==================== design 1
$ cat src/rtl/cp0_regfile.sv
// ---------------------------------------------------------------------------
// cp0_regfile
// Coprocessor-0 register file for the five-stage MIPS core. Holds BadVAddr,
// Count, Compare, Status, Cause, EPC and PRId, applies exception/ERET commits
// from the exception unit, services MFC0/MTC0, samples the hardware interrupt
// lines and runs the Count/Compare timer.
//
// Ports:
//   clk, rst                 clock (rising edge), async active-low reset
//   hw_int[5:0]              level interrupt lines, sampled into Cause.IP[7:2]
//   raddr, rdata             MFC0 read port (rdata combinational)
//   wen, waddr, wdata        MTC0 write port
//   exp_*                    exception/ERET commit from the exception unit
//   epc_address              current EPC
//   allow_interrupt          Status.IE & ~Status.EXL
//   interrupt_flag[7:0]      Cause.IP & Status.IM
//   timer_int                Cause.TI
// ---------------------------------------------------------------------------
module cp0_regfile #(
  parameter logic [31:0] PRID_VALUE = 32'h0000_4220,
  parameter int unsigned COUNT_DIV  = 2
) (
  input  logic        clk,
  input  logic        rst,
  input  logic [5:0]  hw_int,
  input  logic [4:0]  raddr,
  output logic [31:0] rdata,
  input  logic        wen,
  input  logic [4:0]  waddr,
  input  logic [31:0] wdata,
  input  logic        exp_en,
  input  logic        exp_exl_clean,
  input  logic [31:0] exp_epc,
  input  logic [4:0]  exp_code,
  input  logic        exp_bd,
  input  logic [31:0] exp_bad_vaddr,
  input  logic        exp_bad_vaddr_wen,
  output logic [31:0] epc_address,
  output logic        allow_interrupt,
  output logic [7:0]  interrupt_flag,
  output logic        timer_int
);

  localparam int unsigned DIV_W = (COUNT_DIV > 1) ? $clog2(COUNT_DIV) : 1;
  localparam logic [DIV_W-1:0] DIV_LAST = DIV_W'(COUNT_DIV - 1);

  localparam logic [4:0] ADDR_BADVADDR = 5'd8;
  localparam logic [4:0] ADDR_COUNT    = 5'd9;
  localparam logic [4:0] ADDR_COMPARE  = 5'd11;
  localparam logic [4:0] ADDR_STATUS   = 5'd12;
  localparam logic [4:0] ADDR_CAUSE    = 5'd13;
  localparam logic [4:0] ADDR_EPC      = 5'd14;
  localparam logic [4:0] ADDR_PRID     = 5'd15;

  logic [31:0]      badVAddr_q, badVAddr_d;
  logic [31:0]      count_q, count_d;
  logic [31:0]      compare_q, compare_d;
  logic [31:0]      epc_q, epc_d;
  logic [DIV_W-1:0] div_q, div_d;
  logic [7:0]       statusIm_q, statusIm_d;
  logic             statusExl_q, statusExl_d;
  logic             statusIe_q, statusIe_d;
  logic             causeBd_q, causeBd_d;
  logic             causeTi_q, causeTi_d;
  logic [7:0]       causeIp_q, causeIp_d;
  logic [4:0]       causeExc_q, causeExc_d;
  logic             divWrap;
  logic [31:0]      statusWord;
  logic [31:0]      causeWord;

  assign statusWord = {9'b0, 1'b1, 6'b0, statusIm_q, 6'b0, statusExl_q, statusIe_q};
  assign causeWord  = {causeBd_q, causeTi_q, 14'b0, causeIp_q, 1'b0, causeExc_q, 2'b0};

  // Next-state: timer and interrupt sampling first, then MTC0, then the
  // exception commit so that it overrides MTC0 on the fields it owns.
  always_comb begin
    badVAddr_d  = badVAddr_q;
    count_d     = count_q;
    compare_d   = compare_q;
    epc_d       = epc_q;
    statusIm_d  = statusIm_q;
    statusExl_d = statusExl_q;
    statusIe_d  = statusIe_q;
    causeBd_d   = causeBd_q;
    causeTi_d   = causeTi_q;
    causeIp_d   = causeIp_q;
    causeExc_d  = causeExc_q;

    divWrap = (div_q == DIV_LAST);
    div_d   = divWrap ? '0 : div_q + DIV_W'(1);
    if (divWrap) begin
      count_d = count_q + 32'd1;
    end

    // IP[7] merges the timer with hw_int[5]; uses the registered TI.
    causeIp_d[7:2] = {hw_int[5] | causeTi_q, hw_int[4:0]};

    if (divWrap && (count_q == compare_q)) begin
      causeTi_d = 1'b1;
    end

    if (wen) begin
      case (waddr)
        ADDR_COUNT: begin
          count_d = wdata;
          div_d   = '0;
        end
        ADDR_COMPARE: begin
          compare_d = wdata;
          causeTi_d = 1'b0;
        end
        ADDR_STATUS: begin
          statusIm_d  = wdata[15:8];
          statusExl_d = wdata[1];
          statusIe_d  = wdata[0];
        end
        ADDR_CAUSE: causeIp_d[1:0] = wdata[9:8];
        ADDR_EPC:   epc_d = wdata;
        default: ;
      endcase
    end

    if (exp_en) begin
      causeExc_d  = exp_code;
      statusExl_d = 1'b1;
      // Nested exceptions keep the original return address.
      if (!statusExl_q) begin
        epc_d     = exp_epc;
        causeBd_d = exp_bd;
      end
      if (exp_bad_vaddr_wen) begin
        badVAddr_d = exp_bad_vaddr;
      end
    end else if (exp_exl_clean) begin
      statusExl_d = 1'b0;
    end
  end

  // State register with asynchronous active-low reset.
  always_ff @(posedge clk or negedge rst) begin
    if (!rst) begin
      badVAddr_q  <= '0;
      count_q     <= '0;
      compare_q   <= '0;
      epc_q       <= '0;
      div_q       <= '0;
      statusIm_q  <= '0;
      statusExl_q <= 1'b0;
      statusIe_q  <= 1'b0;
      causeBd_q   <= 1'b0;
      causeTi_q   <= 1'b0;
      causeIp_q   <= '0;
      causeExc_q  <= '0;
    end else begin
      badVAddr_q  <= badVAddr_d;
      count_q     <= count_d;
      compare_q   <= compare_d;
      epc_q       <= epc_d;
      div_q       <= div_d;
      statusIm_q  <= statusIm_d;
      statusExl_q <= statusExl_d;
      statusIe_q  <= statusIe_d;
      causeBd_q   <= causeBd_d;
      causeTi_q   <= causeTi_d;
      causeIp_q   <= causeIp_d;
      causeExc_q  <= causeExc_d;
    end
  end

  // MFC0 read mux; unimplemented registers read zero.
  always_comb begin
    rdata = '0;
    case (raddr)
      ADDR_BADVADDR: rdata = badVAddr_q;
      ADDR_COUNT:    rdata = count_q;
      ADDR_COMPARE:  rdata = compare_q;
      ADDR_STATUS:   rdata = statusWord;
      ADDR_CAUSE:    rdata = causeWord;
      ADDR_EPC:      rdata = epc_q;
      ADDR_PRID:     rdata = PRID_VALUE;
      default:       rdata = '0;
    endcase
  end

  assign epc_address     = epc_q;
  assign allow_interrupt = statusIe_q & ~statusExl_q;
  assign interrupt_flag  = causeIp_q & statusIm_q;
  assign timer_int       = causeTi_q;

endmodule
$ cat config.mk
export PLATFORM = sky130hd
export DESIGN_NAME = cp0_regfile
export DESIGN_NICKNAME = d
export VERILOG_FILES = /design/src/rtl/cp0_regfile.sv
export SDC_FILE = /design/constraint.sdc
export NUM_CORES = 1
export LEC_CHECK = 0
export ABC_AREA = 1
export CAP_MARGIN = 20
export CORE_MARGIN = 2
export CORE_UTILIZATION = 40
export CTS_CLUSTER_DIAMETER = 60
export DETAILED_ROUTE_END_ITERATION = 10
export DONT_BUFFER_PORTS = 1
export HOLD_SLACK_MARGIN = 0.06
export PLACE_DENSITY = 0.56
export SLEW_MARGIN = 25
export SYNTH_ARGS = -nofsm -noshare
export SYNTH_HDL_FRONTEND = slang
export SYNTH_SLANG_ARGS = --single-unit
$ cat constraint.sdc
create_clock -name clk -period 2.3 [get_ports clk]
set_input_delay 0.575 -clock clk [delete_from_list [all_inputs] [get_ports clk]]
set_output_delay 0.575 -clock clk [all_outputs]
set_load 0.1 [all_outputs]
==================== design 2
==> src/rtl/adma_as_atx_split.sv <==
// adma_as_atx_split
// Splits one DMA transfer descriptor (start address, length in beats) into
// AXI burst commands. Each burst is limited by MAX_BURST and by the 4 KB
// boundary. After the last burst is accepted, the block waits for tx_done
// from the status stage before it accepts another descriptor.
//
// Ports:
//   clk, rst_n          clock, asynchronous active-low reset
//   tx_vld/tx_rdy       descriptor handshake (tx_rdy high only in IDLE)
//   tx_addr, tx_len     descriptor start byte address, length in beats
//   atx_vld/atx_rdy     burst command handshake
//   atx_addr, atx_len   burst start address (beat aligned), AxLEN (beats-1)
//   atx_start           burst command accepted this cycle
//   atx_start_last      accepted burst is the final one of the descriptor
//   tx_done             status stage reports the whole transfer complete
//   tx_zero             one-cycle pulse: a zero-length descriptor was consumed
//   busy                not IDLE
module adma_as_atx_split #(
    parameter int ADDR_W       = 32,
    parameter int DMA_LENGTH_W = 16,
    parameter int DATA_W       = 32,
    parameter int MAX_BURST    = 256
) (
    input  logic                    clk,
    input  logic                    rst_n,
    input  logic                    tx_vld,
    output logic                    tx_rdy,
    input  logic [ADDR_W-1:0]       tx_addr,
    input  logic [DMA_LENGTH_W-1:0] tx_len,
    output logic                    atx_vld,
    input  logic                    atx_rdy,
    output logic [ADDR_W-1:0]       atx_addr,
    output logic [7:0]              atx_len,
    output logic                    atx_start,
    output logic                    atx_start_last,
    input  logic                    tx_done,
    output logic                    tx_zero,
    output logic                    busy
);

    localparam int BYTES = DATA_W / 8;
    localparam int OFFS  = $clog2(BYTES);
    // Burst arithmetic width: wide enough for the 4 KB beat count and for rem.
    localparam int CW    = (DMA_LENGTH_W > 13) ? DMA_LENGTH_W : 13;
    localparam logic [ADDR_W-1:0] ALIGN_MASK = ~ADDR_W'(BYTES - 1);

    typedef enum logic [1:0] {
        IDLE,
        ISSUE,
        WAIT_DONE
    } state_t;

    state_t                  state_q, state_d;
    logic [ADDR_W-1:0]       cur_addr;
    logic [DMA_LENGTH_W-1:0] rem;
    logic [12:0]             b4k;
    logic [CW-1:0]           rem_w;
    logic [CW-1:0]           burst;
    logic [7:0]              len_live;
    logic                    last;
    logic [ADDR_W-1:0]       hold_addr;
    logic [7:0]              hold_len;
    logic                    tx_zero_q;

    // Burst size from the current registers: min(rem, MAX_BURST, beats to 4 KB).
    always_comb begin
        b4k   = (13'd4096 - {1'b0, cur_addr[11:0]}) >> OFFS;
        rem_w = CW'(rem);
        burst = rem_w;
        if (burst > CW'(MAX_BURST)) burst = CW'(MAX_BURST);
        if (burst > CW'(b4k))       burst = CW'(b4k);
        last     = (burst == rem_w);
        len_live = 8'(burst - CW'(1));
    end

    // State register
    always_ff @(posedge clk or negedge rst_n) begin
        if (!rst_n) state_q <= IDLE;
        else        state_q <= state_d;
    end

    // Next-state logic
    always_comb begin
        state_d = state_q;
        case (state_q)
            IDLE:      if (tx_vld && (tx_len != '0)) state_d = ISSUE;
            ISSUE:     if (atx_rdy && last)          state_d = WAIT_DONE;
            WAIT_DONE: if (tx_done)                  state_d = IDLE;
            default:   state_d = IDLE;
        endcase
    end

    // Outputs; outside ISSUE the command fields show the last accepted burst.
    always_comb begin
        tx_rdy         = (state_q == IDLE);
        atx_vld        = (state_q == ISSUE);
        busy           = (state_q != IDLE);
        atx_start      = atx_vld & atx_rdy;
        atx_start_last = atx_start & last;
        atx_addr       = atx_vld ? cur_addr : hold_addr;
        atx_len        = atx_vld ? len_live : hold_len;
        tx_zero        = tx_zero_q;
    end

    // Datapath registers
    always_ff @(posedge clk or negedge rst_n) begin
        if (!rst_n) begin
            cur_addr  <= '0;
            rem       <= '0;
            hold_addr <= '0;
            hold_len  <= '0;
            tx_zero_q <= 1'b0;
        end else begin
            tx_zero_q <= (state_q == IDLE) && tx_vld && (tx_len == '0);
            if ((state_q == IDLE) && tx_vld) begin
                cur_addr <= tx_addr & ALIGN_MASK;
                rem      <= tx_len;
            end
            if (atx_start) begin
                cur_addr  <= cur_addr + (ADDR_W'(burst) << OFFS);
                rem       <= rem - DMA_LENGTH_W'(burst);
                hold_addr <= cur_addr;
                hold_len  <= len_live;
            end
        end
    end

endmodule

==> config.mk <==
export PLATFORM = sky130hd
export DESIGN_NAME = adma_as_atx_split
export DESIGN_NICKNAME = d
export VERILOG_FILES = /design/src/rtl/adma_as_atx_split.sv
export SDC_FILE = /design/constraint.sdc
export NUM_CORES = 1
export LEC_CHECK = 0
export ABC_AREA = 1
export CORE_MARGIN = 10
export CORE_UTILIZATION = 48
export DETAILED_ROUTE_END_ITERATION = 8
export HOLD_SLACK_MARGIN = 0.03
export PLACE_DENSITY = 0.7
export SYNTH_ARGS = -nofsm -noshare
export SYNTH_HDL_FRONTEND = slang
export SYNTH_SLANG_ARGS = --single-unit
==> constraint.sdc <==
create_clock -name clk -period 5.2 [get_ports clk]
set_input_delay 1.04 -clock clk [delete_from_list [all_inputs] [get_ports clk]]
set_output_delay 1.04 -clock clk [all_outputs]
set_load 0.1 [all_outputs]
==================== design 3
<file path="src/rtl/wb_mux_c_seq.sv">
// Writeback Bus C mux with a registered output and a memory-wait FSM.
// Optional load sign/zero extension is enabled by defining WBMUX_LOAD_EXT_EN.
module wb_mux_c_seq #(
  parameter int DATAWIDTH_BUS = 32,
  parameter int MEM_TIMEOUT   = 8
) (
  input  logic                     CC_WBMUX_CLOCK_50,
  input  logic                     CC_WBMUX_RESET_InHigh,
  input  logic                     CC_WBMUX_Req_Valid_In,
  input  logic [1:0]               CC_WBMUX_Selector_In,
  input  logic [DATAWIDTH_BUS-1:0] CC_WBMUX_ALU_Data_Bus_In,
  input  logic [DATAWIDTH_BUS-1:0] CC_WBMUX_DataMemory_Data_Bus_In,
  input  logic                     CC_WBMUX_DataMemory_Valid_In,
  input  logic [DATAWIDTH_BUS-1:0] CC_WBMUX_PC_Data_Bus_In,
  input  logic [DATAWIDTH_BUS-1:0] CC_WBMUX_AUX_Data_Bus_In,
  input  logic [1:0]               CC_WBMUX_Size_In,
  input  logic                     CC_WBMUX_Signed_In,
  output logic [DATAWIDTH_BUS-1:0] CC_WBMUX_DataBUS_Out,
  output logic                     CC_WBMUX_Valid_Out,
  output logic                     CC_WBMUX_Busy_Out,
  output logic                     CC_WBMUX_Timeout_Out
);

  localparam int W = DATAWIDTH_BUS;
  localparam logic [7:0] CNT_LAST = 8'(MEM_TIMEOUT - 1);

  typedef enum logic {
    IDLE     = 1'b0,
    WAIT_MEM = 1'b1
  } state_t;

  state_t     state;
  state_t     state_nxt;
  logic [7:0] cnt;
  logic [7:0] cnt_nxt;
  logic       load;
  logic       tmo;
  logic [W-1:0] mem_ext;
  logic [W-1:0] wb_data;

  logic clk;
  logic rst;
  logic req;
  logic memv;
  logic [1:0] sel;

  assign clk  = CC_WBMUX_CLOCK_50;
  assign rst  = CC_WBMUX_RESET_InHigh;
  assign req  = CC_WBMUX_Req_Valid_In;
  assign memv = CC_WBMUX_DataMemory_Valid_In;
  assign sel  = CC_WBMUX_Selector_In;

`ifdef WBMUX_LOAD_EXT_EN
  logic [1:0] size_q;
  logic       sgn_q;
  logic [1:0] size_use;
  logic       sgn_use;

  function automatic logic [W-1:0] ext(
    input logic [W-1:0] d,
    input logic [1:0]   sz,
    input logic         sg
  );
    logic [W-1:0] r;
    unique case (sz)
      2'd0:    r = {{(W-8){sg & d[7]}}, d[7:0]};
      2'd1:    r = {{(W-16){sg & d[15]}}, d[15:0]};
      default: r = d;
    endcase
    return r;
  endfunction

  // The fast path uses the live size; a waiting load uses the latched one.
  assign size_use = (state == IDLE) ? CC_WBMUX_Size_In : size_q;
  assign sgn_use  = (state == IDLE) ? CC_WBMUX_Signed_In : sgn_q;
  assign mem_ext  = ext(CC_WBMUX_DataMemory_Data_Bus_In, size_use, sgn_use);

  always_ff @(posedge clk) begin
    if (rst) begin
      size_q <= 2'd0;
      sgn_q  <= 1'b0;
    end else if (state == IDLE && req && sel == 2'd1 && !memv) begin
      size_q <= CC_WBMUX_Size_In;
      sgn_q  <= CC_WBMUX_Signed_In;
    end
  end
`else
  logic unused_cfg;
  assign unused_cfg = ^{CC_WBMUX_Size_In, CC_WBMUX_Signed_In};
  assign mem_ext    = CC_WBMUX_DataMemory_Data_Bus_In;
`endif

  always_ff @(posedge clk) begin
    if (rst) begin
      state <= IDLE;
      cnt   <= 8'd0;
    end else begin
      state <= state_nxt;
      cnt   <= cnt_nxt;
    end
  end

  always_comb begin
    state_nxt = state;
    cnt_nxt   = cnt;
    load      = 1'b0;
    tmo       = 1'b0;
    unique case (state)
      IDLE: begin
        if (req) begin
          if (sel != 2'd1 || memv) begin
            load = 1'b1;
          end else begin
            state_nxt = WAIT_MEM;
            cnt_nxt   = 8'd0;
          end
        end
      end
      WAIT_MEM: begin
        if (memv) begin
          load      = 1'b1;
          state_nxt = IDLE;
        end else if (cnt == CNT_LAST) begin
          tmo       = 1'b1;
          state_nxt = IDLE;
        end else begin
          cnt_nxt = cnt + 8'd1;
        end
      end
      default: state_nxt = IDLE;
    endcase
  end

  always_comb begin
    CC_WBMUX_Busy_Out = (state == WAIT_MEM);
    wb_data           = mem_ext;
    if (state == IDLE) begin
      unique case (sel)
        2'd0: wb_data = CC_WBMUX_ALU_Data_Bus_In;
        2'd1: wb_data = mem_ext;
        2'd2: wb_data = CC_WBMUX_PC_Data_Bus_In;
        2'd3: wb_data = CC_WBMUX_AUX_Data_Bus_In;
        default: wb_data = mem_ext;
      endcase
    end
  end

  always_ff @(posedge clk) begin
    if (rst) begin
      CC_WBMUX_DataBUS_Out <= '0;
      CC_WBMUX_Valid_Out   <= 1'b0;
      CC_WBMUX_Timeout_Out <= 1'b0;
    end else begin
      CC_WBMUX_Valid_Out   <= load | tmo;
      CC_WBMUX_Timeout_Out <= tmo;
      if (load) begin
        CC_WBMUX_DataBUS_Out <= wb_data;
      end else if (tmo) begin
        CC_WBMUX_DataBUS_Out <= '0;
      end
    end
  end

endmodule

</file>
<file path="config.mk">
export PLATFORM = sky130hd
export DESIGN_NAME = wb_mux_c_seq
export DESIGN_NICKNAME = d
export VERILOG_FILES = /design/src/rtl/wb_mux_c_seq.sv
export SDC_FILE = /design/constraint.sdc
export NUM_CORES = 1
export LEC_CHECK = 0
export CORE_MARGIN = 5
export CORE_UTILIZATION = 36
export DETAILED_ROUTE_END_ITERATION = 6
export PLACE_DENSITY = 0.92
export SYNTH_ARGS = -nofsm -noshare
export SYNTH_HDL_FRONTEND = slang
export SYNTH_SLANG_ARGS = --single-unit
</file>
<file path="constraint.sdc">
create_clock -name CC_WBMUX_CLOCK_50 -period 1.9 [get_ports CC_WBMUX_CLOCK_50]
set_clock_uncertainty 0.05 [all_clocks]
set_input_delay 0.38 -clock CC_WBMUX_CLOCK_50 [delete_from_list [all_inputs] [get_ports CC_WBMUX_CLOCK_50]]
set_output_delay 0.38 -clock CC_WBMUX_CLOCK_50 [all_outputs]
set_load 0.05 [all_outputs]
</file>

## Gallery

Wiring by layer.
picture 1
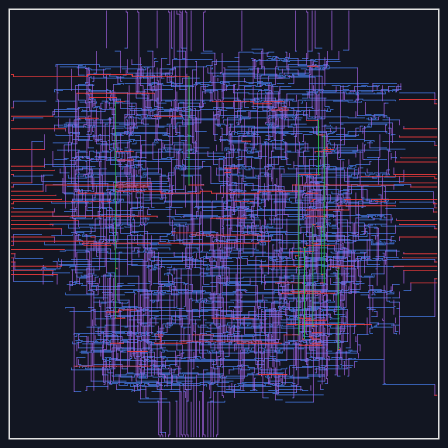
picture 2
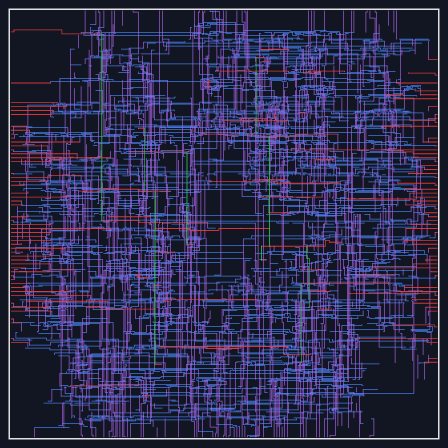
picture 3
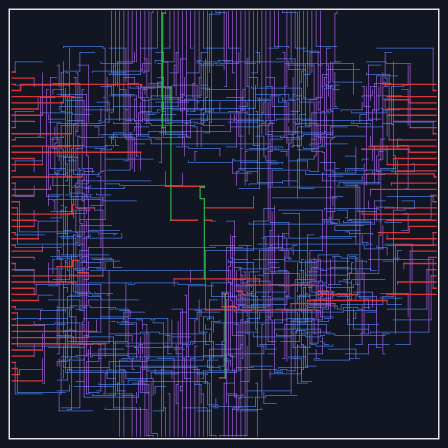
| from | picture |
|---|---|
| design 1 | picture 2 |
| design 3 | picture 3 |
| design 2 | picture 1 |
- most wire: picture 2
- least wire: picture 3

Key to picture 1:
- M1: blue (wire length 9500 microns)
- M4: green (wire length 330 microns)
- M2: purple (wire length 8930 microns)
- M3: red (wire length 1420 microns)

**Design 2: gate families picked out**

The bar under the picture is 50 microns long.
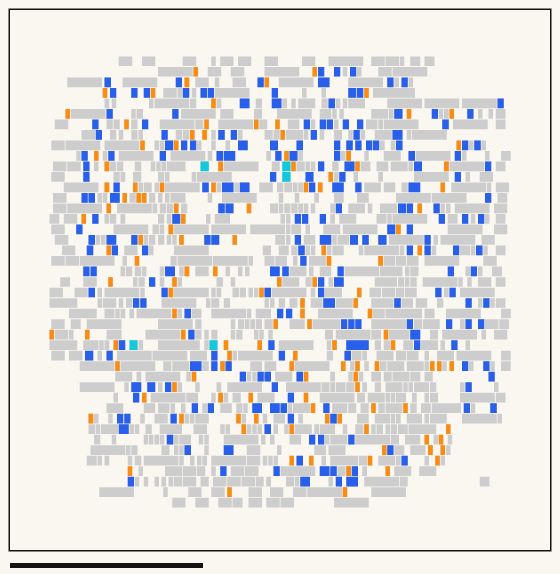
- aoi and oai cells: blue (cells 220; most used o21ai_0)
- inv cells: orange (cells 129; most used inv_1)
- and/or cells: cyan (cells 5; most used and3_1)
fraction of area in multi-input gates: 49.8%
most common cell after layout, fill and taps aside: nand2_1
count of non-filler cells in the finished layout: 1264

==> flow_metrics.rpt, design 2 <==
IMPLEMENTATION SUMMARY REPORT
----------------------------------------------------
[Run status]
  Outcome ........................ finished, final reports clean

[Cells and area]
  Fraction of area in clock buffers and inverters ........................ 3.78%
  Final instance area ........................ 8500 sq um
  Fraction of cell area in non-clock buffers ........................ 12.5%
  Inverters ........................ 129
  Multi-input gates ........................ 739
  Registers with the highest flip-flop counts ........................ cur_addr: 30 flops, hold_addr: 30 flops, rem: 16 flops

[Worst setup path]
  Worst Setup SP ........................ cur_addr[3]
  Type of element launching the critical path ........................ flip-flop
  Worst-path cell with the longest stage delay ........................ dfrtp_1

[Place]
  Detailed-placement wirelength estimate ........................ 14600 microns

[Synth]
  Portion of the post-synthesis area used by sequential elements ........................ 31.6%
  Biggest combinational cell group after synthesis ........................ simple AND/OR/NAND/NOR gates
  Cells after Synth ........................ 979
  Synthesized flop and latch total ........................ 87
  Synthesis area per yosys ........................ 6880 sq um

[Global route]
  Met1 usage ........................ 27.4%
  Vias in the first global route ........................ 6333

[Hold path]
  Worst min-delay path category ........................ reg -> reg
  Hold endpoint ........................ hold_len[5]

[Clock tree]
  Number of buffers inserted for hold repair after clock tree synthesis ........................ 0
  Clock slew seen by the registers of the worst setup and hold paths ........................ 70 ps
  Maximum clock path buffer count ........................ 2

[Route]
  Routed metal-1 wire length ........................ 9500 microns

[Timing]
  Fmax ........................ 195 MHz

----------------------------------------------------
design 2: through the flow:
| step | setup slack [ps] | util [%] |
|---|---|---|
| 2_1_floorplan | 223 | - |
| 3_3_place_gp | 252 | 56.8 |
| 3_5_place_dp | 285 | 56.8 |
| 4_1_cts | 8.30 | 59.8 |
| 5_1_grt | -131 | 60.8 |
| 6_report | 73.3 | 60.8 |
design 2: timing repair:
action | in CTS | in global routing
cloned | 0 | 1
endpoints found under the setup margin | 1 | 13
resized | 11 | 19
setup buffers | 6 | 6
pin swaps | 10 | 11
hold endpoints to repair | 0 | 0
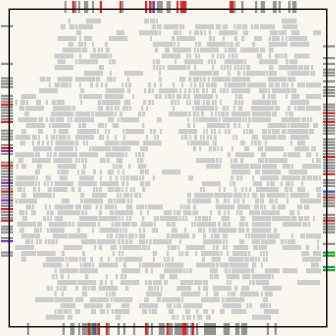
**Above:** design 1 (ports around the boundary).
Pins as bars across the die edge, other pins in grey.
- wdata: red (pins 32; direction input; edge 11 north, 8 south, 7 west, 6 east)
- hw_int: purple (pins 6; direction input; edge 4 west, 1 south, 1 north)
- raddr: green (pins 5; direction input; edge 4 east, 1 south)
- exp_en: blue (pins 1; direction input; edge east)
- all pins by edge: 56 east, 54 south, 52 west, 36 north
die y size: 148 microns
horizontal extent of the die: 148 microns

==> flow_metrics.rpt, design 1 <==
IMPLEMENTATION SUMMARY REPORT
----------------------------------------------------
[Cells and area]
  Largest cell class ........................ multi-input combinational cells
  Flop share of the area ........................ 35.1%
  Final instance area ........................ 11000 sq um

[Timing]
  Hold violation count in the final report ........................ 154
  Final number of setup-violating endpoints ........................ 1
  Fin Hold WS ........................ -165 ps
  Min setup slack post-route ........................ -5.00 ps

[Route]
  Routed metal-1 wire length ........................ 11900 microns

[Global route]
  Number of antenna violations at the first check in global routing ........................ 0
  First-pass GRT wire length ........................ 40400 microns

[Clock tree]
  Clock root buffer ........................ clkbuf_16

[Synth]
  Portion of the post-synthesis area used by sequential elements ........................ 46.5%
  Biggest combinational cell group after synthesis ........................ simple AND/OR/NAND/NOR gates

[Run status]
  Violated checks ........................ hold timing, setup timing
  Outcome ........................ finished, violations left

[Place]
  Detailed-placement wirelength estimate ........................ 18700 microns

----------------------------------------------------
-- design 1: what timing repair did --
item	4_1_cts	5_1_grt
gates resized	13	27
setup endpoints to repair	23	18
buffers inserted	0	6
hold endpoints to repair	154	154
pin swaps	2	11
-- design 1: sequential cells by signal, indices dropped and copies added (netlist names) --
register     cells
badVAddr_q      32
causeBd_q        1
causeExc_q       5
causeIp_q        8
compare_q       32
count_q         32
divWrap          1
epc_address     32
statusExl_q      1
statusIe_q       1
statusIm_q       8
timer_int        1
**Design 3: ports around the boundary**

Pins as bars across the die edge, other pins in grey.
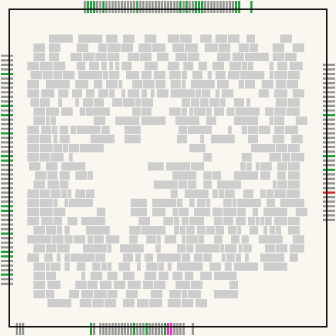
- CC_WBMUX_RESET_InHigh: red (pins 1; direction input; edge east)
- CC_WBMUX_Selector_In: magenta (pins 2; direction input; edge south)
- CC_WBMUX_DataBUS_Out: green (pins 32; direction output; edge 13 north, 12 west, 4 south, 3 east)
die y size: 94.2 microns
count of port buffers added during placement: 168
horizontal extent of the die: 94.2 microns

==> flow_metrics.rpt, design 3 <==
IMPLEMENTATION SUMMARY REPORT
----------------------------------------------------
[Hold path]
  Hold endpoint ........................ CC_WBMUX_DataBUS_Out[16]
  Worst min-delay path category ........................ reg -> reg

[Synth]
  Synth top cell by count ........................ dfxtp_1
  Synthesis area per yosys ........................ 2550 sq um
  Distinct lib cells used ........................ 37
  Portion of the post-synthesis area used by sequential elements ........................ 33.7%
  Post-synthesis area per instance ........................ 8.99 sq um

[Floorplan]
  Starting density of the core ........................ 37.4%

[Timing]
  Max-slew violation count ........................ 0
  Min setup slack post-route ........................ 55.9 ps

[Clock tree]
  CTS tree ........................ yes
  Clock slew seen by the registers of the worst setup and hold paths ........................ 80 ps
  Maximum clock path buffer count ........................ 2

[Global route]
  Global-route total usage across every layer ........................ 20.3%

[Route]
  Routed length per placed instance ........................ 17.5 microns

[Cells and area]
  Fraction of cell area in non-clock buffers ........................ 41.1%
  FFs & Latches ........................ 43
  Bufs w/o clock ........................ 194
  Flop share of the area ........................ 19.2%

[Run status]
  Outcome ........................ finished, final reports clean

----------------------------------------------------
[design 3: per-layer routing]
metal / global-route usage (%) / wire length, microns / vias to the layer above / share of wire (%)
li1: - / - / 1418 / -
met1: 21.9 / 3740 / 1349 / 39
met2: 38.7 / 5040 / 118 / 52
met3: 6.09 / 813 / 10 / 8.4
met4: 4.33 / 95 / 0 / 0.98
met5: 0 / 0 / - / 0
[design 3: through the flow]
step	util [%]	hold slack, ps	cells
final	65.9	418	555
after global routing	65.9	434	555
after CTS	65.3	423	552
after detailed placement	63.8	398	544
after global placement	63.8	395	544
after floorplan	-	410	284

==================== design 4
**Design 4: where the registers sit**

Other sequential cells in the stronger grey, the rest of the logic in the fainter grey.
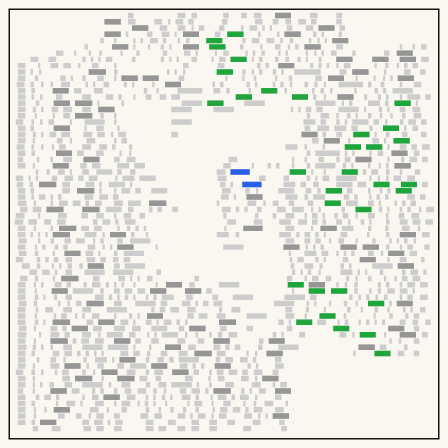

==> config.mk <==
export PLATFORM = sky130hd
export DESIGN_NAME = mem_port_arbiter
export DESIGN_NICKNAME = d
export VERILOG_FILES = /design/src/rtl/mem_arb_pkg.sv /design/src/rtl/mem_arb_pick.sv /design/src/rtl/mem_port_arbiter.sv
export SDC_FILE = /design/constraint.sdc
export NUM_CORES = 1
export LEC_CHECK = 0
export ABC_AREA = 1
export CELL_PAD_IN_SITES_DETAIL_PLACEMENT = 2
export CELL_PAD_IN_SITES_GLOBAL_PLACEMENT = 2
export CORE_UTILIZATION = 18
export DETAILED_ROUTE_END_ITERATION = 10
export GPL_TIMING_DRIVEN = 0
export PLACE_DENSITY = 0.75
export SLEW_MARGIN = 20
export SYNTH_ARGS = -nofsm -noshare
export SYNTH_HDL_FRONTEND = slang
export SYNTH_SLANG_ARGS = --single-unit
==> constraint.sdc <==
create_clock -name clk -period 1.3 [get_ports clk]
set_input_delay 0.26 -clock clk [delete_from_list [all_inputs] [get_ports clk]]
set_output_delay 0.26 -clock clk [all_outputs]
set_load 0.05 [all_outputs]
==> src/rtl/mem_arb_pkg.sv <==
// Shared encodings for the memory port arbiter: FSM states and access owner.
package mem_arb_pkg;

    typedef enum logic [1:0] {
        IDLE   = 2'd0,
        ACCESS = 2'd1,
        WAIT   = 2'd2,
        RESP   = 2'd3
    } state_t;

    typedef enum logic {
        OWN_M0 = 1'b0,
        OWN_M1 = 1'b1
    } owner_t;

endpackage

==> src/rtl/mem_arb_pick.sv <==
// Combinational winner select between two requesters; zero latency, no state.
// MEM_ARB_RR_EN selects round-robin on collision, otherwise m0 has fixed priority.
module mem_arb_pick
    import mem_arb_pkg::*;
(
    input  logic   req0,
    input  logic   req1,
    input  owner_t last_owner,
    output logic   gnt0,
    output logic   gnt1
);

`ifdef MEM_ARB_RR_EN
    // On a collision the requester that was not served last goes first.
    always_comb begin
        gnt0 = req0 && (!req1 || (last_owner == OWN_M1));
        gnt1 = req1 && (!req0 || (last_owner == OWN_M0));
    end
`else
    logic unused_last_owner;
    assign unused_last_owner = last_owner;

    always_comb begin
        gnt0 = req0;
        gnt1 = req1 && !req0;
    end
`endif

endmodule

==> src/rtl/mem_port_arbiter.sv <==
// Shares one synchronous memory port between m0 and m1; read req->rvalid 2+MEM_LATENCY cycles,
// writes take 2 cycles; requests are held off (no gnt) until IDLE. MEM_ARB_RR_EN enables round-robin.
module mem_port_arbiter
    import mem_arb_pkg::*;
#(
    parameter int AW          = 32,
    parameter int DW          = 32,
    parameter int MEM_LATENCY = 0
)
(
    input  logic          clk,
    input  logic          resetn,
    input  logic          m0_req,
    input  logic          m0_we,
    input  logic [AW-1:0] m0_addr,
    input  logic [DW-1:0] m0_wdata,
    output logic          m0_gnt,
    output logic          m0_rvalid,
    output logic [DW-1:0] m0_rdata,
    input  logic          m1_req,
    input  logic          m1_we,
    input  logic [AW-1:0] m1_addr,
    input  logic [DW-1:0] m1_wdata,
    output logic          m1_gnt,
    output logic          m1_rvalid,
    output logic [DW-1:0] m1_rdata,
    output logic [AW-1:0] mem_address,
    output logic [DW-1:0] mem_data_out,
    output logic          mem_we,
    input  logic [DW-1:0] mem_data_in
);

    localparam int            CW  = (MEM_LATENCY > 0) ? $clog2(MEM_LATENCY + 1) : 1;
    localparam logic [CW-1:0] LAT = CW'(MEM_LATENCY);

    state_t        state;
    state_t        state_nxt;
    owner_t        owner;
    owner_t        last_owner;
    logic          we_q;
    logic [CW-1:0] wait_cnt;
    logic          pick0;
    logic          pick1;
    logic          grant;

    mem_arb_pick u_pick (
        .req0       (m0_req),
        .req1       (m1_req),
        .last_owner (last_owner),
        .gnt0       (pick0),
        .gnt1       (pick1)
    );

    assign grant = (state == IDLE) && (pick0 || pick1);

    always_ff @(posedge clk) begin
        if (!resetn) begin
            state <= IDLE;
        end else begin
            state <= state_nxt;
        end
    end

    always_comb begin
        state_nxt = state;
        case (state)
            IDLE:   if (m0_req || m1_req) state_nxt = ACCESS;
            ACCESS: begin
                if (we_q)                  state_nxt = IDLE;
                else if (MEM_LATENCY == 0) state_nxt = RESP;
                else                       state_nxt = WAIT;
            end
            WAIT:   if (wait_cnt == CW'(1)) state_nxt = RESP;
            RESP:   state_nxt = IDLE;
            default: state_nxt = IDLE;
        endcase
    end

    always_comb begin
        m0_gnt    = 1'b0;
        m1_gnt    = 1'b0;
        if (state == IDLE) begin
            m0_gnt = pick0;
            m1_gnt = pick1;
        end
        mem_we    = (state == ACCESS) && we_q;
        m0_rvalid = (state == RESP) && (owner == OWN_M0);
        m1_rvalid = (state == RESP) && (owner == OWN_M1);
    end

    always_ff @(posedge clk) begin
        if (!resetn) begin
            owner        <= OWN_M0;
            we_q         <= 1'b0;
            mem_address  <= '0;
            mem_data_out <= '0;
            wait_cnt     <= '0;
            m0_rdata     <= '0;
            m1_rdata     <= '0;
        end else begin
            if (grant) begin
                owner        <= pick1 ? OWN_M1 : OWN_M0;
                we_q         <= pick1 ? m1_we : m0_we;
                mem_address  <= pick1 ? m1_addr : m0_addr;
                mem_data_out <= pick1 ? m1_wdata : m0_wdata;
            end
            if (state == ACCESS) begin
                wait_cnt <= LAT;
            end else if ((state == WAIT) && (wait_cnt != '0)) begin
                wait_cnt <= wait_cnt - CW'(1);
            end
            // Entering RESP marks the last cycle in which mem_data_in is valid.
            if (state_nxt == RESP) begin
                if (owner == OWN_M0) m0_rdata <= mem_data_in;
                else                 m1_rdata <= mem_data_in;
            end
        end
    end

`ifdef MEM_ARB_RR_EN
    always_ff @(posedge clk) begin
        if (!resetn) begin
            last_owner <= OWN_M1;
        end else if (grant) begin
            last_owner <= pick1 ? OWN_M1 : OWN_M0;
        end
    end
`else
    assign last_owner = OWN_M1;
`endif

endmodule
==================== design 5
**src/rtl/trg_sci_frame_reader.sv**
```systemverilog
// Trigger science-data frame reader: drains the FIFO, realigns on EB 90 headers,
// checks the payload CRC-16 and forwards flagged bytes through a 2-entry output buffer.
module trg_sci_frame_reader #(
    parameter int          FRAME_LEN = 20,
    parameter logic [15:0] HDR_WORD  = 16'hEB90,
    parameter logic [15:0] CRC_POLY  = 16'h1021,
    parameter logic [15:0] CRC_INIT  = 16'hFFFF
) (
    input  logic        clk_in,
    input  logic        rst_in,
    input  logic        enb_in,
    input  logic [7:0]  fifo_data_in,
    input  logic        fifo_empty_in,
    output logic        fifo_rd_out,
    output logic [7:0]  dout,
    output logic        dout_valid,
    input  logic        dout_ready,
    output logic        dout_sof,
    output logic        dout_eof,
    output logic        frame_crc_ok,
    output logic [15:0] frame_cnt,
    output logic [15:0] crc_err_cnt,
    output logic [15:0] hdr_err_cnt,
    output logic        busy_out
);

    localparam int DATA_W = 8;
    localparam int IDX_W  = $clog2(FRAME_LEN);
    localparam logic [IDX_W-1:0]  LAST_BODY = IDX_W'(FRAME_LEN - 3);
    localparam logic [DATA_W-1:0] HDR_HI    = HDR_WORD[15:8];
    localparam logic [DATA_W-1:0] HDR_LO    = HDR_WORD[7:0];

    typedef enum logic [2:0] {IDLE, HUNT, HDR1, BODY, CRCH, CRCL} state_t;

    typedef struct packed {
        logic [DATA_W-1:0] data;
        logic              sof;
        logic              eof;
        logic              ok;
    } entry_t;

    function automatic logic [15:0] sat_inc(input logic [15:0] v);
        return (v == 16'hFFFF) ? v : v + 16'd1;
    endfunction

    function automatic logic [15:0] crc_byte(input logic [15:0] c, input logic [DATA_W-1:0] b);
        logic [15:0] r;
        r = c ^ {b, 8'h00};
        for (int i = 0; i < 8; i++)
            r = r[15] ? ((r << 1) ^ CRC_POLY) : (r << 1);
        return r;
    endfunction

    state_t             state, state_nxt;
    logic               vld_p1;
    logic [DATA_W-1:0]  data_p1;
    logic [IDX_W-1:0]   idx, idx_nxt;
    logic [15:0]        crc, crc_nxt, crc_h, crc_h_nxt;
    logic               armed, armed_nxt;
    logic               hdr_inc;
    logic [1:0]         npush;
    entry_t             e0, e1;

    entry_t             buf_mem [2];
    logic               wr_ptr, rd_ptr;
    logic [1:0]         count;
    entry_t             head;
    logic               pop, held, inframe;
    logic [2:0]         slots;

    assign data_p1 = fifo_data_in;
    assign held    = (state == HDR1);
    assign head    = buf_mem[rd_ptr];
    assign pop     = dout_valid & dout_ready;

    // Read side: the held EB and any byte in flight both claim a buffer slot,
    // and the last CRC byte in flight stops reading until the frame closes.
    always_comb begin
        case (state)
            IDLE, HUNT: inframe = enb_in;
            CRCL:       inframe = ~vld_p1;
            default:    inframe = 1'b1;
        endcase
    end

    assign slots       = 3'(count) - 3'(pop) + 3'(held) + 3'(vld_p1);
    assign fifo_rd_out = rst_in & inframe & ~fifo_empty_in & (slots < 3'd2);

    always_comb begin
        state_nxt = state;
        idx_nxt   = idx;
        crc_nxt   = crc;
        crc_h_nxt = crc_h;
        armed_nxt = armed;
        hdr_inc   = 1'b0;
        npush     = 2'd0;
        e0        = '{data: data_p1, sof: 1'b0, eof: 1'b0, ok: 1'b0};
        e1        = '{data: data_p1, sof: 1'b0, eof: 1'b0, ok: 1'b0};
        case (state)
            IDLE: begin
                if (fifo_rd_out) begin
                    state_nxt = HUNT;
                    armed_nxt = 1'b1;
                end
            end
            HUNT: begin
                if (vld_p1) begin
                    if (data_p1 == HDR_HI) begin
                        state_nxt = HDR1;
                    end else if (armed) begin
                        hdr_inc   = 1'b1;
                        armed_nxt = 1'b0;
                    end
                end
            end
            HDR1: begin
                if (vld_p1) begin
                    if (data_p1 == HDR_LO) begin
                        npush     = 2'd2;
                        e0.data   = HDR_HI;
                        e0.sof    = 1'b1;
                        crc_nxt   = CRC_INIT;
                        idx_nxt   = IDX_W'(2);
                        state_nxt = BODY;
                    end else if (data_p1 != HDR_HI) begin
                        hdr_inc   = 1'b1;
                        armed_nxt = 1'b0;
                        state_nxt = HUNT;
                    end
                end
            end
            BODY: begin
                if (vld_p1) begin
                    npush   = 2'd1;
                    crc_nxt = crc_byte(crc, data_p1);
                    idx_nxt = idx + IDX_W'(1);
                    if (idx == LAST_BODY)
                        state_nxt = CRCH;
                end
            end
            CRCH: begin
                if (vld_p1) begin
                    npush     = 2'd1;
                    crc_h_nxt = {crc[15:8] ^ crc[15:8], data_p1} | {data_p1, 8'h00} & 16'hFF00;
                    state_nxt = CRCL;
                end
            end
            CRCL: begin
                if (vld_p1) begin
                    npush     = 2'd1;
                    e0.eof    = 1'b1;
                    e0.ok     = ({crc_h[15:8], data_p1} == crc);
                    state_nxt = IDLE;
                end
            end
            default: state_nxt = IDLE;
        endcase
    end

    // Stage p1: captured byte lands in the buffer; CRC state has no reset.
    always_ff @(posedge clk_in) begin
        if (npush != 2'd0)
            buf_mem[wr_ptr] <= e0;
        if (npush == 2'd2)
            buf_mem[~wr_ptr] <= e1;
        crc   <= crc_nxt;
        crc_h <= crc_h_nxt;
    end

    always_ff @(posedge clk_in or negedge rst_in) begin
        if (!rst_in) begin
            state       <= IDLE;
            vld_p1      <= 1'b0;
            idx         <= '0;
            armed       <= 1'b0;
            wr_ptr      <= 1'b0;
            rd_ptr      <= 1'b0;
            count       <= 2'd0;
            frame_cnt   <= 16'd0;
            crc_err_cnt <= 16'd0;
            hdr_err_cnt <= 16'd0;
        end else begin
            state  <= state_nxt;
            vld_p1 <= fifo_rd_out;
            idx    <= idx_nxt;
            armed  <= armed_nxt;
            wr_ptr <= wr_ptr ^ npush[0];
            rd_ptr <= rd_ptr ^ pop;
            count  <= count - 2'(pop) + npush;
            if (hdr_inc)
                hdr_err_cnt <= sat_inc(hdr_err_cnt);
            if (pop && head.eof) begin
                frame_cnt <= sat_inc(frame_cnt);
                if (!head.ok)
                    crc_err_cnt <= sat_inc(crc_err_cnt);
            end
        end
    end

    assign dout_valid   = (count != 2'd0);
    assign dout         = dout_valid ? head.data : '0;
    assign dout_sof     = dout_valid & head.sof;
    assign dout_eof     = dout_valid & head.eof;
    assign frame_crc_ok = dout_valid & head.eof & head.ok;
    assign busy_out     = (state != IDLE);

endmodule
```
**config.mk**
```make
export PLATFORM = sky130hd
export DESIGN_NAME = trg_sci_frame_reader
export DESIGN_NICKNAME = d
export VERILOG_FILES = /design/src/rtl/trg_sci_frame_reader.sv
export SDC_FILE = /design/constraint.sdc
export NUM_CORES = 1
export LEC_CHECK = 0
export ABC_AREA = 1
export CAP_MARGIN = 20
export CORE_MARGIN = 2
export CORE_UTILIZATION = 60
export CTS_BUF_LIST = sky130_fd_sc_hd__clkbuf_2 sky130_fd_sc_hd__clkbuf_4 sky130_fd_sc_hd__clkbuf_8
export DETAILED_ROUTE_END_ITERATION = 10
export GPL_TIMING_DRIVEN = 0
export PLACE_DENSITY = 0.87
export SETUP_SLACK_MARGIN = 0.15
export SKIP_LAST_GASP = 1
export SLEW_MARGIN = 5
export SYNTH_ARGS = -nofsm -noshare
export SYNTH_HDL_FRONTEND = slang
export SYNTH_SLANG_ARGS = --single-unit
```
**constraint.sdc**
```tcl
create_clock -name clk_in -period 4.8 [get_ports clk_in]
set_input_delay 0.96 -clock clk_in [delete_from_list [all_inputs] [get_ports clk_in]]
set_output_delay 0.96 -clock clk_in [all_outputs]
set_load 0.05 [all_outputs]
```
==================== design 6
$ cat config.mk
export PLATFORM = sky130hd
export DESIGN_NAME = btn_scan_ctrl
export DESIGN_NICKNAME = d
export VERILOG_FILES = /design/src/rtl/btn_scan_ctrl.sv
export SDC_FILE = /design/constraint.sdc
export NUM_CORES = 1
export LEC_CHECK = 0
export CAP_MARGIN = 5
export CELL_PAD_IN_SITES_DETAIL_PLACEMENT = 1
export CELL_PAD_IN_SITES_GLOBAL_PLACEMENT = 2
export CORE_ASPECT_RATIO = 1.1
export CORE_UTILIZATION = 39
export DETAILED_ROUTE_END_ITERATION = 16
export PLACE_DENSITY_LB_ADDON = 0.1
export SLEW_MARGIN = 20
export SYNTH_ARGS = -nofsm -noshare
export SYNTH_HDL_FRONTEND = slang
export SYNTH_SLANG_ARGS = --single-unit
$ cat constraint.sdc
create_clock -name clk -period 4.1 [get_ports clk]
set_input_delay 0.82 -clock clk [delete_from_list [all_inputs] [get_ports clk]]
set_output_delay 0.82 -clock clk [all_outputs]
set_load 0.02 [all_outputs]
$ cat src/rtl/btn_scan_ctrl.sv
// Round-robin debounce scheduler: one tick and one stability comparator shared by all buttons,
// rising debounced edges queued as press events over valid/ready, accepted presses toggle LEDs.
module btn_scan_ctrl #(
   parameter int unsigned N_BTN        = 4,
   parameter int unsigned ID_W         = 2,
   parameter int unsigned SAMPLE_DIV   = 1000,
   parameter int unsigned STABLE_TICKS = 8,
   parameter int unsigned CNT_W        = 16
) (
   input  logic             clk,
   input  logic             rst,
   input  logic [N_BTN-1:0] btn,
   output logic [N_BTN-1:0] db_level,
   output logic             press_valid,
   input  logic             press_ready,
   output logic [ID_W-1:0]  press_id,
   output logic [N_BTN-1:0] led_driver,
   output logic             ovf
);

   localparam int unsigned SC_W = (STABLE_TICKS > 1) ? $clog2(STABLE_TICKS) : 1;

   typedef enum logic {ST_IDLE, ST_HOLD} state_e;

   logic [N_BTN-1:0] sync1_q;
   logic [N_BTN-1:0] bs_q;
   logic [CNT_W-1:0] tick_cnt_q, tick_cnt_d;
   logic             tick_c;
   logic [ID_W-1:0]  scan_idx_q, scan_idx_d;
   logic [SC_W-1:0]  stab_cnt_q [N_BTN];
   logic [SC_W-1:0]  stab_cnt_d [N_BTN];
   logic [N_BTN-1:0] db_level_q, db_level_d;
   logic [N_BTN-1:0] rise_c;
   logic [N_BTN-1:0] pending_q, pending_d;
   logic [N_BTN-1:0] take_c;
   logic             ovf_q, ovf_d;
   logic [ID_W-1:0]  rr_ptr_q;
   logic [ID_W-1:0]  sel_c;
   logic [ID_W-1:0]  cand_c;
   logic             any_pend_c;
   state_e           state_q;
   logic             press_valid_q;
   logic [ID_W-1:0]  press_id_q;
   logic [N_BTN-1:0] led_q;

   assign tick_c     = (tick_cnt_q == CNT_W'(SAMPLE_DIV - 1));
   assign tick_cnt_d = tick_c ? '0 : tick_cnt_q + CNT_W'(1);
   // N_BTN is a power of two, so the index wraps naturally
   assign scan_idx_d = tick_c ? scan_idx_q + ID_W'(1) : scan_idx_q;

   // Shared stability comparator for the button currently being visited
   always_comb begin
      stab_cnt_d = stab_cnt_q;
      db_level_d = db_level_q;
      rise_c     = '0;
      if (tick_c) begin
         if (bs_q[scan_idx_q] == db_level_q[scan_idx_q]) begin
            stab_cnt_d[scan_idx_q] = '0;
         end else if (stab_cnt_q[scan_idx_q] == SC_W'(STABLE_TICKS - 1)) begin
            db_level_d[scan_idx_q] = bs_q[scan_idx_q];
            stab_cnt_d[scan_idx_q] = '0;
            rise_c[scan_idx_q]     = bs_q[scan_idx_q];
         end else begin
            stab_cnt_d[scan_idx_q] = stab_cnt_q[scan_idx_q] + SC_W'(1);
         end
      end
   end

   // Descending scan so the closest set bit at or after rr_ptr wins
   always_comb begin
      sel_c      = rr_ptr_q;
      cand_c     = rr_ptr_q;
      any_pend_c = 1'b0;
      for (int k = N_BTN - 1; k >= 0; k--) begin
         cand_c = rr_ptr_q + ID_W'(k);
         if (pending_q[cand_c]) begin
            sel_c      = cand_c;
            any_pend_c = 1'b1;
         end
      end
   end

   // A new rise wins over the same-edge dispatch clear and is not an overflow
   always_comb begin
      take_c    = (state_q == ST_IDLE && any_pend_c) ? (N_BTN'(1) << sel_c) : '0;
      pending_d = (pending_q & ~take_c) | rise_c;
      ovf_d     = ovf_q | (|(rise_c & pending_q & ~take_c));
   end

   always_ff @(posedge clk) begin
      if (rst) begin
         sync1_q       <= '0;
         bs_q          <= '0;
         tick_cnt_q    <= '0;
         scan_idx_q    <= '0;
         stab_cnt_q    <= '{default: '0};
         db_level_q    <= '0;
         pending_q     <= '0;
         ovf_q         <= 1'b0;
         rr_ptr_q      <= '0;
         state_q       <= ST_IDLE;
         press_valid_q <= 1'b0;
         press_id_q    <= '0;
         led_q         <= '0;
      end else begin
         sync1_q    <= btn;
         bs_q       <= sync1_q;
         tick_cnt_q <= tick_cnt_d;
         scan_idx_q <= scan_idx_d;
         stab_cnt_q <= stab_cnt_d;
         db_level_q <= db_level_d;
         pending_q  <= pending_d;
         ovf_q      <= ovf_d;
         if (state_q == ST_IDLE) begin
            if (any_pend_c) begin
               press_id_q    <= sel_c;
               press_valid_q <= 1'b1;
               rr_ptr_q      <= sel_c + ID_W'(1);
               state_q       <= ST_HOLD;
            end
         end else begin
            if (press_valid_q && press_ready) begin
               press_valid_q      <= 1'b0;
               led_q[press_id_q]  <= ~led_q[press_id_q];
               state_q            <= ST_IDLE;
            end
         end
      end
   end

   assign db_level    = db_level_q;
   assign press_valid = press_valid_q;
   assign press_id    = press_id_q;
   assign led_driver  = led_q;
   assign ovf         = ovf_q;

endmodule

==================== design 7
==> config.mk <==
export PLATFORM = sky130hd
export DESIGN_NAME = wr_decode_scoreboard_flat
export DESIGN_NICKNAME = d
export VERILOG_FILES = /design/src/rtl/wr_decode_scoreboard_pkg.sv /design/src/rtl/wr_decode_scoreboard_if.sv /design/src/rtl/wr_decode_scoreboard_onehot_decoder.sv /design/src/rtl/wr_decode_scoreboard.sv /design/src/flat_wrapper.sv
export SDC_FILE = /design/constraint.sdc
export NUM_CORES = 1
export LEC_CHECK = 0
export CORE_UTILIZATION = 39
export CTS_CLUSTER_SIZE = 16
export DETAILED_ROUTE_END_ITERATION = 10
export PLACE_DENSITY = 0.73
export SLEW_MARGIN = 20
export SYNTH_ARGS = -nofsm -noshare
export SYNTH_HDL_FRONTEND = slang
export SYNTH_HIERARCHICAL = 1
export SYNTH_SLANG_ARGS = --single-unit
==> constraint.sdc <==
create_clock -name clk -period 2.84 [get_ports clk]
set_input_delay 0.426 -clock clk [delete_from_list [all_inputs] [get_ports clk]]
set_output_delay 0.426 -clock clk [all_outputs]
set_load 0.01 [all_outputs]
==> src/rtl/wr_decode_scoreboard_pkg.sv <==
// Shared widths and the one-hot helper for the write-back decoder and its reference models.
package wr_decode_scoreboard_pkg;

    localparam int ADDR_W_DEF   = 4;
    localparam int DATA_W_DEF   = 16;
    localparam int NUM_REGS_DEF = 1 << ADDR_W_DEF;

    function automatic int num_regs(input int addr_w);
        return 1 << addr_w;
    endfunction

    // Reference one-hot encode at the default width; en=0 yields all zeros.
    function automatic logic [NUM_REGS_DEF-1:0] onehot(input logic [ADDR_W_DEF-1:0] addr,
                                                        input logic                  en);
        logic [NUM_REGS_DEF-1:0] v;
        v = '0;
        if (en) begin
            v[addr] = 1'b1;
        end
        return v;
    endfunction

endpackage

==> src/rtl/wr_decode_scoreboard_if.sv <==
// Issue, write-back, forwarding and scoreboard signals between the pipeline and the decoder.
interface wr_decode_scoreboard_if
    import wr_decode_scoreboard_pkg::*;
#(
    parameter int ADDR_W = ADDR_W_DEF,
    parameter int DATA_W = DATA_W_DEF
);
    localparam int NUM_REGS = 1 << ADDR_W;

    logic                issue_valid;
    logic [ADDR_W-1:0]   issue_rd;
    logic                issue_ready;
    logic                wb_valid;
    logic [ADDR_W-1:0]   wb_rd;
    logic [DATA_W-1:0]   wb_data;
    logic [NUM_REGS-1:0] wordline;
    logic [DATA_W-1:0]   wr_data;
    logic [ADDR_W-1:0]   rs_addr;
    logic                fwd_hit;
    logic [DATA_W-1:0]   fwd_data;
    logic [NUM_REGS-1:0] busy;
    logic                wb_err;

    modport master (
        output issue_valid, issue_rd, wb_valid, wb_rd, wb_data, rs_addr,
        input  issue_ready, wordline, wr_data, fwd_hit, fwd_data, busy, wb_err
    );

    modport slave (
        input  issue_valid, issue_rd, wb_valid, wb_rd, wb_data, rs_addr,
        output issue_ready, wordline, wr_data, fwd_hit, fwd_data, busy, wb_err
    );

endinterface

==> src/rtl/wr_decode_scoreboard_onehot_decoder.sv <==
// Combinational address-to-one-hot decoder with enable; generalises the old 4-to-16 decoder.
module onehot_decoder
    import wr_decode_scoreboard_pkg::*;
#(
    parameter int ADDR_W = ADDR_W_DEF
) (
    input  logic [ADDR_W-1:0]        i_addr,
    input  logic                     i_en,
    output logic [(1<<ADDR_W)-1:0]   o_onehot
);

    always_comb begin
        o_onehot = '0;
        if (i_en) begin
            o_onehot[i_addr] = 1'b1;
        end
    end

endmodule

==> src/rtl/wr_decode_scoreboard.sv <==
// Write-back decoder: registered one-hot wordline, pending-write scoreboard with WAW stall,
// and single-port forwarding of the staged write.
module wr_decode_scoreboard
    import wr_decode_scoreboard_pkg::*;
#(
    parameter int ADDR_W   = ADDR_W_DEF,
    parameter int DATA_W   = DATA_W_DEF,
    parameter bit ZERO_REG = 1'b1
) (
    input  logic                  clk,
    input  logic                  rst_n,
    wr_decode_scoreboard_if.slave bus
);

    localparam int NUM_REGS = 1 << ADDR_W;

    logic                w_wb_zero;
    logic                w_issue_zero;
    logic                w_rs_zero;
    logic                w_issue_ready;
    logic                w_set_en;
    logic                w_wb_err_set;
    logic                w_fwd_hit;
    logic [NUM_REGS-1:0] w_clr;
    logic [NUM_REGS-1:0] w_set;
    logic [NUM_REGS-1:0] w_busy_next;

    logic [NUM_REGS-1:0] r_busy;
    logic                r_wb_err;
    logic [NUM_REGS-1:0] r_wordline_p1;
    logic [DATA_W-1:0]   r_wr_data_p1;

    assign w_wb_zero    = ZERO_REG && (bus.wb_rd == '0);
    assign w_issue_zero = ZERO_REG && (bus.issue_rd == '0);
    assign w_rs_zero    = ZERO_REG && (bus.rs_addr == '0);

    // Write-backs to the hardwired zero register never produce a wordline or clear.
    onehot_decoder #(.ADDR_W(ADDR_W)) u_clr_dec (
        .i_addr   (bus.wb_rd),
        .i_en     (bus.wb_valid & ~w_wb_zero),
        .o_onehot (w_clr)
    );

    // A write-back landing this cycle frees its register for a same-cycle issue.
    assign w_issue_ready = bus.issue_valid
                         & (~r_busy[bus.issue_rd] | w_clr[bus.issue_rd] | w_issue_zero);
    assign w_set_en      = w_issue_ready & ~w_issue_zero;

    onehot_decoder #(.ADDR_W(ADDR_W)) u_set_dec (
        .i_addr   (bus.issue_rd),
        .i_en     (w_set_en),
        .o_onehot (w_set)
    );

    // Set is OR'd in last so a new writer keeps the register busy over a retiring one.
    assign w_busy_next  = (r_busy & ~w_clr) | w_set;
    assign w_wb_err_set = bus.wb_valid & ~r_busy[bus.wb_rd] & ~w_wb_zero;

    // Stage p0 -> p1: scoreboard update and write staging.
    always_ff @(posedge clk or negedge rst_n) begin
        if (!rst_n) begin
            r_busy        <= '0;
            r_wb_err      <= 1'b0;
            r_wordline_p1 <= '0;
            r_wr_data_p1  <= '0;
        end else begin
            r_busy        <= w_busy_next;
            r_wordline_p1 <= w_clr;
            if (w_wb_err_set) begin
                r_wb_err <= 1'b1;
            end
            if (bus.wb_valid) begin
                r_wr_data_p1 <= bus.wb_data;
            end
        end
    end

    assign w_fwd_hit = (|r_wordline_p1) & r_wordline_p1[bus.rs_addr] & ~w_rs_zero;

    assign bus.issue_ready = w_issue_ready;
    assign bus.wordline    = r_wordline_p1;
    assign bus.wr_data     = r_wr_data_p1;
    assign bus.fwd_hit     = w_fwd_hit;
    assign bus.fwd_data    = w_fwd_hit ? r_wr_data_p1 : '0;
    assign bus.busy        = r_busy;
    assign bus.wb_err      = r_wb_err;

endmodule

==> src/flat_wrapper.sv <==
// flat-port wrapper written by rule: the top's interface ports become plain ports
module wr_decode_scoreboard_flat import wr_decode_scoreboard_pkg::*;
#(
    parameter int ADDR_W   = ADDR_W_DEF,
    parameter int DATA_W   = DATA_W_DEF,
    parameter bit ZERO_REG = 1'b1
)
  (clk, rst_n, bus_issue_valid, bus_issue_rd, bus_wb_valid, bus_wb_rd, bus_wb_data, bus_rs_addr, bus_issue_ready, bus_wordline, bus_wr_data, bus_fwd_hit, bus_fwd_data, bus_busy, bus_wb_err);
  wr_decode_scoreboard_if #(.ADDR_W(ADDR_W), .DATA_W(DATA_W)) bus_i ();
  input  logic clk;
  input  logic rst_n;
  input wire logic [$bits(bus_i.issue_valid)-1:0] bus_issue_valid;
  input wire logic [$bits(bus_i.issue_rd)-1:0] bus_issue_rd;
  input wire logic [$bits(bus_i.wb_valid)-1:0] bus_wb_valid;
  input wire logic [$bits(bus_i.wb_rd)-1:0] bus_wb_rd;
  input wire logic [$bits(bus_i.wb_data)-1:0] bus_wb_data;
  input wire logic [$bits(bus_i.rs_addr)-1:0] bus_rs_addr;
  output wire logic [$bits(bus_i.issue_ready)-1:0] bus_issue_ready;
  output wire logic [$bits(bus_i.wordline)-1:0] bus_wordline;
  output wire logic [$bits(bus_i.wr_data)-1:0] bus_wr_data;
  output wire logic [$bits(bus_i.fwd_hit)-1:0] bus_fwd_hit;
  output wire logic [$bits(bus_i.fwd_data)-1:0] bus_fwd_data;
  output wire logic [$bits(bus_i.busy)-1:0] bus_busy;
  output wire logic [$bits(bus_i.wb_err)-1:0] bus_wb_err;
  assign bus_i.issue_valid = bus_issue_valid;
  assign bus_i.issue_rd = bus_issue_rd;
  assign bus_i.wb_valid = bus_wb_valid;
  assign bus_i.wb_rd = bus_wb_rd;
  assign bus_i.wb_data = bus_wb_data;
  assign bus_i.rs_addr = bus_rs_addr;
  assign bus_issue_ready = bus_i.issue_ready;
  assign bus_wordline = bus_i.wordline;
  assign bus_wr_data = bus_i.wr_data;
  assign bus_fwd_hit = bus_i.fwd_hit;
  assign bus_fwd_data = bus_i.fwd_data;
  assign bus_busy = bus_i.busy;
  assign bus_wb_err = bus_i.wb_err;
  wr_decode_scoreboard #(.ADDR_W(ADDR_W), .DATA_W(DATA_W), .ZERO_REG(ZERO_REG)) u_core (.clk(clk), .rst_n(rst_n), .bus(bus_i));
endmodule
**Design 5: ports around the boundary**

Pins as bars across the die edge, other pins in grey.
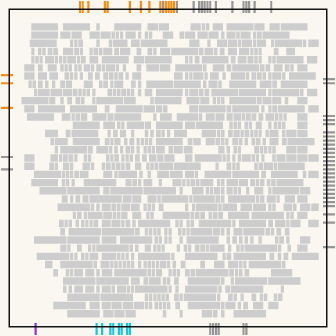
- hdr_err_cnt: orange (pins 16; direction output; edge 13 north, 3 west)
- clk_in: purple (pins 1; direction input; edge south)
- fifo_data_in: cyan (pins 8; direction input; edge south)
- all pins by edge: 28 north, 27 east, 15 south, 5 west
horizontal extent of the die: 105 microns
die y size: 105 microns

**Design 5: where the registers sit**

Other sequential cells in the stronger grey, the rest of the logic in the fainter grey.
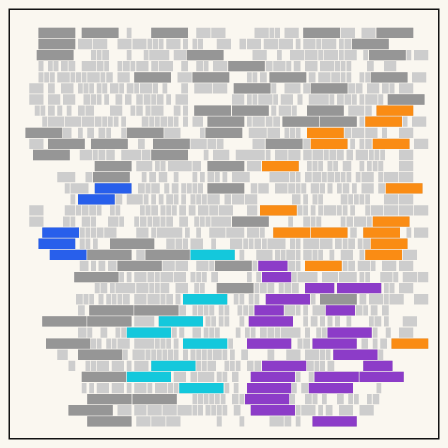
- idx: blue (placed flops 5; where west)
- crc_err_cnt: orange (placed flops 16; where east)
- crc_h: cyan (placed flops 8; where south)
- buf_mem: purple (placed flops 22)
flop share of the area: 40.0%
power in sequential cells: 1220 uW
area occupied by registers: 2870 sq um

==> flow_metrics.rpt, design 5 <==
IMPLEMENTATION SUMMARY REPORT
----------------------------------------------------
[Clock tree]
  # resized after CTS ........................ 3
  Clock slew seen by the registers of the worst setup and hold paths ........................ 100 ps
  Insertion delay to the later sink of the worst-skew pair ........................ 380 ps

[Power and ir drop]
  P per Cell Area ........................ 455 nW/um^2
  Clock distribution power ........................ 522 uW

[Route]
  Drt pass-1 iters ........................ 5
  Routed length per placed instance ........................ 14.4 microns
  Detailed Route Iter0 Violations ........................ 338

[Cells and area]
  Clock buffers ........................ 11
  Fraction of layout cells with a size suffix above 1 ........................ 8.24%
  Combined area of the multi-input logic cells ........................ 2720 sq um

[Global route]
  Number of antenna violations at the first check in global routing ........................ 0
  Busiest layer in global routing ........................ met2

[Synth]
  Distinct lib cells used ........................ 43
  Commonest cells in the synthesized netlist ........................ nand2_1, inv_1, nor2_1
  Top-area cell share ........................ 25.4%
  And-or/or-and share of the synthesized area ........................ 5.29%

[Worst setup path]
  Type of element launching the critical path ........................ input pin
  Worst-path cell with the longest stage delay ........................ clkdlybuf4s50_1
  Sequence of cells on the critical path ........................ clkdlybuf4s50_1 > inv_1 > nor2_4 > ha_1 > inv_1 > ha_1 > a21o_1 > fa_1 > nor3b_1 > nand3_1 > inv_1 > buf_2
  Crit path required time ........................ 3840 ps
  Largest delay contributor family on the critical path ........................ buffers and inverters

[Floorplan]
  Cell row count ........................ 36
  Std-Cell Core Area ........................ 9820 sq um

[Timing]
  Fmax ........................ 222 MHz

[Run status]
  Outcome ........................ finished, final reports clean

----------------------------------------------------
## design 5: cell families after synthesis
logic type	count (synthesis)
compound gates	59
flops	108
simple gates	387
xor+xnor	65
fa+ha+maj	9
buf+inv	119
## design 5: worst min path at each step
stage	endpoint	slack, ps	depth (start not counted)
6_report	buf_mem[0][2]	460	2
5_1_grt	buf_mem[0][2]	470	2
4_1_cts	buf_mem[0][2]	450	2
3_5_place_dp	buf_mem[0][2]	430	2
3_3_place_gp	buf_mem[0][2]	430	2
2_1_floorplan	buf_mem[0][2]	410	2
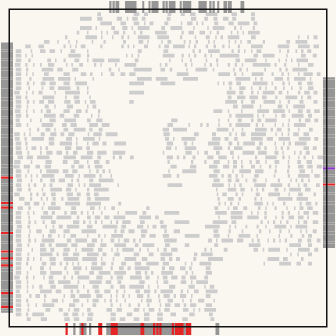
**Above:** design 4 (ports around the boundary).
Pins as bars across the die edge, other pins in grey.
- mem_address: red (pins 32; direction output; edge 22 south, 9 west, 1 east)
- m1_gnt: purple (pins 1; direction output; edge east)
horizontal extent of the die: 186 microns
die y size: 186 microns
count of port buffers added during placement: 298

## Picture notes: 'where the registers sit' of design 4
- m1_rdata: green (placed flops 32)
- state: blue (placed flops 2)
- not coloured: 99
power in sequential cells: 4950 uW
area occupied by registers: 2700 sq um
flop share of the area: 22.7%
fraction of the core area covered by cells at the end of the flow: 35.5%

==> flow_metrics.rpt, design 4 <==
IMPLEMENTATION SUMMARY REPORT
----------------------------------------------------
[Run status]
  Outcome ........................ finished, violations left
  Violated checks ........................ setup timing

[Worst setup path]
  Termination of the worst setup path ........................ m1_rvalid
  Worst r2r path cells ........................ 9

[Power and ir drop]
  Maximum VDD drop ........................ 0.874 mV
  Fraction of power spent switching nets ........................ 38.8%
  P per Cell Area ........................ 1480 nW/um^2

[Synth]
  Synthesized flop and latch total ........................ 133
  Syn Std Cell Area ........................ 6100 sq um
  Distinct lib cells used ........................ 15

[Floorplan]
  Die Area ........................ 34600 sq um

[Timing]
  Min setup slack post-route ........................ -286 ps
  Final number of setup-violating endpoints ........................ 138
  Setup repair after global routing missed its margin ........................ yes

[Place]
  Final Wtd Congestion ........................ 0.807

[Global route]
  Global-route total usage across every layer ........................ 17.1%

[Clock tree]
  Maximum clock path buffer count ........................ 2

[Cells and area]
  Synth-to-Final Area Change ........................ 94.6%
  Fraction of area in multi-input gates ........................ 30.7%

[Flow run]
  Stage-log warning count ........................ 28

[Route]
  Detailed Route Iter0 Violations ........................ 200

----------------------------------------------------
-- design 4: placed cells by master (no fill, tap or decap), drive strengths merged --
| master | count |
|---|---|
| nand2 | 329 |
| dlygate4sd2 | 2 |
| o21ai | 2 |
| inv | 49 |
| clkinv | 1 |
| buf | 215 |
| bufinv | 3 |
| clkbuf | 55 |
| bufbuf | 1 |
| clkinvlp | 2 |
| diode | 1 |
| a21oi | 132 |
| dfxtp | 133 |
| clkdlybuf4s50 | 163 |
| nor3 | 2 |
| nor2 | 70 |
| nand3 | 131 |
**Design 7: wiring by layer**

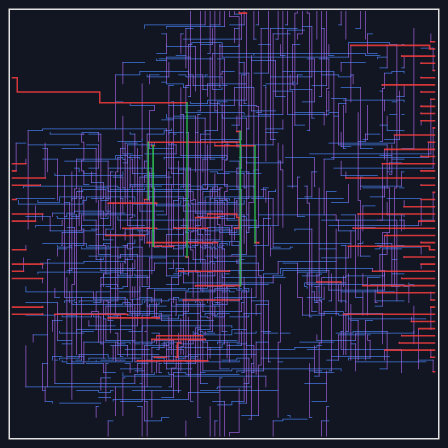
- M4: green (wire length 107 microns)
- M2: purple (wire length 3660 microns)
- M3: red (wire length 548 microns)
- M1: blue (wire length 2970 microns)
wirelength, routed: 7280 microns
via count: 2273
routed length per placed instance: 16.3 microns
global-route total usage across every layer: 23.0%

**Design 7: ports around the boundary**

Pins as bars across the die edge, other pins in grey.
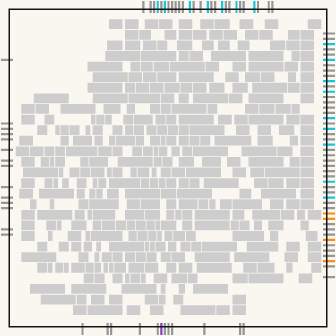
- bus_wr_data: cyan (pins 16; direction output; edge 9 east, 7 north)
- bus_rs_addr: orange (pins 4; direction input; edge east)
- bus_wb_err: purple (pins 1; direction output; edge south)
horizontal extent of the die: 81.2 microns
count of port buffers added during placement: 98
die y size: 81.2 microns

==> flow_metrics.rpt, design 7 <==
IMPLEMENTATION SUMMARY REPORT
----------------------------------------------------
[Synth]
  Yosys cell count ........................ 207
  Top cells by area ........................ dfrtp_1, mux2_2, nand2b_1, mux4_2, nor2_1

[Route]
  Drt pass-1 iters ........................ 4

[Cells and area]
  Area occupied by registers ........................ 1230 sq um
  Clock buffers ........................ 5
  Fraction of layout cells with a size suffix above 1 ........................ 35.8%

[Clock tree]
  TritonCTS Buffers ........................ 5
  # resized after CTS ........................ 39
  Clock root buffer ........................ clkbuf_8

[Place]
  Detailed-placement wirelength estimate ........................ 5060 microns

[Timing]
  Final number of setup-violating endpoints ........................ 1
  Max-slew violation count ........................ 0
  Minimum clock period after layout ........................ 2890 ps
  Min setup slack post-route ........................ -53.3 ps

[Run status]
  Outcome ........................ finished, violations left
  Violated checks ........................ setup timing

[Power and ir drop]
  NetSw ........................ 574 uW
  Portion of total power attributed to sequential cells ........................ 45.0%
  Int Power ........................ 1360 uW
  Leakage power ........................ 0.00184 uW

[Worst setup path]
  Worst r2r path cells ........................ 9

[Global route]
  Largest net degree at the start of global routing ........................ 50

[Hold path]
  Worst min-delay path category ........................ in -> async

----------------------------------------------------
design 7: logic make-up after synthesis:
family          share of synthesized area [%]
compound gates                           8.19
buf+inv                                  2.35
flops                                    50.2
mux                                      15.8
simple gates                             23.5
design 7: metal layers:
layer / share of wire, % / up-vias / GRT usage [%]
met4: 1.5 / 0 / 7.50
li1: - / 1054 / -
met2: 50 / 105 / 39.9
met1: 41 / 1104 / 27.9
met3: 7.5 / 10 / 5.39
met5: 0 / - / 0
design 7: state kept, by name, summed over array words and instances, names as in the netlist:
signal               cells
u_core/bus.wb_err        1
u_core/bus.wr_data      16
u_core/bus.busy         16
u_core/bus.wordline     16
**Design 6: ports around the boundary**

Pins as bars across the die edge, other pins in grey.
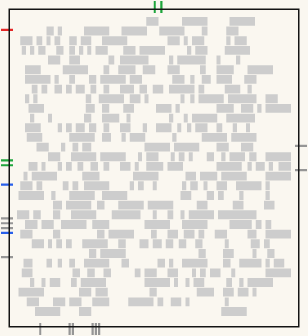
- press_id: blue (pins 2; direction output; edge west)
- db_level: green (pins 4; direction output; edge 2 north, 2 west)
- clk: red (pins 1; direction input; edge west)
- all pins by edge: 9 west, 6 south, 2 north, 2 east
die y size: 88.9 microns
count of port buffers added during placement: 18
horizontal extent of the die: 81.0 microns

==> flow_metrics.rpt, design 6 <==
IMPLEMENTATION SUMMARY REPORT
----------------------------------------------------
[Run status]
  Outcome ........................ finished, final reports clean

[Cells and area]
  Count of non-filler cells in the finished layout ........................ 395
  Clock buffers ........................ 10
  Synth-to-Final Area Change ........................ 16.2%

[Synth]
  XOR/XNOR Area Share ........................ 4.25%
  Syn Std Cell Area ........................ 2680 sq um
  Synthesized flop and latch total ........................ 57
  Synth top cell by count ........................ dfxtp_1

[Place]
  Detailed-placement wirelength estimate ........................ 4370 microns

[Timing]
  Portion of the clock cycle consumed by the worst path in the final layout ........................ 61.3%
  Setup repair after global routing missed its margin ........................ no
  Minimum clock period after layout ........................ 2510 ps
  Fmax ........................ 398 MHz
  Sum of negative setup slack ........................ 0 ps

[Route]
  Via count ........................ 2137
  Wirelength, routed ........................ 6180 microns
  Routed length per placed instance ........................ 15.6 microns

[Floorplan]
  Starting density of the core ........................ 40.6%

[Worst setup path]
  Worst Setup SP ........................ scan_idx_q[0]

[Global route]
  Congestion Overflow GR ........................ 0

----------------------------------------------------
==> design 6: layer usage <==
metal	vias to the layer above	GRT usage, %	routed length [microns]
met1	1033	24.7	2990
met3	8	4.54	177
li1	1072	-	-
met5	-	0	0
met4	0	10.4	106
met2	24	30.2	2910
==> design 6: power by group through the flow <==
stage          clock (uW)  combinational [uW]  sequential [uW]
2_1_floorplan           0                17.1              575
3_3_place_gp            0                28.0              576
3_5_place_dp            0                28.4              576
4_1_cts               536                28.5              563
5_1_grt               562                31.2              564
6_report              522                28.3              563

==> layout pictures side by side <==
The clock network.
shot_01.png
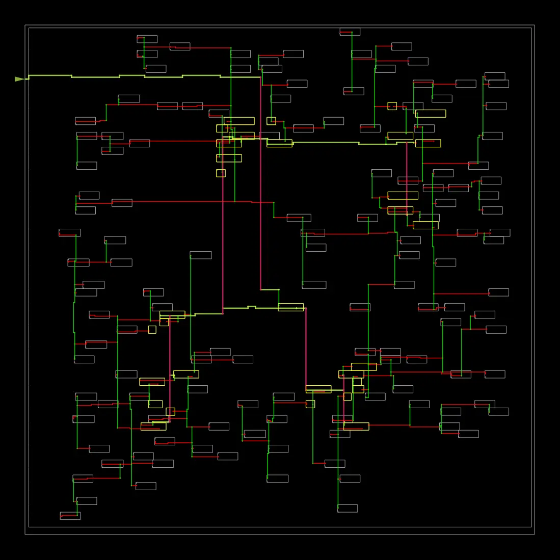
shot_02.png
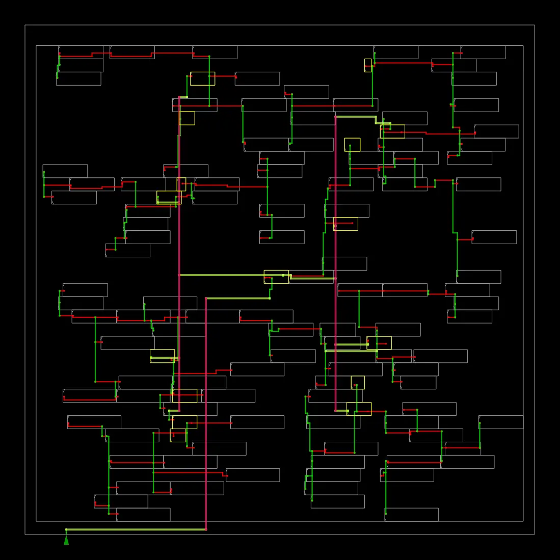
shot_03.png
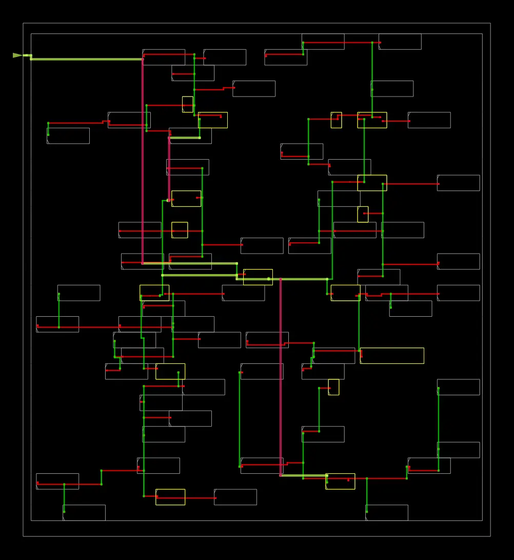
shot_04.png
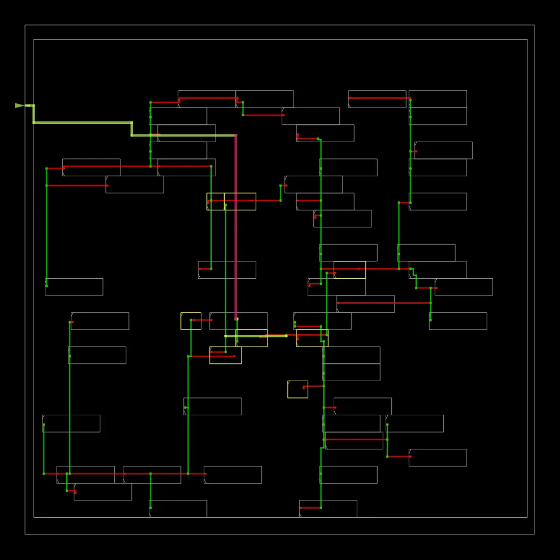
- shot_01.png = design 4
- shot_02.png = design 5
- shot_03.png = design 6
- shot_04.png = design 7



## Gallery

Gate families picked out.
panel A
The bar under the picture is 20 microns long.
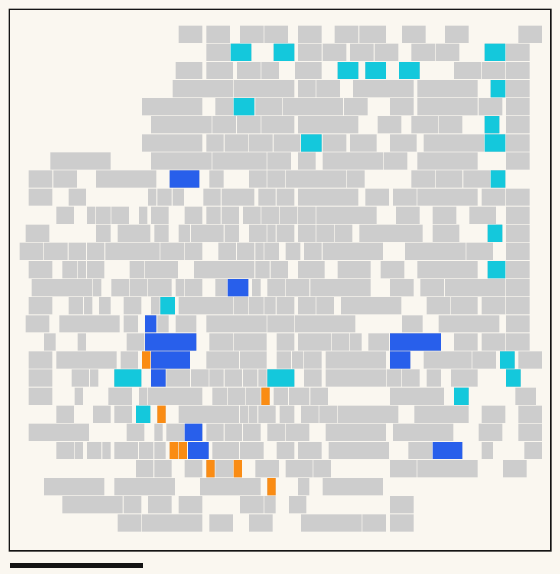
panel B
The bar under the picture is 20 microns long.
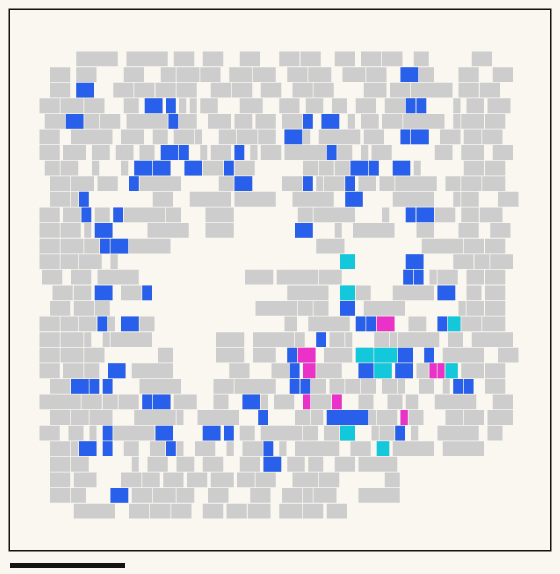
panel C
The bar under the picture is 50 microns long.
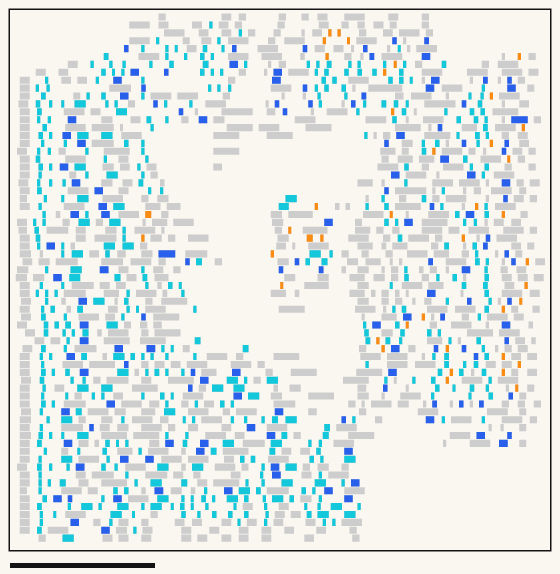
panel D
The bar under the picture is 50 microns long.
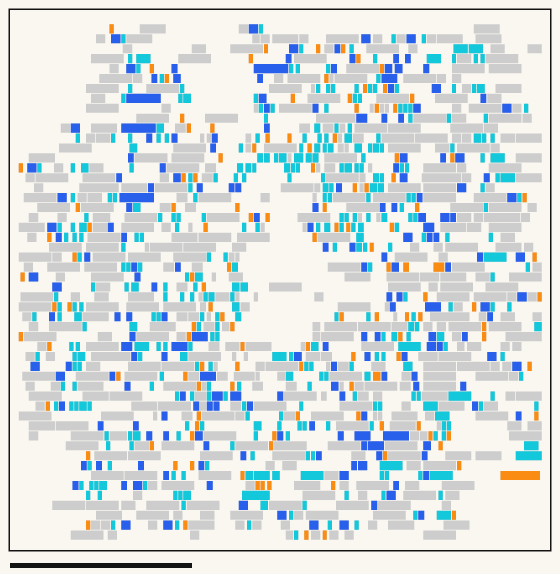
panel E
The bar under the picture is 20 microns long.
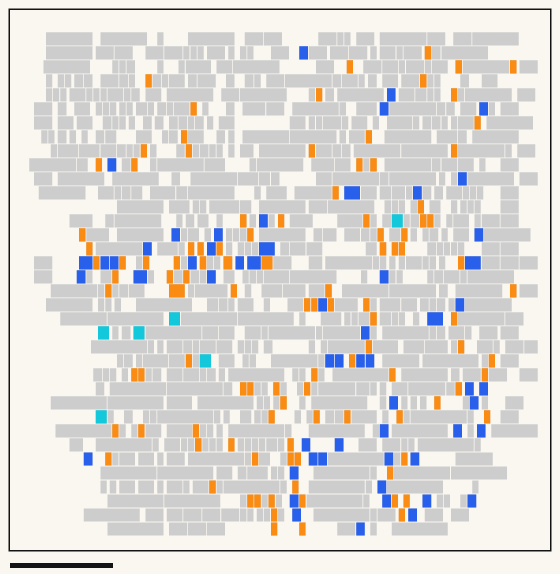
panel F
The bar under the picture is 20 microns long.
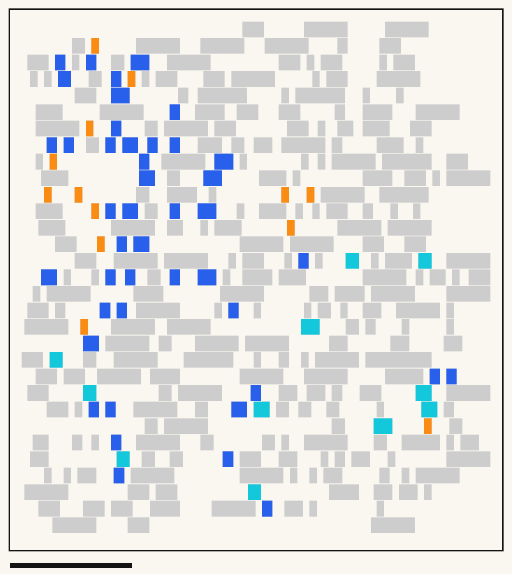
Panel B is design 3.
Panel E is design 5.
Panel F is design 6.
Panel D is design 1.
Panel A is design 7.
Panel C is design 4.
- most cells: panel C
- largest die: panel C

Key to panel E:
- inv cells: orange (cells 106; most used inv_1)
- aoi and oai cells: blue (cells 57; most used a21oi_1)
- and/or cells: cyan (cells 6; most used or2_2)


==> screenshots <==
Wiring by layer.
Plate I
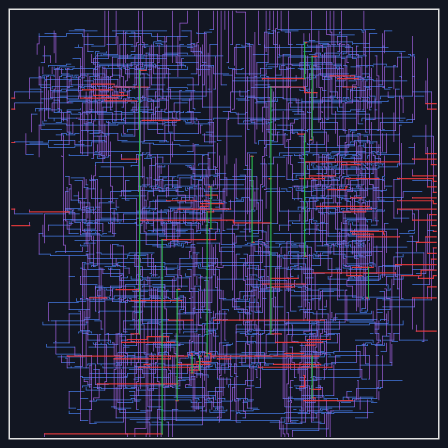
Plate II
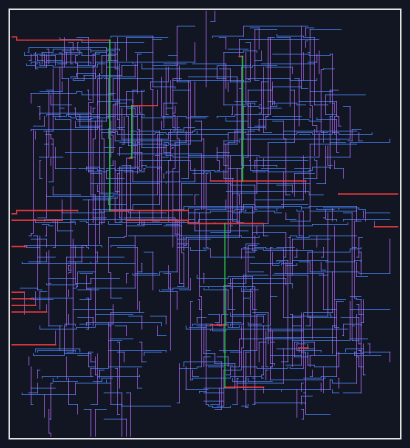
Plate III
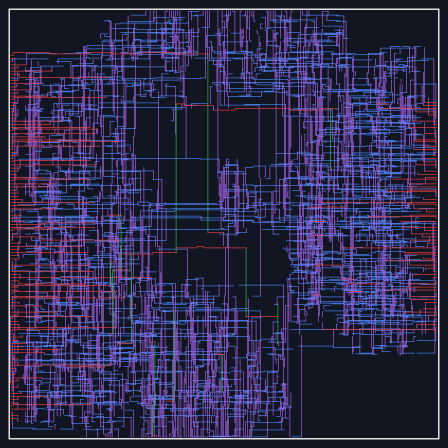
| picture | from |
|---|---|
| Plate I | design 5 |
| Plate II | design 6 |
| Plate III | design 4 |

Key to Plate III:
- M2: purple (wire length 16400 microns)
- M4: green (wire length 414 microns)
- M1: blue (wire length 12700 microns)
- M3: red (wire length 2720 microns)

Power and IR drop assume default switching activity.
